==================== block 1
Block 1, logic cells by family:
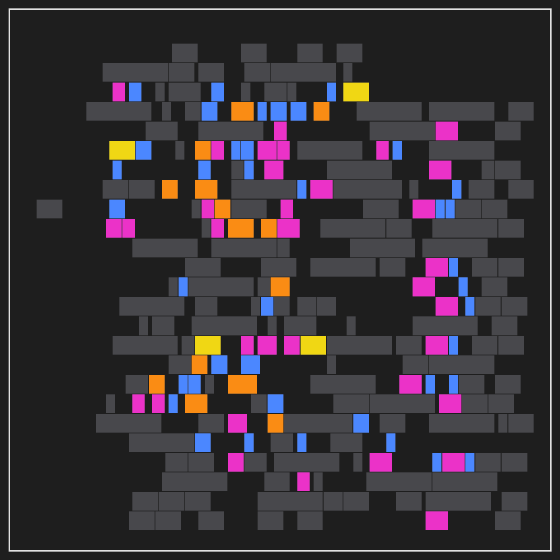
Block 1, clock nets:
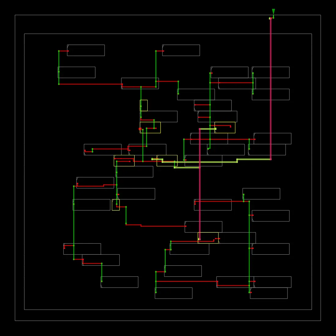
`src/rtl/vga_pkg.sv`:
```
// Shared 640x480@60 timing defaults, colour-bar codes and the axis-length helper for the VGA generator.
// Latency: none (constants and pure functions only).
// Backpressure: none.
package vga_pkg;

   // Default 640x480@60 raster, 25.175 MHz-class pixel rate
   localparam int unsigned DEF_H_ACTIVE = 640;
   localparam int unsigned DEF_H_FP     = 16;
   localparam int unsigned DEF_H_SYNC   = 96;
   localparam int unsigned DEF_H_BP     = 48;
   localparam int unsigned DEF_V_ACTIVE = 480;
   localparam int unsigned DEF_V_FP     = 10;
   localparam int unsigned DEF_V_SYNC   = 2;
   localparam int unsigned DEF_V_BP     = 33;

   // Colour depth per channel and counter widths
   localparam int unsigned DEF_CW = 4;
   localparam int unsigned DEF_XW = 11;
   localparam int unsigned DEF_YW = 10;

   // Colour bars as {R,G,B} on/off flags, left to right across the active line
   localparam logic [2:0] BAR_WHITE   = 3'b111;
   localparam logic [2:0] BAR_YELLOW  = 3'b110;
   localparam logic [2:0] BAR_CYAN    = 3'b011;
   localparam logic [2:0] BAR_GREEN   = 3'b010;
   localparam logic [2:0] BAR_MAGENTA = 3'b101;
   localparam logic [2:0] BAR_RED     = 3'b100;
   localparam logic [2:0] BAR_BLUE    = 3'b001;
   localparam logic [2:0] BAR_BLACK   = 3'b000;

   // Full length of one axis in pixels or lines
   function automatic int unsigned axis_total(input int unsigned active,
                                              input int unsigned fp,
                                              input int unsigned sync,
                                              input int unsigned bp);
      return active + fp + sync + bp;
   endfunction

   // Colour flags for bar number idx (0 = leftmost)
   function automatic logic [2:0] bar_rgb(input logic [2:0] idx);
      logic [2:0] rgb;
      rgb = BAR_BLACK;
      case (idx)
         3'd0: rgb = BAR_WHITE;
         3'd1: rgb = BAR_YELLOW;
         3'd2: rgb = BAR_CYAN;
         3'd3: rgb = BAR_GREEN;
         3'd4: rgb = BAR_MAGENTA;
         3'd5: rgb = BAR_RED;
         3'd6: rgb = BAR_BLUE;
         default: rgb = BAR_BLACK;
      endcase
      return rgb;
   endfunction

endpackage

```
`src/rtl/vga_timing_gen_if.sv`:
```
// Pixel-request and VGA pin bundle between the timing generator (master) and its neighbours (slave).
// Latency: none (wiring only). testpat exists only when VGA_TESTPAT_EN is defined.
// Backpressure: none; the raster never stalls, pix_ce only paces it.
interface vga_timing_gen_if
   import vga_pkg::*;
#(
   parameter int unsigned CW = DEF_CW,
   parameter int unsigned XW = DEF_XW,
   parameter int unsigned YW = DEF_YW
);
   logic            pix_ce;
   logic [3*CW-1:0] pixel_in;
`ifdef VGA_TESTPAT_EN
   logic            testpat;
`endif
   logic [XW-1:0]   req_x;
   logic [YW-1:0]   req_y;
   logic            req_valid;
   logic            hsync;
   logic            vsync;
   logic            de;
   logic [CW-1:0]   red;
   logic [CW-1:0]   green;
   logic [CW-1:0]   blue;
   logic            frame_start;
   logic            line_start;

   modport master (
      input  pix_ce,
      input  pixel_in,
`ifdef VGA_TESTPAT_EN
      input  testpat,
`endif
      output req_x,
      output req_y,
      output req_valid,
      output hsync,
      output vsync,
      output de,
      output red,
      output green,
      output blue,
      output frame_start,
      output line_start
   );

   modport slave (
      output pix_ce,
      output pixel_in,
`ifdef VGA_TESTPAT_EN
      output testpat,
`endif
      input  req_x,
      input  req_y,
      input  req_valid,
      input  hsync,
      input  vsync,
      input  de,
      input  red,
      input  green,
      input  blue,
      input  frame_start,
      input  line_start
   );
endinterface

```
`src/rtl/vga_axis_counter.sv`:
```
// One raster axis: position counter with wrap, active-area and sync-region decode.
// Latency: count updates on the edge where i_adv=1; decodes are combinational from the count.
// Backpressure: none; i_adv=0 simply holds the position.
module vga_axis_counter
   import vga_pkg::*;
#(
   parameter int unsigned ACTIVE = DEF_H_ACTIVE,
   parameter int unsigned FP     = DEF_H_FP,
   parameter int unsigned SYNC   = DEF_H_SYNC,
   parameter int unsigned BP     = DEF_H_BP,
   parameter int unsigned W      = DEF_XW
) (
   input  logic         clk,
   input  logic         rst_n,
   input  logic         i_adv,
   output logic [W-1:0] o_count,
   output logic         o_wrap,
   output logic         o_active,
   output logic         o_sync_region
);
   localparam int unsigned           TOTAL    = axis_total(ACTIVE, FP, SYNC, BP);
   localparam longint unsigned       CAPACITY = 64'd1 << W;
   localparam logic [W-1:0]          LAST     = W'(TOTAL - 1);
   localparam logic [W-1:0]          ACT_END  = W'(ACTIVE);
   localparam logic [W-1:0]          SYNC_BEG = W'(ACTIVE + FP);
   localparam logic [W-1:0]          SYNC_END = W'(ACTIVE + FP + SYNC);

   // The whole axis, including the terminal count, must fit the counter
   if (64'(TOTAL) >= CAPACITY) begin : g_width_check
      $error("vga_axis_counter: axis total %0d does not fit in %0d bits", TOTAL, W);
   end

   logic [W-1:0] r_count;

   // Position counter: steps on each enabled cycle, returns to 0 after the last position
   always_ff @(posedge clk or negedge rst_n) begin
      if (!rst_n) begin
         r_count <= '0;
      end else if (i_adv) begin
         r_count <= o_wrap ? '0 : r_count + W'(1);
      end
   end

   assign o_count       = r_count;
   assign o_wrap        = (r_count == LAST);
   assign o_active      = (r_count < ACT_END);
   assign o_sync_region = (r_count >= SYNC_BEG) && (r_count < SYNC_END);

endmodule

```
`src/rtl/vga_timing_gen.sv`:
```
// Parametrised VGA raster generator with registered sync/de/RGB pins; optional colour bars under VGA_TESTPAT_EN.
// Latency: pins lag the req_x/req_y position by one pix_ce; frame_start/line_start are one clk wide.
// Backpressure: none; pix_ce=0 freezes counters and pins, pulses still clear on the next clk.
module vga_timing_gen
   import vga_pkg::*;
#(
   parameter int unsigned H_ACTIVE = DEF_H_ACTIVE,
   parameter int unsigned H_FP     = DEF_H_FP,
   parameter int unsigned H_SYNC   = DEF_H_SYNC,
   parameter int unsigned H_BP     = DEF_H_BP,
   parameter int unsigned V_ACTIVE = DEF_V_ACTIVE,
   parameter int unsigned V_FP     = DEF_V_FP,
   parameter int unsigned V_SYNC   = DEF_V_SYNC,
   parameter int unsigned V_BP     = DEF_V_BP,
   parameter bit          H_POL    = 1'b0,
   parameter bit          V_POL    = 1'b0,
   parameter int unsigned CW       = DEF_CW,
   parameter int unsigned XW       = DEF_XW,
   parameter int unsigned YW       = DEF_YW
) (
   input  logic            clk,
   input  logic            rst_n,
   vga_timing_gen_if.master bus
);
   logic [XW-1:0]   w_hcnt;
   logic [YW-1:0]   w_vcnt;
   logic            w_h_wrap;
   logic            w_h_active;
   logic            w_h_sync;
   logic            w_v_adv;
   logic            w_v_wrap;
   logic            w_v_active;
   logic            w_v_sync;
   logic            w_req_valid;
   logic            w_origin;
   logic [3*CW-1:0] w_pix;
   logic            w_unused;

   logic            r_hsync;
   logic            r_vsync;
   logic            r_de;
   logic [3*CW-1:0] r_rgb;
   logic            r_frame_start;
   logic            r_line_start;

   // The vertical axis steps once per line, on the enabled cycle that ends it
   assign w_v_adv = bus.pix_ce & w_h_wrap;

   vga_axis_counter #(
      .ACTIVE (H_ACTIVE),
      .FP     (H_FP),
      .SYNC   (H_SYNC),
      .BP     (H_BP),
      .W      (XW)
   ) u_h_axis (
      .clk           (clk),
      .rst_n         (rst_n),
      .i_adv         (bus.pix_ce),
      .o_count       (w_hcnt),
      .o_wrap        (w_h_wrap),
      .o_active      (w_h_active),
      .o_sync_region (w_h_sync)
   );

   vga_axis_counter #(
      .ACTIVE (V_ACTIVE),
      .FP     (V_FP),
      .SYNC   (V_SYNC),
      .BP     (V_BP),
      .W      (YW)
   ) u_v_axis (
      .clk           (clk),
      .rst_n         (rst_n),
      .i_adv         (w_v_adv),
      .o_count       (w_vcnt),
      .o_wrap        (w_v_wrap),
      .o_active      (w_v_active),
      .o_sync_region (w_v_sync)
   );

   // End-of-frame is implied by both counters returning to zero; nothing downstream needs it
   assign w_unused = w_v_wrap;

   assign w_req_valid   = w_h_active & w_v_active;
   assign w_origin      = (w_hcnt == '0) && (w_vcnt == '0);
   assign bus.req_x     = w_hcnt;
   assign bus.req_y     = w_vcnt;
   assign bus.req_valid = w_req_valid;

`ifdef VGA_TESTPAT_EN
   // Eight equal bars; narrow rasters fall back to 1-pixel bars and the tail stays on the last bar
   localparam int unsigned BAR_W = ((H_ACTIVE / 8) > 0) ? (H_ACTIVE / 8) : 1;

   logic [XW-1:0] w_bar_idx;
   logic [2:0]    w_bar_flags;

   assign w_bar_idx   = w_hcnt / XW'(BAR_W);
   assign w_bar_flags = bar_rgb((w_bar_idx > XW'(7)) ? 3'd7 : w_bar_idx[2:0]);
   assign w_pix       = bus.testpat ? {{CW{w_bar_flags[2]}}, {CW{w_bar_flags[1]}}, {CW{w_bar_flags[0]}}}
                                    : bus.pixel_in;
`else
   assign w_pix = bus.pixel_in;
`endif

   // Pin stage: capture the current position's sync/de/colour on pix_ce; pulses drop on the next clk regardless
   always_ff @(posedge clk or negedge rst_n) begin
      if (!rst_n) begin
         r_hsync       <= ~H_POL;
         r_vsync       <= ~V_POL;
         r_de          <= 1'b0;
         r_rgb         <= '0;
         r_frame_start <= 1'b0;
         r_line_start  <= 1'b0;
      end else if (bus.pix_ce) begin
         r_hsync       <= w_h_sync ? H_POL : ~H_POL;
         r_vsync       <= w_v_sync ? V_POL : ~V_POL;
         r_de          <= w_req_valid;
         r_rgb         <= w_req_valid ? w_pix : '0;
         r_frame_start <= w_origin;
         r_line_start  <= (w_hcnt == '0);
      end else begin
         r_frame_start <= 1'b0;
         r_line_start  <= 1'b0;
      end
   end

   assign bus.hsync       = r_hsync;
   assign bus.vsync       = r_vsync;
   assign bus.de          = r_de;
   assign bus.red         = r_rgb[3*CW-1:2*CW];
   assign bus.green       = r_rgb[2*CW-1:CW];
   assign bus.blue        = r_rgb[CW-1:0];
   assign bus.frame_start = r_frame_start;
   assign bus.line_start  = r_line_start;

endmodule
```
`src/flat_wrapper.sv`:
```
// flat-port wrapper written by rule: the top's interface ports become plain ports
module vga_timing_gen_flat import vga_pkg::*;
#(
   parameter int unsigned H_ACTIVE = DEF_H_ACTIVE,
   parameter int unsigned H_FP     = DEF_H_FP,
   parameter int unsigned H_SYNC   = DEF_H_SYNC,
   parameter int unsigned H_BP     = DEF_H_BP,
   parameter int unsigned V_ACTIVE = DEF_V_ACTIVE,
   parameter int unsigned V_FP     = DEF_V_FP,
   parameter int unsigned V_SYNC   = DEF_V_SYNC,
   parameter int unsigned V_BP     = DEF_V_BP,
   parameter bit          H_POL    = 1'b0,
   parameter bit          V_POL    = 1'b0,
   parameter int unsigned CW       = DEF_CW,
   parameter int unsigned XW       = DEF_XW,
   parameter int unsigned YW       = DEF_YW
)
  (clk, rst_n, bus_pix_ce, bus_pixel_in, bus_req_x, bus_req_y, bus_req_valid, bus_hsync, bus_vsync, bus_de, bus_red, bus_green, bus_blue, bus_frame_start, bus_line_start);
  vga_timing_gen_if #(.CW(CW), .XW(XW), .YW(YW)) bus_i ();
  input  logic clk;
  input  logic rst_n;
  input wire logic [$bits(bus_i.pix_ce)-1:0] bus_pix_ce;
  input wire logic [$bits(bus_i.pixel_in)-1:0] bus_pixel_in;
  output wire logic [$bits(bus_i.req_x)-1:0] bus_req_x;
  output wire logic [$bits(bus_i.req_y)-1:0] bus_req_y;
  output wire logic [$bits(bus_i.req_valid)-1:0] bus_req_valid;
  output wire logic [$bits(bus_i.hsync)-1:0] bus_hsync;
  output wire logic [$bits(bus_i.vsync)-1:0] bus_vsync;
  output wire logic [$bits(bus_i.de)-1:0] bus_de;
  output wire logic [$bits(bus_i.red)-1:0] bus_red;
  output wire logic [$bits(bus_i.green)-1:0] bus_green;
  output wire logic [$bits(bus_i.blue)-1:0] bus_blue;
  output wire logic [$bits(bus_i.frame_start)-1:0] bus_frame_start;
  output wire logic [$bits(bus_i.line_start)-1:0] bus_line_start;
  assign bus_i.pix_ce = bus_pix_ce;
  assign bus_i.pixel_in = bus_pixel_in;
  assign bus_req_x = bus_i.req_x;
  assign bus_req_y = bus_i.req_y;
  assign bus_req_valid = bus_i.req_valid;
  assign bus_hsync = bus_i.hsync;
  assign bus_vsync = bus_i.vsync;
  assign bus_de = bus_i.de;
  assign bus_red = bus_i.red;
  assign bus_green = bus_i.green;
  assign bus_blue = bus_i.blue;
  assign bus_frame_start = bus_i.frame_start;
  assign bus_line_start = bus_i.line_start;
  vga_timing_gen #(.H_ACTIVE(H_ACTIVE), .H_FP(H_FP), .H_SYNC(H_SYNC), .H_BP(H_BP), .V_ACTIVE(V_ACTIVE), .V_FP(V_FP), .V_SYNC(V_SYNC), .V_BP(V_BP), .H_POL(H_POL), .V_POL(V_POL), .CW(CW), .XW(XW), .YW(YW)) u_core (.clk(clk), .rst_n(rst_n), .bus(bus_i));
endmodule
```
`config.mk`:
```
export PLATFORM = sky130hd
export DESIGN_NAME = vga_timing_gen_flat
export DESIGN_NICKNAME = d
export VERILOG_FILES = /design/src/rtl/vga_pkg.sv /design/src/rtl/vga_timing_gen_if.sv /design/src/rtl/vga_axis_counter.sv /design/src/rtl/vga_timing_gen.sv /design/src/flat_wrapper.sv
export SDC_FILE = /design/constraint.sdc
export NUM_CORES = 1
export LEC_CHECK = 0
export CELL_PAD_IN_SITES_DETAIL_PLACEMENT = 0
export CELL_PAD_IN_SITES_GLOBAL_PLACEMENT = 1
export CORE_MARGIN = 2
export CORE_UTILIZATION = 35
export CTS_CLUSTER_DIAMETER = 30
export DETAILED_ROUTE_END_ITERATION = 10
export PLACE_DENSITY = 0.84
export SKIP_CTS_REPAIR_TIMING = 1
export SYNTH_ARGS = -nofsm -noshare
export SYNTH_HDL_FRONTEND = slang
export SYNTH_SLANG_ARGS = --single-unit
```
`constraint.sdc`:
```
create_clock -name clk -period 3.83 [get_ports clk]
set_clock_uncertainty 0.05 [all_clocks]
set_input_delay 0.766 -clock clk [delete_from_list [all_inputs] [get_ports clk]]
set_output_delay 0.766 -clock clk [all_outputs]
set_load 0.02 [all_outputs]
```
==> flow_summary_export.csv <==
group,metric,value,unit
run_status,run_status,"finished, final reports clean",
sta,tightest_slew,0.9357,ns
yosys,ys_sh_adder,2.809,%
sta,drv_slew,0,
detailed_routing,wl_met2,1763,µm
final_layout,logic_area,758.2,µm²
yosys,yosys.cell_count.top_type,"dfrtp_1",
worst_hold_path,min_to,"u_core.r_rgb[2]",
cts,clock_sinks,38,
yosys,compound_area_share,13.27,%
power,seq_cell_power,502,µW
final_layout,buf_share,22.24,%
worst_setup_path,critPathMaxFanout,14,
final_layout,regMostFlops,"u_core.r_rgb",
final_layout,instances_no_fill,298,
grt,grt_pass1_wl,6561,µm
worst_setup_path,critPathLaunchType,"flop",
cts,clock_tree.root_cell,"clkbuf_8",
final_layout,largest_reg_flops,12,
sta,tns,0,ns
yosys,synth_top_cell_by_area,"dfrtp_1",
cts,clk_path_buf_depth,2,
grt,antenna_found_initial,0,
power,p_leak,1.083,nW
## Picture notes: 'logic cells by family' of block 1
legend:
  magenta:
    family: inverting AOI/OAI gates
    cells: 34
  orange:
    family: AND and OR gates
    cells: 14
  blue:
    family: NAND gates
    cells: 40
  yellow:
    family: multiplexers
    cells: 4

## Picture notes: 'clock nets' of block 1
total CTS buffers: 5
clock buffers: 5
Clk Latency, worst-skew pair: 0.28 ns


==================== block 2
### src/rtl/score_bcd_counter.sv
// Game score keeper: packed-BCD point counter paced by the game tick, with a
// session high score and a registered single-digit readout port.
//
// state     | meaning
// ----------+----------------------------------------------------------
// S_IDLE    | after reset; score held at 0, waiting for game_start
// S_RUNNING | run active; game ticks accumulate points
// S_OVER    | run ended; score frozen, high score already updated
module score_bcd_counter #(
    parameter int TICKS_PER_POINT = 6
) (
    input  logic        clk,
    input  logic        rst_n,
    input  logic        game_start,
    input  logic        game_over,
    input  logic        game_tick,
    input  logic [1:0]  i_digit_sel,
    input  logic        i_sel_hi,
    output logic [15:0] o_score,
    output logic [15:0] o_hi_score,
    output logic [3:0]  o_digit,
    output logic        o_running,
    output logic        o_new_record
);

    typedef enum logic [1:0] {
        S_IDLE,
        S_RUNNING,
        S_OVER
    } state_t;

    localparam logic [5:0] PRE_LAST = 6'(TICKS_PER_POINT - 1);

    state_t      state, state_nxt;
    logic [15:0] score, score_nxt;
    logic [15:0] hi_score, hi_nxt;
    logic [15:0] readout_src;
    logic [5:0]  prescaler, pre_nxt;
    logic        new_record, rec_nxt;
    logic [3:0]  digit, digit_nxt;

    // Ripple the carry digit by digit; 9999 saturates instead of wrapping.
    function automatic logic [15:0] bcd_inc(input logic [15:0] v);
        logic [15:0] r;
        logic        carry;
        r     = v;
        carry = 1'b1;
        if (v != 16'h9999) begin
            for (int i = 0; i < 4; i++) begin
                if (carry) begin
                    if (v[i*4 +: 4] == 4'd9) begin
                        r[i*4 +: 4] = 4'd0;
                    end else begin
                        r[i*4 +: 4] = v[i*4 +: 4] + 4'd1;
                        carry       = 1'b0;
                    end
                end
            end
        end
        return r;
    endfunction

    always_ff @(posedge clk) begin
        if (!rst_n) begin
            state      <= S_IDLE;
            score      <= 16'h0000;
            hi_score   <= 16'h0000;
            prescaler  <= 6'd0;
            new_record <= 1'b0;
            digit      <= 4'd0;
        end else begin
            state      <= state_nxt;
            score      <= score_nxt;
            hi_score   <= hi_nxt;
            prescaler  <= pre_nxt;
            new_record <= rec_nxt;
            digit      <= digit_nxt;
        end
    end

    always_comb begin
        state_nxt = state;
        score_nxt = score;
        hi_nxt    = hi_score;
        pre_nxt   = prescaler;
        rec_nxt   = new_record;
        case (state)
            S_IDLE: begin
                score_nxt = 16'h0000;
                if (game_start) begin
                    state_nxt = S_RUNNING;
                    pre_nxt   = 6'd0;
                end
            end
            S_RUNNING: begin
                // game_over takes priority over a restart or a tick in the same cycle
                if (game_over) begin
                    state_nxt = S_OVER;
                    if (score > hi_score) begin
                        hi_nxt  = score;
                        rec_nxt = 1'b1;
                    end
                end else if (game_start) begin
                    score_nxt = 16'h0000;
                    pre_nxt   = 6'd0;
                end else if (game_tick) begin
                    if (prescaler == PRE_LAST) begin
                        pre_nxt   = 6'd0;
                        score_nxt = bcd_inc(score);
                    end else begin
                        pre_nxt = prescaler + 6'd1;
                    end
                end
            end
            S_OVER: begin
                if (game_start) begin
                    state_nxt = S_RUNNING;
                    score_nxt = 16'h0000;
                    pre_nxt   = 6'd0;
                    rec_nxt   = 1'b0;
                end
            end
            default: begin
                state_nxt = S_IDLE;
                score_nxt = 16'h0000;
                pre_nxt   = 6'd0;
            end
        endcase
    end

    always_comb begin
        readout_src = i_sel_hi ? hi_score : score;
        digit_nxt   = readout_src[{i_digit_sel, 2'b00} +: 4];
    end

    assign o_score      = score;
    assign o_hi_score   = hi_score;
    assign o_digit      = digit;
    assign o_running    = (state == S_RUNNING);
    assign o_new_record = new_record;

endmodule

### config.mk
export PLATFORM = sky130hd
export DESIGN_NAME = score_bcd_counter
export DESIGN_NICKNAME = d
export VERILOG_FILES = /design/src/rtl/score_bcd_counter.sv
export SDC_FILE = /design/constraint.sdc
export NUM_CORES = 1
export LEC_CHECK = 0
export ABC_AREA = 1
export CAP_MARGIN = 5
export CORE_MARGIN = 10
export CORE_UTILIZATION = 56
export CTS_CLUSTER_SIZE = 28
export DETAILED_ROUTE_END_ITERATION = 8
export HOLD_SLACK_MARGIN = 0.05
export PLACE_DENSITY = 0.82
export SLEW_MARGIN = 40
export SYNTH_ARGS = -nofsm -noshare
export SYNTH_HDL_FRONTEND = slang
export SYNTH_SLANG_ARGS = --single-unit
### constraint.sdc
create_clock -name clk -period 2.75 [get_ports clk]
set_clock_uncertainty 0.1 [all_clocks]
set_input_delay 0.4125 -clock clk [delete_from_list [all_inputs] [get_ports clk]]
set_output_delay 0.4125 -clock clk [all_outputs]
set_load 0.03 [all_outputs]
Block 2, signal wires on met4:
Supply wires on this layer in gray.
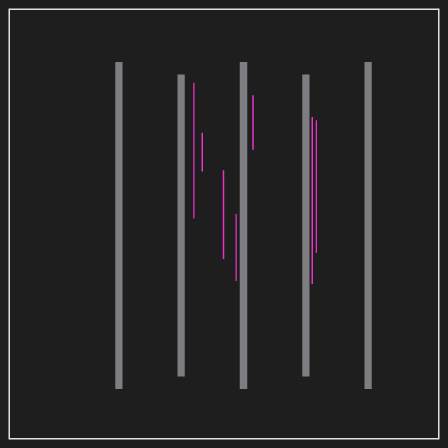
wire length on this layer: 147 µm
longest straight run: 36.0 µm
share of all routed wire: 1.9%
nets with wire on the layer: 6
Via Count: 3051
total wire length: 7785 µm

Block 2, register map, names as in the netlist:
Other sequential cells in the stronger gray, the rest of the logic in the fainter gray.
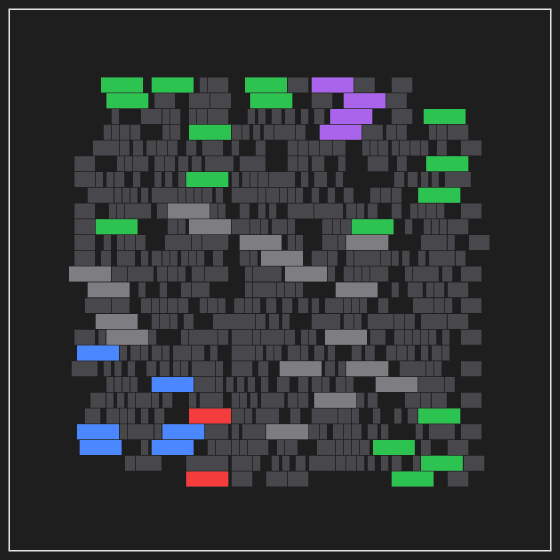
legend:
  green:
    netlist_name: o_hi_score
    flops: 16
  blue:
    netlist_name: prescaler
    flops: 6
    where: south-west
  red:
    netlist_name: state
    flops: 2
  purple:
    netlist_name: o_digit
    flops: 4
not colored: 17

==> flow_summary_export.csv <==
group,metric,value,unit
final_layout,flop_area,900.9,µm²
placed_design,portBuffers,45,
worst_setup_path,critPathLaunchType,"flop",
placed_design,place_area,3548,µm²
sta,finalWorstSetupSlack,0.5015,ns
floorplan,die_h,93.17,µm
yosys,edf_count,0,
detailed_routing,wl_met3,516,µm
yosys,synth_cells,442,
yosys,syn-num-nets,476,
cts,cts_tree,"done",
final_layout,layout-drive-gt1-share,8.793,%
worst_setup_path,r2r-end,"o_hi_score[3]",
floorplan,coreArea,5140,µm²
floorplan,fp-row-count,26,
cts,post_cts_resized,0,
cts,insertion_delay,0.29,ns
final_layout,n_clock_buffer,8,
yosys,avgSynthCellArea,6.783,µm²
detailed_routing,drtPass1Iterations,5,
placed_design,dpl_worst_slack,0.4981,ns
worst_setup_path,critPathTopFamily,"simple AND/OR/NAND/NOR gates",
detailed_routing,wl_met1,3361,µm
run_status,run_status,"finished, final reports clean",
floorplan,die_width,93.17,µm
placed_design,place.gp.congestion,0.8775,
grt,antenna_found_initial,0,
yosys,synth_top_area_share,30.05,%

==================== block 3
## config.mk

```make
export PLATFORM = sky130hd
export DESIGN_NAME = dmem_arb
export DESIGN_NICKNAME = d
export VERILOG_FILES = /design/src/rtl/dmem_arb.sv
export SDC_FILE = /design/constraint.sdc
export NUM_CORES = 1
export LEC_CHECK = 0
export ABC_AREA = 1
export CORE_AREA = 2 2 150 152
export CTS_BUF_LIST = sky130_fd_sc_hd__clkbuf_4
export CTS_CLUSTER_DIAMETER = 120
export CTS_CLUSTER_SIZE = 16
export DETAILED_ROUTE_END_ITERATION = 10
export DIE_AREA = 0 0 152 154
export PLACE_DENSITY = 0.61
export SYNTH_ARGS = -nofsm -noshare
export SYNTH_HDL_FRONTEND = slang
export SYNTH_SLANG_ARGS = --single-unit
```

## constraint.sdc

```tcl
create_clock -name clk -period 1.7 [get_ports clk]
set_input_delay 0.255 -clock clk [delete_from_list [all_inputs] [get_ports clk]]
set_output_delay 0.255 -clock clk [all_outputs]
set_load 0.1 [all_outputs]
```

## src/rtl/dmem_arb.sv

```systemverilog
// rtl/dmem_arb.sv - data-memory port arbiter between the nanorv32 core and a host master
//
// Ports:
//   clk, reset                      clock, asynchronous active-high reset
//   cpu_rd_req/addr, cpu_rd_data    core read request and returned read data
//   cpu_wr_req/addr/data/be         core write request
//   cpu_stall                       core request not serviced this cycle
//   host_req/we/addr/wdata/be       host access request (held until granted)
//   host_gnt                        host access accepted this cycle
//   host_rvalid, host_rdata         host read data, one cycle after a read grant
//   mem_rd_*, mem_wr_*              shared memory read and write ports
//   stall_cnt                       saturating count of stalled core cycles
module dmem_arb #(
    parameter int ADDRWIDTH = 32,
    parameter int MAX_WAIT  = 3
) (
    input  logic                 clk,
    input  logic                 reset,
    input  logic                 cpu_rd_req,
    input  logic [ADDRWIDTH-1:0] cpu_rd_addr,
    output logic [31:0]          cpu_rd_data,
    input  logic                 cpu_wr_req,
    input  logic [ADDRWIDTH-1:0] cpu_wr_addr,
    input  logic [31:0]          cpu_wr_data,
    input  logic [3:0]           cpu_wr_be,
    output logic                 cpu_stall,
    input  logic                 host_req,
    input  logic                 host_we,
    input  logic [ADDRWIDTH-1:0] host_addr,
    input  logic [31:0]          host_wdata,
    input  logic [3:0]           host_be,
    output logic                 host_gnt,
    output logic                 host_rvalid,
    output logic [31:0]          host_rdata,
    output logic                 mem_rd_req,
    output logic [ADDRWIDTH-1:0] mem_rd_addr,
    input  logic [31:0]          mem_rd_data,
    output logic                 mem_wr_req,
    output logic [ADDRWIDTH-1:0] mem_wr_addr,
    output logic [31:0]          mem_wr_data,
    output logic [3:0]           mem_wr_be,
    output logic [15:0]          stall_cnt
);

    localparam int WW = (MAX_WAIT < 2) ? 1 : $clog2(MAX_WAIT + 1);
    localparam logic [WW-1:0] WAIT_LIMIT = WW'(MAX_WAIT);

    typedef enum logic [1:0] {
        OWN_IDLE = 2'd0,
        OWN_CPU  = 2'd1,
        OWN_HOST = 2'd2
    } owner_t;

    owner_t        rd_owner, rd_owner_next;
    logic [WW-1:0] wait_cnt, wait_cnt_next;
    logic [15:0]   stall_q, stall_next;
    logic          cpu_act, contend, host_win, cpu_win;

    // Ownership of this cycle's memory access. Core wins contention until the
    // host has lost MAX_WAIT contested cycles in a row.
    always_comb begin
        cpu_act  = cpu_rd_req | cpu_wr_req;
        contend  = cpu_act & host_req;
        host_win = host_req & (~cpu_act | (wait_cnt >= WAIT_LIMIT));
        cpu_win  = cpu_act & ~host_win;
    end

    // All outputs are gated to zero while reset is high.
    always_comb begin
        cpu_stall   = 1'b0;
        host_gnt    = 1'b0;
        mem_rd_req  = 1'b0;
        mem_rd_addr = '0;
        mem_wr_req  = 1'b0;
        mem_wr_addr = '0;
        mem_wr_data = '0;
        mem_wr_be   = '0;
        cpu_rd_data = '0;
        host_rdata  = '0;
        host_rvalid = 1'b0;
        if (!reset) begin
            if (host_win) begin
                host_gnt  = 1'b1;
                cpu_stall = cpu_act;
                if (host_we) begin
                    mem_wr_req  = 1'b1;
                    mem_wr_addr = host_addr;
                    mem_wr_data = host_wdata;
                    mem_wr_be   = host_be;
                end else begin
                    mem_rd_req  = 1'b1;
                    mem_rd_addr = host_addr;
                end
            end else if (cpu_win) begin
                mem_rd_req  = cpu_rd_req;
                mem_rd_addr = cpu_rd_addr;
                mem_wr_req  = cpu_wr_req;
                mem_wr_addr = cpu_wr_addr;
                mem_wr_data = cpu_wr_data;
                mem_wr_be   = cpu_wr_be;
            end
            case (rd_owner)
                OWN_CPU:  cpu_rd_data = mem_rd_data;
                OWN_HOST: begin
                    host_rdata  = mem_rd_data;
                    host_rvalid = 1'b1;
                end
                default: ;
            endcase
        end
    end

    assign stall_cnt = stall_q;

    always_comb begin
        rd_owner_next = OWN_IDLE;
        if (host_win && !host_we) begin
            rd_owner_next = OWN_HOST;
        end else if (cpu_win && cpu_rd_req) begin
            rd_owner_next = OWN_CPU;
        end

        // Starvation count: only a contested cycle lost by the host advances it.
        wait_cnt_next = wait_cnt;
        if (host_win || !host_req) begin
            wait_cnt_next = '0;
        end else if (contend && (wait_cnt != WAIT_LIMIT)) begin
            wait_cnt_next = wait_cnt + 1'b1;
        end

        stall_next = stall_q;
        if (cpu_stall && (stall_q != 16'hFFFF)) begin
            stall_next = stall_q + 16'd1;
        end
    end

    always_ff @(posedge clk or posedge reset) begin
        if (reset) begin
            rd_owner <= OWN_IDLE;
            wait_cnt <= '0;
            stall_q  <= '0;
        end else begin
            rd_owner <= rd_owner_next;
            wait_cnt <= wait_cnt_next;
            stall_q  <= stall_next;
        end
    end

endmodule

```

==> flow_summary_export.csv <==
group,metric,value,unit
placed_design,place.gp.congestion,0.8148,
final_layout,buf_share,57.00,%
yosys,edf_count,0,
grt,met3_usage,2.988,%
cts,cts_tree,"done",
placed_design,dpl.hpwl,17530,µm
yosys,area_leaders,"nand2_1 (33%), a21oi_1 (17%), dfrtp_1 (17%)",
worst_setup_path,critPathMaxFanout,6,
sta,hold_viol,0,
sta,tns,-69.23,ns
run_status,run_status,"complete, but fails checks",
worst_setup_path,cp_num_cells,11,
worst_setup_path,reg2reg_depth,8,
worst_setup_path,crit_type,"reg -> out",
detailed_routing,drtPass1Iterations,4,
yosys,synth_top_area_share,33.43,%
worst_setup_path,crit_buf_inv,5,
sta,finalWorstSetupSlack,-0.6892,ns
yosys,yosysUniqueCellTypes,26,
final_layout,instances_no_fill,1322,
sta,finalSetupViolations,164,
run_status,violations,"setup timing",
worst_setup_path,critPathLaunchType,"flop",
floorplan,coreArea,21690,µm²
final_layout,comb_cells,492,
Block 3, register map, names as in the netlist:
Other sequential cells in the stronger gray, the rest of the logic in the fainter gray.
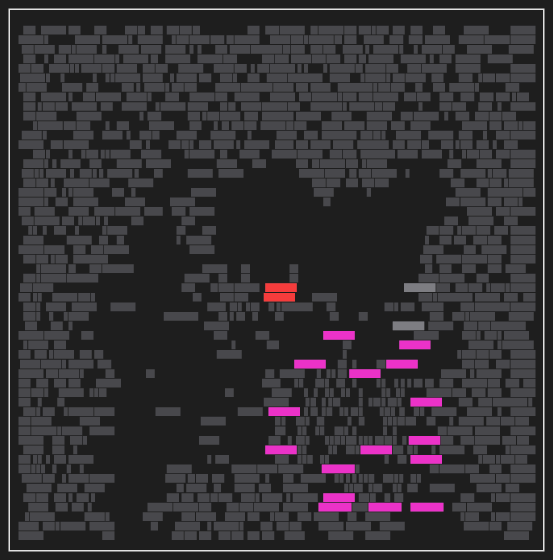
legend:
  red:
    netlist_name: wait_cnt
    flops: 2
  magenta:
    netlist_name: stall_cnt
    flops: 16
not colored: 2

Block 3, clock distribution:
Scale bar: 50 µm.
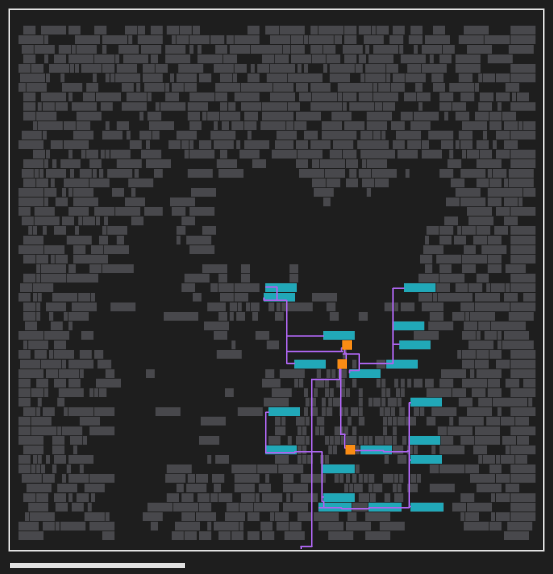
legend:
  orange:
    item: clock drivers
    count: 3
  cyan:
    item: flip-flops
    count: 20
  purple:
    item: clock wires
    length: 330 µm
routed clock nets: 4

Block 3, sizing map:
Scale bar: 50 µm.
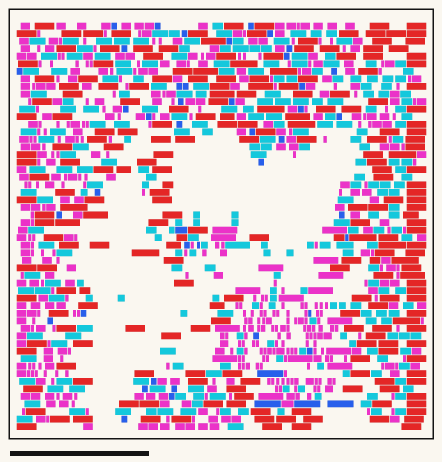
legend:
  cyan:
    size: _3 and _4 cells
    cells: 256
    share: 25%
  red:
    size: _6 and larger
    cells: 233
    share: 22%
  magenta:
    size: _0 and _1 cells
    cells: 508
    share: 49%
  blue:
    size: _2 cells
    cells: 45
    share: 4.3%
nonclk buf count: 473
fin area: 12270 µm²
Worst Slack Setup Final: -0.6892 ns
synthesis-to-finish area growth: 306.4%


==================== block 4
Block 4, sizing map:
Scale bar: 50 µm.
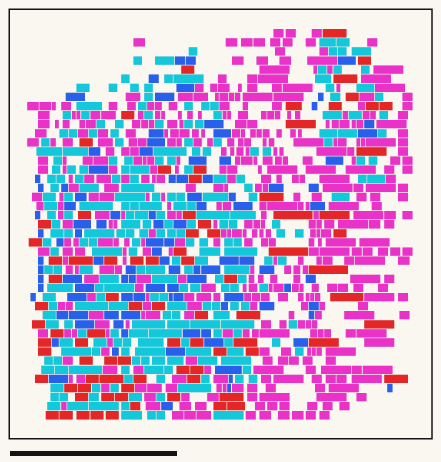
Block 4, signal wires on met4:
Supply wires on this layer in gray.
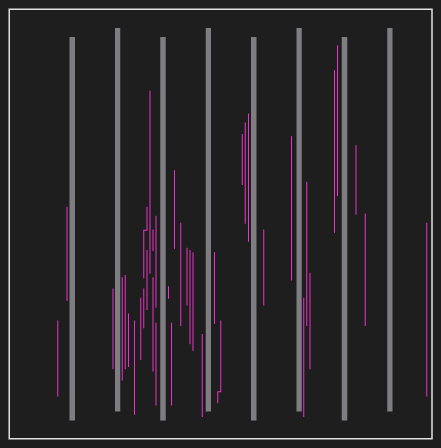
Block 4, clock nets:
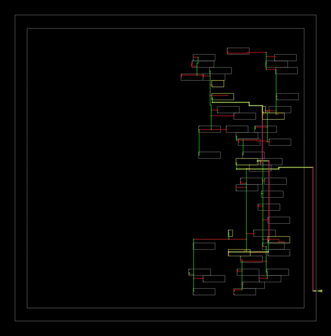
==> config.mk <==
export PLATFORM = sky130hd
export DESIGN_NAME = imm_ext_pipe
export DESIGN_NICKNAME = d
export VERILOG_FILES = /design/src/rtl/imm_ext_pkg.sv /design/src/rtl/imm_ext_core.sv /design/src/rtl/imm_ext_pipe.sv
export SDC_FILE = /design/constraint.sdc
export NUM_CORES = 1
export LEC_CHECK = 0
export ABC_AREA = 0
export CORE_AREA = 5 5 121 123
export CTS_CLUSTER_SIZE = 24
export DETAILED_ROUTE_END_ITERATION = 10
export DIE_AREA = 0 0 126 128
export REMOVE_ABC_BUFFERS = 1
export SYNTH_ARGS = -nofsm -noshare
export SYNTH_HDL_FRONTEND = slang
export SYNTH_HIERARCHICAL = 1
export SYNTH_SLANG_ARGS = --single-unit
==> constraint.sdc <==
create_clock -name clk -period 1.6 [get_ports clk]
set_clock_uncertainty 0.05 [all_clocks]
set_input_delay 0.48 -clock clk [delete_from_list [all_inputs] [get_ports clk]]
set_output_delay 0.48 -clock clk [all_outputs]
set_load 0.02 [all_outputs]
==> src/rtl/imm_ext_pkg.sv <==
// rtl/imm_ext_pkg.sv - shared immediate-extension mode encodings and helpers
// Contents: imm_mode_e (3-bit extension mode), mode_is_legal() predicate.
package imm_ext_pkg;

    typedef enum logic [2:0] {
        MODE_SEXT  = 3'b000,
        MODE_ZEXT  = 3'b001,
        MODE_LUI   = 3'b010,
        MODE_BR    = 3'b011,
        MODE_J     = 3'b100,
        MODE_SHAMT = 3'b101,
        MODE_RSV6  = 3'b110,
        MODE_RSV7  = 3'b111
    } imm_mode_e;

    localparam int unsigned ERR_CNT_W   = 8;
    localparam logic [7:0]  ERR_CNT_MAX = 8'hFF;

    // Encodings 110 and 111 are reserved for future decode extensions.
    function automatic logic mode_is_legal(input logic [2:0] m);
        return (m != MODE_RSV6) && (m != MODE_RSV7);
    endfunction

endpackage

==> src/rtl/imm_ext_core.sv <==
// rtl/imm_ext_core.sv - combinational immediate extension function
// Ports:
//   imm    [JIMM_W-1:0]  raw instruction immediate field
//   mode   [2:0]         extension mode select
//   pc     [DATA_W-1:0]  PC of the instruction being decoded
//   result [DATA_W-1:0]  extended immediate / computed target
//   legal                mode is not a reserved encoding
module imm_ext_core
    import imm_ext_pkg::*;
#(
    parameter int DATA_W = 32,
    parameter int IMM_W  = 16,
    parameter int JIMM_W = 26
) (
    input  logic [JIMM_W-1:0] imm,
    input  logic [2:0]        mode,
    input  logic [DATA_W-1:0] pc,
    output logic [DATA_W-1:0] result,
    output logic              legal
);

    logic [IMM_W-1:0]  i16;
    logic [DATA_W-1:0] sext_v;
    logic [DATA_W-1:0] zext_v;
    logic [DATA_W-1:0] lui_v;
    logic [DATA_W-1:0] pc4;
    logic [DATA_W-1:0] br_v;
    logic [DATA_W-1:0] j_v;
    logic [DATA_W-1:0] shamt_v;
    imm_mode_e         mode_e;

    assign i16     = imm[IMM_W-1:0];
    assign sext_v  = {{(DATA_W-IMM_W){i16[IMM_W-1]}}, i16};
    assign zext_v  = DATA_W'(i16);
    assign lui_v   = DATA_W'({i16, {(32-IMM_W){1'b0}}});
    assign pc4     = pc + DATA_W'(4);
    // Branch target wraps modulo 2^DATA_W; no overflow is reported.
    assign br_v    = pc4 + (sext_v << 2);
    // Jump keeps the 256 MB region of the sequential PC.
    assign j_v     = DATA_W'({pc4[31:JIMM_W+2], imm, 2'b00});
    assign shamt_v = DATA_W'(imm[10:6]);
    assign mode_e  = imm_mode_e'(mode);

    always_comb begin
        result = '0;
        legal  = 1'b1;
        case (mode_e)
            MODE_SEXT:  result = sext_v;
            MODE_ZEXT:  result = zext_v;
            MODE_LUI:   result = lui_v;
            MODE_BR:    result = br_v;
            MODE_J:     result = j_v;
            MODE_SHAMT: result = shamt_v;
            default:    legal  = 1'b0;
        endcase
    end

endmodule

==> src/rtl/imm_ext_pipe.sv <==
// rtl/imm_ext_pipe.sv - one-stage registered immediate extender with error counting
// Ports:
//   clk, reset (async active-low)
//   imm, mode, pc, valid_in   decode-stage fields
//   stall, flush              pipeline control (flush has priority)
//   imm_out, valid_out        registered result
//   mode_err                  one-cycle pulse per accepted reserved mode
//   err_cnt                   saturating reserved-mode event count
module imm_ext_pipe
    import imm_ext_pkg::*;
#(
    parameter int DATA_W = 32,
    parameter int IMM_W  = 16,
    parameter int JIMM_W = 26
) (
    input  logic              clk,
    input  logic              reset,
    input  logic [JIMM_W-1:0] imm,
    input  logic [2:0]        mode,
    input  logic [DATA_W-1:0] pc,
    input  logic              valid_in,
    input  logic              stall,
    input  logic              flush,
    output logic [DATA_W-1:0] imm_out,
    output logic              valid_out,
    output logic              mode_err,
    output logic [7:0]        err_cnt
);

    logic [DATA_W-1:0] core_result;
    logic              core_legal;

    logic [DATA_W-1:0] imm_q,   imm_d;
    logic              valid_q, valid_d;
    logic              err_q,   err_d;
    logic [7:0]        cnt_q,   cnt_d;

    imm_ext_core #(
        .DATA_W (DATA_W),
        .IMM_W  (IMM_W),
        .JIMM_W (JIMM_W)
    ) u_core (
        .imm    (imm),
        .mode   (mode),
        .pc     (pc),
        .result (core_result),
        .legal  (core_legal)
    );

    always_comb begin
        imm_d   = imm_q;
        valid_d = valid_q;
        err_d   = 1'b0;
        cnt_d   = cnt_q;
        if (flush) begin
            imm_d   = '0;
            valid_d = 1'b0;
        end else if (stall) begin
            // Hold result; the error pulse still drops so it never stretches.
        end else if (valid_in && core_legal) begin
            imm_d   = core_result;
            valid_d = 1'b1;
        end else if (valid_in) begin
            // Reserved mode: keep the last good value, mark it invalid.
            valid_d = 1'b0;
            err_d   = 1'b1;
            if (cnt_q != ERR_CNT_MAX) begin
                cnt_d = cnt_q + 8'd1;
            end
        end else begin
            valid_d = 1'b0;
        end
    end

    always_ff @(posedge clk or negedge reset) begin
        if (!reset) begin
            imm_q   <= '0;
            valid_q <= 1'b0;
            err_q   <= 1'b0;
            cnt_q   <= '0;
        end else begin
            imm_q   <= imm_d;
            valid_q <= valid_d;
            err_q   <= err_d;
            cnt_q   <= cnt_d;
        end
    end

    assign imm_out   = imm_q;
    assign valid_out = valid_q;
    assign mode_err  = err_q;
    assign err_cnt   = cnt_q;

endmodule

==> flow_summary_export.csv <==
group,metric,value,unit
run_status,run_status,"complete, but fails checks",
run_status,violations,"setup timing",
floorplan,io_pins,108,
final_layout,fin_nets,987,
placed_design,portBuffers,107,
final_layout,flop_area,1051,µm²
yosys,synth_cells,577,
detailed_routing,vias,6077,
grt,grt.busiest_layer,"met2",
detailed_routing,highest_layer,"met4",
sta,period_used_share,204.8,%
floorplan,tap-cell-count,180,
placed_design,dpl.hpwl,13990,µm
worst_setup_path,critPathMaxFanout,4,
sta,tns,-36.92,ns
sta,finalSetupViolations,34,
floorplan,fp-row-count,43,
yosys,area_leaders,"dfrtp_1 (23%), ha_1 (9.7%), a22o_1 (7.4%)",
yosys,simple_gate_area_share,21.91,%
cts,post-cts-setup-buffers,41,
sta,finalWorstSetupSlack,-1.677,ns
sta,whs,0.1048,ns
cts,cts-hold-fix-buffers,0,
yosys,common_cells,"a21oi_1 (59), nor2_1 (49), nand2_1 (47)",
About 'sizing map' of block 4:
legend:
  blue:
    size: _2 cells
    cells: 102
    share: 12%
  cyan:
    size: _3 and _4 cells
    cells: 245
    share: 28%
  magenta:
    size: _0 and _1 cells
    cells: 453
    share: 51%
  red:
    size: _6 and larger
    cells: 85
    share: 9.6%
Worst Slack Setup Final: -1.677 ns
nonclk buf count: 330
synthesis-to-finish area growth: 98.70%
fin area: 9191 µm²

About 'signal wires on met4' of block 4:
wire length on this layer: 1070 µm
main direction: vertical
longest straight run: 54.4 µm
share of all routed wire: 4.9%

About 'clock nets' of block 4:
Sinks on Clock Net: 42
Clk Latency, worst-skew pair: 0.28 ns
flip-flops: 42
P_clk: 1.03 mW


==================== block 5
[config.mk]
export PLATFORM = sky130hd
export DESIGN_NAME = gps_cfg_ctrl
export DESIGN_NICKNAME = d
export VERILOG_FILES = /design/src/rtl/gps_cfg_pkg.sv /design/src/rtl/gps_cfg_framer.sv /design/src/rtl/gps_cfg_ctrl.sv
export SDC_FILE = /design/constraint.sdc
export NUM_CORES = 1
export LEC_CHECK = 0
export ABC_AREA = 0
export ABC_CLOCK_PERIOD_IN_PS = 3990
export CAP_MARGIN = 0
export CORE_AREA = 2 2 93 113
export CTS_CLUSTER_SIZE = 28
export DETAILED_ROUTE_END_ITERATION = 7
export DIE_AREA = 0 0 95 115
export HOLD_SLACK_MARGIN = 0.02
export PLACE_DENSITY = 0.79
export SYNTH_ARGS = -nofsm -noshare
export SYNTH_HDL_FRONTEND = slang
export SYNTH_SLANG_ARGS = --single-unit
export TNS_END_PERCENT = 1
[constraint.sdc]
create_clock -name clk_in -period 3.99 [get_ports clk_in]
set_input_delay 0.399 -clock clk_in [delete_from_list [all_inputs] [get_ports clk_in]]
set_output_delay 0.399 -clock clk_in [all_outputs]
set_load 0.02 [all_outputs]
[src/rtl/gps_cfg_pkg.sv]
// gps_cfg_pkg: shared state encoding, control-bit layout and frame constants
// for the GPS generator configuration controller.
package gps_cfg_pkg;

    typedef enum logic [1:0] {ST_IDLE, ST_PAYLOAD, ST_CHECK, ST_PEND} state_t;

    localparam int CTL_RUN        = 0;
    localparam int CTL_NOISE_OFF  = 1;
    localparam int CTL_SIGNAL_OFF = 2;
    localparam int CTL_MSG_PRESET = 3;
    localparam int CTL_IMMEDIATE  = 4;

    localparam int FRAME_LEN   = 8;
    localparam int PAYLOAD_LEN = FRAME_LEN - 2;

    localparam logic [7:0] HDR_BYTE_DEF    = 8'hA5;
    localparam int         TIMEOUT_CYC_DEF = 1024;

    // Checksum covers the header and every payload byte.
    function automatic logic [7:0] frame_xor(input logic [7:0] hdr,
                                             input logic [PAYLOAD_LEN-1:0][7:0] p);
        frame_xor = hdr;
        for (int i = 0; i < PAYLOAD_LEN; i++) frame_xor ^= p[i];
    endfunction

endpackage

[src/rtl/gps_cfg_framer.sv]
// gps_cfg_framer: header hunt, payload capture into a shadow, checksum check,
// inter-byte timeout, and the PEND hold until the top applies the config.
module gps_cfg_framer
    import gps_cfg_pkg::*;
#(
    parameter logic [7:0] HDR_BYTE    = HDR_BYTE_DEF,
    parameter int         TIMEOUT_CYC = TIMEOUT_CYC_DEF
) (
    input  logic                        clk_in,
    input  logic                        rst_in,
    input  logic                        valid,
    input  logic [7:0]                  data,
    input  logic                        commit,
    output logic                        ready,
    output state_t                      state,
    output logic [PAYLOAD_LEN-1:0][7:0] shadow,
    output logic                        err
);

    localparam int CW = $clog2(TIMEOUT_CYC + 1);

    logic [2:0]    cnt;
    logic [CW-1:0] idle_cnt;
    logic          acc;

    assign ready = state != ST_PEND;
    assign acc   = valid && ready;

    always_ff @(posedge clk_in or posedge rst_in) begin
        if (rst_in) begin
            state    <= ST_IDLE;
            cnt      <= '0;
            idle_cnt <= '0;
            shadow   <= '0;
            err      <= 1'b0;
        end else begin
            err <= 1'b0;
            case (state)
                ST_IDLE: begin
                    idle_cnt <= '0;
                    if (acc && data == HDR_BYTE) begin
                        state <= ST_PAYLOAD;
                        cnt   <= '0;
                    end
                end
                ST_PAYLOAD, ST_CHECK: begin
                    if (acc) begin
                        idle_cnt <= '0;
                        if (state == ST_PAYLOAD) begin
                            shadow[cnt] <= data;
                            cnt         <= cnt + 3'd1;
                            if (cnt == 3'(PAYLOAD_LEN - 1)) state <= ST_CHECK;
                        end else if (data == frame_xor(HDR_BYTE, shadow) && shadow[0][7:5] == 3'b000) begin
                            state <= ST_PEND;
                        end else begin
                            err    <= 1'b1;
                            state  <= ST_IDLE;
                            shadow <= '0;
                        end
                    end else if (idle_cnt == CW'(TIMEOUT_CYC - 1)) begin
                        err      <= 1'b1;
                        state    <= ST_IDLE;
                        shadow   <= '0;
                        idle_cnt <= '0;
                    end else if (idle_cnt != '1) begin
                        idle_cnt <= idle_cnt + CW'(1);
                    end
                end
                ST_PEND: if (commit) state <= ST_IDLE;
                default: state <= ST_IDLE;
            endcase
        end
    end

endmodule

[src/rtl/gps_cfg_ctrl.sv]
// gps_cfg_ctrl: applies checked configuration frames to the generator outputs,
// either immediately or aligned to the next code epoch.
module gps_cfg_ctrl
    import gps_cfg_pkg::*;
#(
    parameter logic [7:0] HDR_BYTE    = HDR_BYTE_DEF,
    parameter int         TIMEOUT_CYC = TIMEOUT_CYC_DEF
) (
    input  logic        clk_in,
    input  logic        rst_in,
    input  logic        cfg_valid_in,
    input  logic [7:0]  cfg_data_in,
    output logic        cfg_ready_out,
    input  logic        epoch_in,
    output logic        ena_out,
    output logic [4:0]  n_sat_out,
    output logic [15:0] ca_phase_out,
    output logic [7:0]  doppler_out,
    output logic [7:0]  snr_out,
    output logic        noise_off_out,
    output logic        signal_off_out,
    output logic        use_msg_preset_out,
    output logic        commit_out,
    output logic        err_out,
    output logic        busy_out
);

    state_t                      state;
    logic [PAYLOAD_LEN-1:0][7:0] shadow;
    logic                        commit;

    gps_cfg_framer #(.HDR_BYTE(HDR_BYTE), .TIMEOUT_CYC(TIMEOUT_CYC)) u_framer (
        .clk_in (clk_in),
        .rst_in (rst_in),
        .valid  (cfg_valid_in),
        .data   (cfg_data_in),
        .commit (commit),
        .ready  (cfg_ready_out),
        .state  (state),
        .shadow (shadow),
        .err    (err_out)
    );

    // A stopped generator has no epoch to align to, so apply at once.
    assign commit   = state == ST_PEND && (shadow[5][CTL_IMMEDIATE] || !ena_out || epoch_in);
    assign busy_out = state != ST_IDLE;

    always_ff @(posedge clk_in or posedge rst_in) begin
        if (rst_in) begin
            ena_out            <= 1'b0;
            n_sat_out          <= '0;
            ca_phase_out       <= '0;
            doppler_out        <= '0;
            snr_out            <= '0;
            noise_off_out      <= 1'b0;
            signal_off_out     <= 1'b0;
            use_msg_preset_out <= 1'b0;
            commit_out         <= 1'b0;
        end else begin
            commit_out <= commit;
            if (commit) begin
                ena_out            <= shadow[5][CTL_RUN];
                n_sat_out          <= shadow[0][4:0];
                ca_phase_out       <= {shadow[1], shadow[2]};
                doppler_out        <= shadow[3];
                snr_out            <= shadow[4];
                noise_off_out      <= shadow[5][CTL_NOISE_OFF];
                signal_off_out     <= shadow[5][CTL_SIGNAL_OFF];
                use_msg_preset_out <= shadow[5][CTL_MSG_PRESET];
            end
        end
    end

endmodule

Block 5, sizing map:
Scale bar: 20 µm.
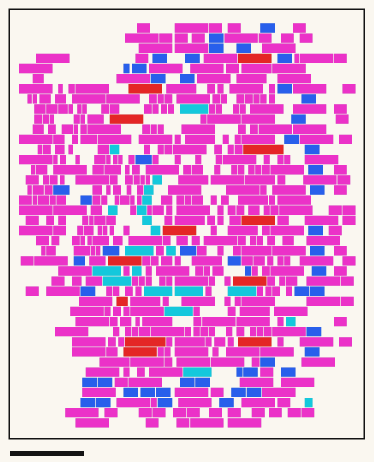
legend:
  cyan:
    size: _3 and _4 cells
    cells: 21
    share: 4.0%
  red:
    size: _6 and larger
    cells: 12
    share: 2.3%
  blue:
    size: _2 cells
    cells: 51
    share: 9.6%
  magenta:
    size: _0 and _1 cells
    cells: 447
    share: 84%
Worst Slack Setup Final: 0.7887 ns
nonclk buf count: 66
synthesis-to-finish area growth: 17.51%

Block 5, clock nets:
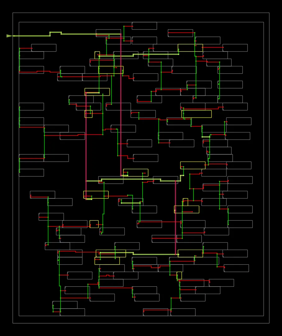
Post-Route Skew: 0.008544 ns
total CTS buffers: 9
P_clk: 958 µW

==> flow_summary_export.csv <==
group,metric,value,unit
power,power.density,776.3,nW/µm²
placed_design,place.gp.congestion,0.9282,
sta,fin_crit,3.201,ns
final_layout,seq_area_share,41.42,%
worst_setup_path,r2r_start,"u_framer.state[1]",
detailed_routing,drt_wl_total,12990,µm
power,p_switching,2.040,mW
yosys,ys_sh_adder,1.592,%
placed_design,post-place-cells,641,
detailed_routing,vias,4112,
run_status,run_status,"finished, final reports clean",
grt,grt_max_degree,55,
grt,overflow,0,
power,p_comb_share,48.8,%
power,p_total,5.019,mW
floorplan,coreArea,9859,µm²
sta,max_freq,312.4,MHz
yosys,ys_cells,485,
grt,grt.busiest_layer,"met2",
final_layout,utilization,65.57,%
final_layout,inverters_excl_clock,9,
yosys,logic_family,"AND-OR/OR-AND gates",
worst_setup_path,startpoint,"u_framer.state[1]",
floorplan,die_width,95,µm

==================== block 6
Block 6, clock nets:
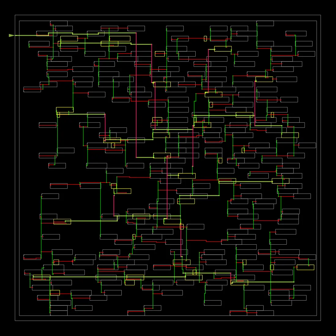
Block 6, signal wires on met4:
Supply wires on this layer in gray.
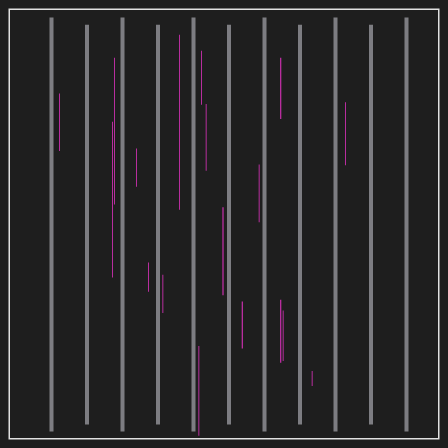
`src/rtl/instruction_fetch_unit.sv`:
```
// Fetch stage: owns the PC, issues in-order requests to instruction memory and fills the IF/ID
// register through a small fetch queue that absorbs decode stalls and memory latency.
module instruction_fetch_unit #(
  parameter logic [31:0] RESET_PC = 32'h0000_0000,
  parameter int unsigned DEPTH    = 2
) (
  input  logic        Clk,
  input  logic        Rst_n,
  input  logic        ID_stall,
  input  logic        ID_PCSrc,
  input  logic [31:0] ID_new_PC,
  output logic        IM_req_valid,
  output logic [31:0] IM_req_addr,
  input  logic        IM_req_ready,
  input  logic        IM_rsp_valid,
  input  logic [31:0] IM_rsp_data,
  output logic [31:0] IF_ID_Instruction,
  output logic [31:0] IF_ID_PC4,
  output logic        IF_ID_Valid
);

  localparam int unsigned AW  = $clog2(DEPTH);
  localparam int unsigned CW  = AW + 1;
  localparam int unsigned CRW = CW + 1;
  localparam logic [CRW-1:0] DepthW = CRW'(DEPTH);

  logic [31:0]   pc_q;
  logic          run_q;
  logic [AW-1:0] head_q;
  logic [CW-1:0] count_q;
  logic [CW-1:0] nfill_q;
  logic [CW-1:0] drop_q;
  logic [31:0]   pc4_mem  [DEPTH];
  logic [31:0]   data_mem [DEPTH];

  logic           redirect;
  logic           accept;
  logic           head_filled;
  logic           rsp_drop;
  logic           rsp_take;
  logic           rsp_consumed;
  logic           pop_filled;
  logic           bypass;
  logic           pop;
  logic [CW-1:0]  unanswered;
  logic [CRW-1:0] credit;
  logic [AW-1:0]  tail_idx;
  logic [AW-1:0]  fill_idx;

  // Filled entries always sit at the head; unanswered ones follow them in request order.
  always_comb begin
    redirect     = ID_PCSrc & IF_ID_Valid & ~ID_stall;
    unanswered   = count_q - nfill_q;
    credit       = {1'b0, count_q} + {1'b0, drop_q};
    IM_req_valid = run_q & (credit < DepthW) & ~redirect;
    IM_req_addr  = pc_q;
    accept       = IM_req_valid & IM_req_ready;
    head_filled  = (nfill_q != '0);
    rsp_drop     = IM_rsp_valid & (drop_q != '0);
    rsp_take     = IM_rsp_valid & (drop_q == '0) & (unanswered != '0);
    rsp_consumed = rsp_drop | rsp_take;
    pop_filled   = ~ID_stall & ~redirect & head_filled;
    bypass       = ~ID_stall & ~redirect & ~head_filled & rsp_take;
    pop          = pop_filled | bypass;
    tail_idx     = head_q + count_q[AW-1:0];
    fill_idx     = head_q + nfill_q[AW-1:0];
  end

  always_ff @(posedge Clk) begin
    if (accept) begin
      pc4_mem[tail_idx] <= pc_q + 32'd4;
    end
    if (rsp_take && !bypass) begin
      data_mem[fill_idx] <= IM_rsp_data;
    end
  end

  always_ff @(posedge Clk or negedge Rst_n) begin
    if (!Rst_n) begin
      pc_q              <= RESET_PC;
      run_q             <= 1'b0;
      head_q            <= '0;
      count_q           <= '0;
      nfill_q           <= '0;
      drop_q            <= '0;
      IF_ID_Instruction <= '0;
      IF_ID_PC4         <= '0;
      IF_ID_Valid       <= 1'b0;
    end else begin
      // Holds off the first request for one cycle after reset release.
      run_q <= 1'b1;
      if (redirect) begin
        pc_q    <= ID_new_PC;
        count_q <= '0;
        nfill_q <= '0;
        // Every fetch still owed by memory becomes a drop, minus the one answering right now.
        drop_q  <= drop_q + unanswered - CW'(rsp_consumed);
      end else begin
        if (accept) begin
          pc_q <= pc_q + 32'd4;
        end
        if (pop) begin
          head_q <= head_q + AW'(1);
        end
        count_q <= count_q + CW'(accept) - CW'(pop);
        nfill_q <= nfill_q + CW'(rsp_take & ~bypass) - CW'(pop_filled);
        drop_q  <= drop_q - CW'(rsp_drop);
      end

      if (!ID_stall) begin
        if (pop_filled) begin
          IF_ID_Instruction <= data_mem[head_q];
          IF_ID_PC4         <= pc4_mem[head_q];
          IF_ID_Valid       <= 1'b1;
        end else if (bypass) begin
          IF_ID_Instruction <= IM_rsp_data;
          IF_ID_PC4         <= pc4_mem[head_q];
          IF_ID_Valid       <= 1'b1;
        end else begin
          IF_ID_Instruction <= '0;
          IF_ID_PC4         <= '0;
          IF_ID_Valid       <= 1'b0;
        end
      end
    end
  end

endmodule
```
`config.mk`:
```
export PLATFORM = sky130hd
export DESIGN_NAME = instruction_fetch_unit
export DESIGN_NICKNAME = d
export VERILOG_FILES = /design/src/rtl/instruction_fetch_unit.sv
export SDC_FILE = /design/constraint.sdc
export NUM_CORES = 1
export LEC_CHECK = 0
export ABC_AREA = 0
export CAP_MARGIN = 20
export CELL_PAD_IN_SITES_DETAIL_PLACEMENT = 2
export CELL_PAD_IN_SITES_GLOBAL_PLACEMENT = 2
export CORE_MARGIN = 2
export CORE_UTILIZATION = 39
export DETAILED_ROUTE_END_ITERATION = 10
export PLACE_DENSITY_LB_ADDON = 0.1
export SYNTH_ARGS = -nofsm -noshare
export SYNTH_HDL_FRONTEND = slang
export SYNTH_SLANG_ARGS = --single-unit
```
`constraint.sdc`:
```
create_clock -name Clk -period 5.92 [get_ports Clk]
set_input_delay 1.184 -clock Clk [delete_from_list [all_inputs] [get_ports Clk]]
set_output_delay 1.184 -clock Clk [all_outputs]
set_load 0.005 [all_outputs]
```
==> flow_summary_export.csv <==
group,metric,value,unit
run_status,run_status,"finished, final reports clean",
final_layout,fin_nets,998,
worst_setup_path,critPathMaxFanout,36,
sta,max_slew_margin,29.95,%
job,tool_warnings,26,
yosys,yosys_area,9936,µm²
sta,tightest_slew,1.048,ns
detailed_routing,postRouteAntennaNets,0,
power,seq_cell_power,2.84,mW
worst_setup_path,worst-r2r-setup-slack,2.14,ns
floorplan,die_h,163.6,µm
cts,path_clk_slew,0.06,ns
power,pg_clk,1.57,mW
yosys,ys_sh_adder,1.335,%
worst_setup_path,slowest_delay,0.54,ns
detailed_routing,wl_met1,12330,µm
worst_setup_path,setup.worst_path.end_class,"output port",
yosys,logic_family,"simple AND/OR/NAND/NOR gates",
power,powerComb,2.28,mW
Notes on 'clock nets' of block 6 above:
total CTS buffers: 26
Clk Latency, worst-skew pair: 0.52 ns

Notes on 'signal wires on met4' of block 6 above:
share of all routed wire: 1.7%
nets with wire on the layer: 11


==================== block 7
Block 7, sizing map:
Scale bar: 20 µm.
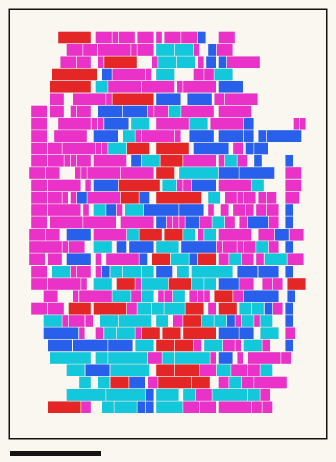
Block 7, register map, names as in the netlist:
Other cells in gray.
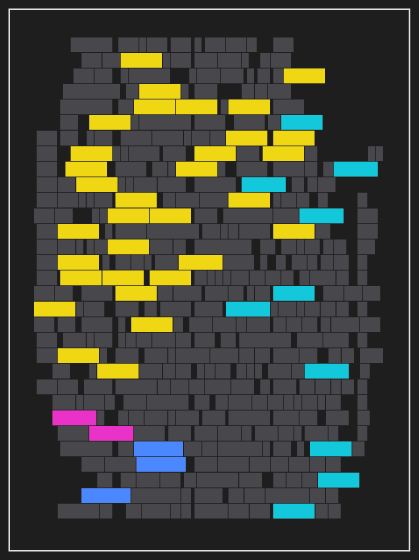
**src/rtl/data_mem_dumper_pkg.sv**
```systemverilog
// Shared debug-unit definitions: dump FSM state encoding and bytes-per-word constant.
package data_mem_dumper_pkg;

    localparam int STATE_W = 3;

    localparam logic [2:0] S_IDLE  = 3'd0;
    localparam logic [2:0] S_LATCH = 3'd1;
    localparam logic [2:0] S_SEND  = 3'd2;
    localparam logic [2:0] S_WAIT  = 3'd3;
    localparam logic [2:0] S_DONE  = 3'd4;

    localparam int         BYTES_PER_WORD = 4;
    localparam logic [1:0] LAST_BYTE_IDX  = 2'(BYTES_PER_WORD - 1);

endpackage

```
**src/rtl/data_mem_dumper.sv**
```systemverilog
// Streams DUMP_WORDS words of data memory to an external UART, LSB first,
// once the pipeline is halted and a dump is requested.
//
// Handshake: o_tx_start is a one-cycle strobe with o_tx_data valid in that
// cycle; the transmitter answers with a one-cycle i_tx_done when the byte is
// gone. Only i_tx_done seen in WAIT advances the stream; all other pulses are
// dropped.
module data_mem_dumper
    import data_mem_dumper_pkg::*;
#(
    parameter int MEM_ADDR_WIDTH = 12,
    parameter int DUMP_WORDS     = 1024
) (
    input  logic                      i_clk,
    input  logic                      i_reset,
    input  logic                      i_halt,
    input  logic                      i_start,
    output logic [MEM_ADDR_WIDTH-1:0] o_mem_addr,
    input  logic [31:0]               i_mem_data,
    output logic [7:0]                o_tx_data,
    output logic                      o_tx_start,
    input  logic                      i_tx_done,
    output logic                      o_busy,
    output logic                      o_done,
    output logic [STATE_W-1:0]        o_dbg_state
);

    localparam int              WIDX_W    = (DUMP_WORDS > 1) ? $clog2(DUMP_WORDS) : 1;
    localparam logic [WIDX_W-1:0] LAST_WORD = WIDX_W'(DUMP_WORDS - 1);

    logic [STATE_W-1:0] r_state;
    logic [WIDX_W-1:0]  r_word_idx;
    logic [1:0]         r_byte_idx;
    logic [31:0]        r_shift;

    always_ff @(posedge i_clk) begin
        if (i_reset) begin
            r_state    <= S_IDLE;
            r_word_idx <= '0;
            r_byte_idx <= '0;
            r_shift    <= '0;
        end else begin
            case (r_state)
                S_IDLE: begin
                    if (i_start && i_halt) begin
                        r_word_idx <= '0;
                        r_state    <= S_LATCH;
                    end
                end
                S_LATCH: begin
                    r_shift    <= i_mem_data;
                    r_byte_idx <= '0;
                    r_state    <= S_SEND;
                end
                S_SEND: begin
                    r_state <= S_WAIT;
                end
                S_WAIT: begin
                    if (i_tx_done) begin
                        if (r_byte_idx != LAST_BYTE_IDX) begin
                            r_shift    <= r_shift >> 8;
                            r_byte_idx <= r_byte_idx + 2'd1;
                            r_state    <= S_SEND;
                        end else if (r_word_idx == LAST_WORD) begin
                            r_state <= S_DONE;
                        end else begin
                            r_word_idx <= r_word_idx + WIDX_W'(1);
                            r_state    <= S_LATCH;
                        end
                    end
                end
                S_DONE: begin
                    r_state <= S_IDLE;
                end
                default: begin
                    r_state <= S_IDLE;
                end
            endcase
        end
    end

    // Outputs are forced low while reset is held so nothing leaks out in the reset cycle itself.
    assign o_tx_start  = !i_reset && (r_state == S_SEND);
    assign o_busy      = !i_reset && (r_state != S_IDLE);
    assign o_done      = !i_reset && (r_state == S_DONE);
    assign o_tx_data   = i_reset ? 8'h00 : r_shift[7:0];
    assign o_mem_addr  = i_reset ? '0 : MEM_ADDR_WIDTH'({r_word_idx, 2'b00});
    assign o_dbg_state = r_state;

endmodule

```
**config.mk**
```make
export PLATFORM = sky130hd
export DESIGN_NAME = data_mem_dumper
export DESIGN_NICKNAME = d
export VERILOG_FILES = /design/src/rtl/data_mem_dumper_pkg.sv /design/src/rtl/data_mem_dumper.sv
export SDC_FILE = /design/constraint.sdc
export NUM_CORES = 1
export LEC_CHECK = 0
export CAP_MARGIN = 20
export CORE_ASPECT_RATIO = 1.4
export CORE_MARGIN = 4
export CORE_UTILIZATION = 43
export CTS_CLUSTER_DIAMETER = 40
export DETAILED_ROUTE_END_ITERATION = 10
export GPL_ROUTABILITY_DRIVEN = 0
export PLACE_DENSITY = 0.88
export SLEW_MARGIN = 20
export SYNTH_ARGS = -nofsm -noshare
export SYNTH_HDL_FRONTEND = slang
export SYNTH_SLANG_ARGS = --single-unit
```
**constraint.sdc**
```tcl
create_clock -name i_clk -period 1.5 [get_ports i_clk]
set_input_delay 0.45 -clock i_clk [delete_from_list [all_inputs] [get_ports i_clk]]
set_output_delay 0.45 -clock i_clk [all_outputs]
set_load 0.01 [all_outputs]
```
==> flow_summary_export.csv <==
group,metric,value,unit
power,power_frac_clock,26.4,%
sta,fin_crit,1.802,ns
final_layout,logic_area,1723,µm²
yosys,compound_area_share,19.39,%
grt,grt.busiest_layer,"met2",
final_layout,utilization,79.58,%
run_status,violations,"setup timing",
detailed_routing,drtPass1Iterations,6,
worst_setup_path,worst-r2r-setup-slack,-0.30,ns
worst_setup_path,reg2reg_depth,7,
power,p_comb_share,25.6,%
grt,overflow,0,
yosys,synth_cells,274,
power,power.density,709.2,nW/µm²
run_status,run_status,"complete, but fails checks",
floorplan,die_width,69.78,µm
sta,finalWorstSetupSlack,-0.3019,ns
power,p_switching,886.8,µW
sta,finalSetupViolations,50,
cts,insertion_delay,0.31,ns
Notes on 'sizing map' of block 7 above:
legend:
  red:
    size: _6 and larger
    cells: 36
    share: 9.2%
  cyan:
    size: _3 and _4 cells
    cells: 83
    share: 21%
  magenta:
    size: _0 and _1 cells
    cells: 199
    share: 51%
  blue:
    size: _2 cells
    cells: 72
    share: 18%

Notes on 'register map, names as in the netlist' of block 7 above:
legend:
  cyan:
    netlist_name: r_word_idx
    flops: 10
  blue:
    netlist_name: o_dbg_state
    flops: 3
  yellow:
    netlist_name: r_shift
    flops: 32
  magenta:
    netlist_name: r_byte_idx
    flops: 2
Sequential Power: 1.40 mW
FF+latch area: 962.2 µm²
fraction of area in registers: 23.44%



==> gallery <==
Signal wires on met4.
Supply wires on this layer in gray.
Plate I
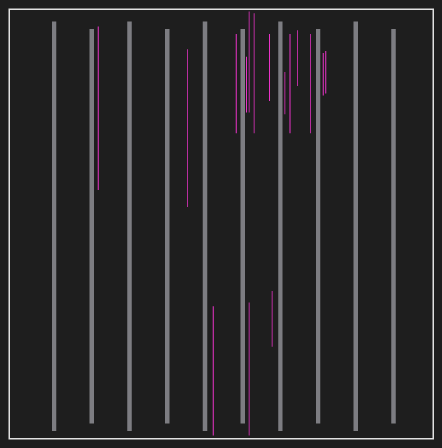
Plate II
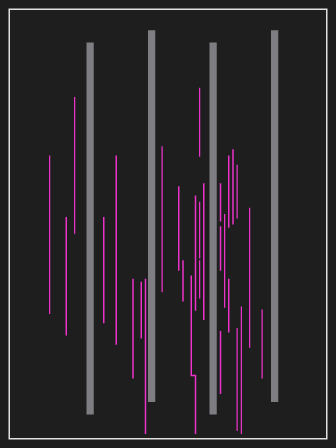
Plate III
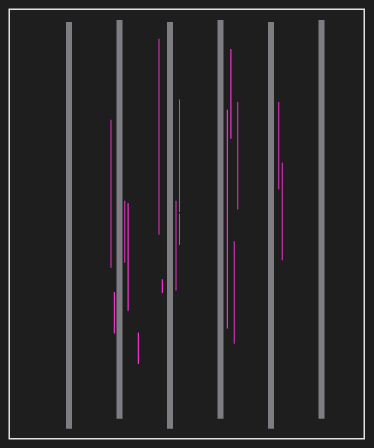
Plate II comes from block 7.
Plate I comes from block 3.
Plate III comes from block 5.


==> notes/layouts.md <==
Pictures saved along the way, in no particular order.

Sizing map.
image #1
Scale bar: 20 µm.
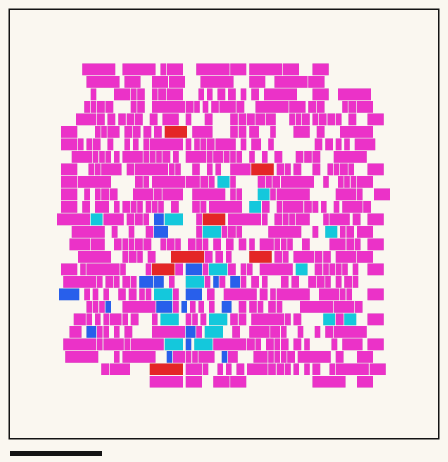
image #2
Scale bar: 20 µm.
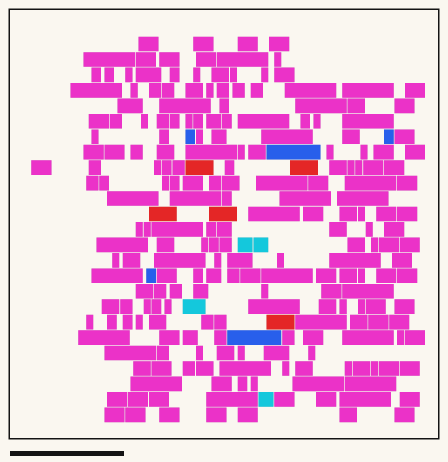
image #3
Scale bar: 50 µm.
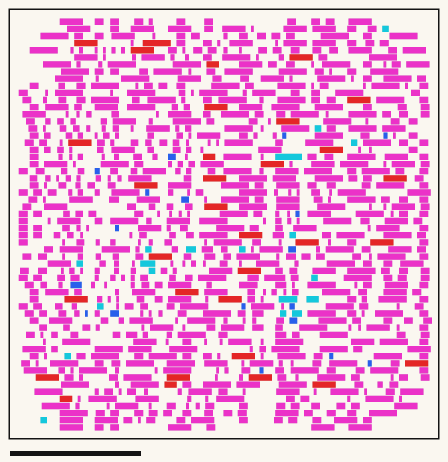
Image #1 comes from block 2.
Image #3 comes from block 6.
Image #2 comes from block 1.
The one with the most cells is image #3.

Key to image #2:
legend:
  magenta:
    size: _0 and _1 cells
    cells: 217
    share: 94%
  red:
    size: _6 and larger
    cells: 5
    share: 2.2%
  cyan:
    size: _3 and _4 cells
    cells: 4
    share: 1.7%
  blue:
    size: _2 cells
    cells: 5
    share: 2.2%

Power figures rest on the tool's default switching activity, not on a simulated workload.
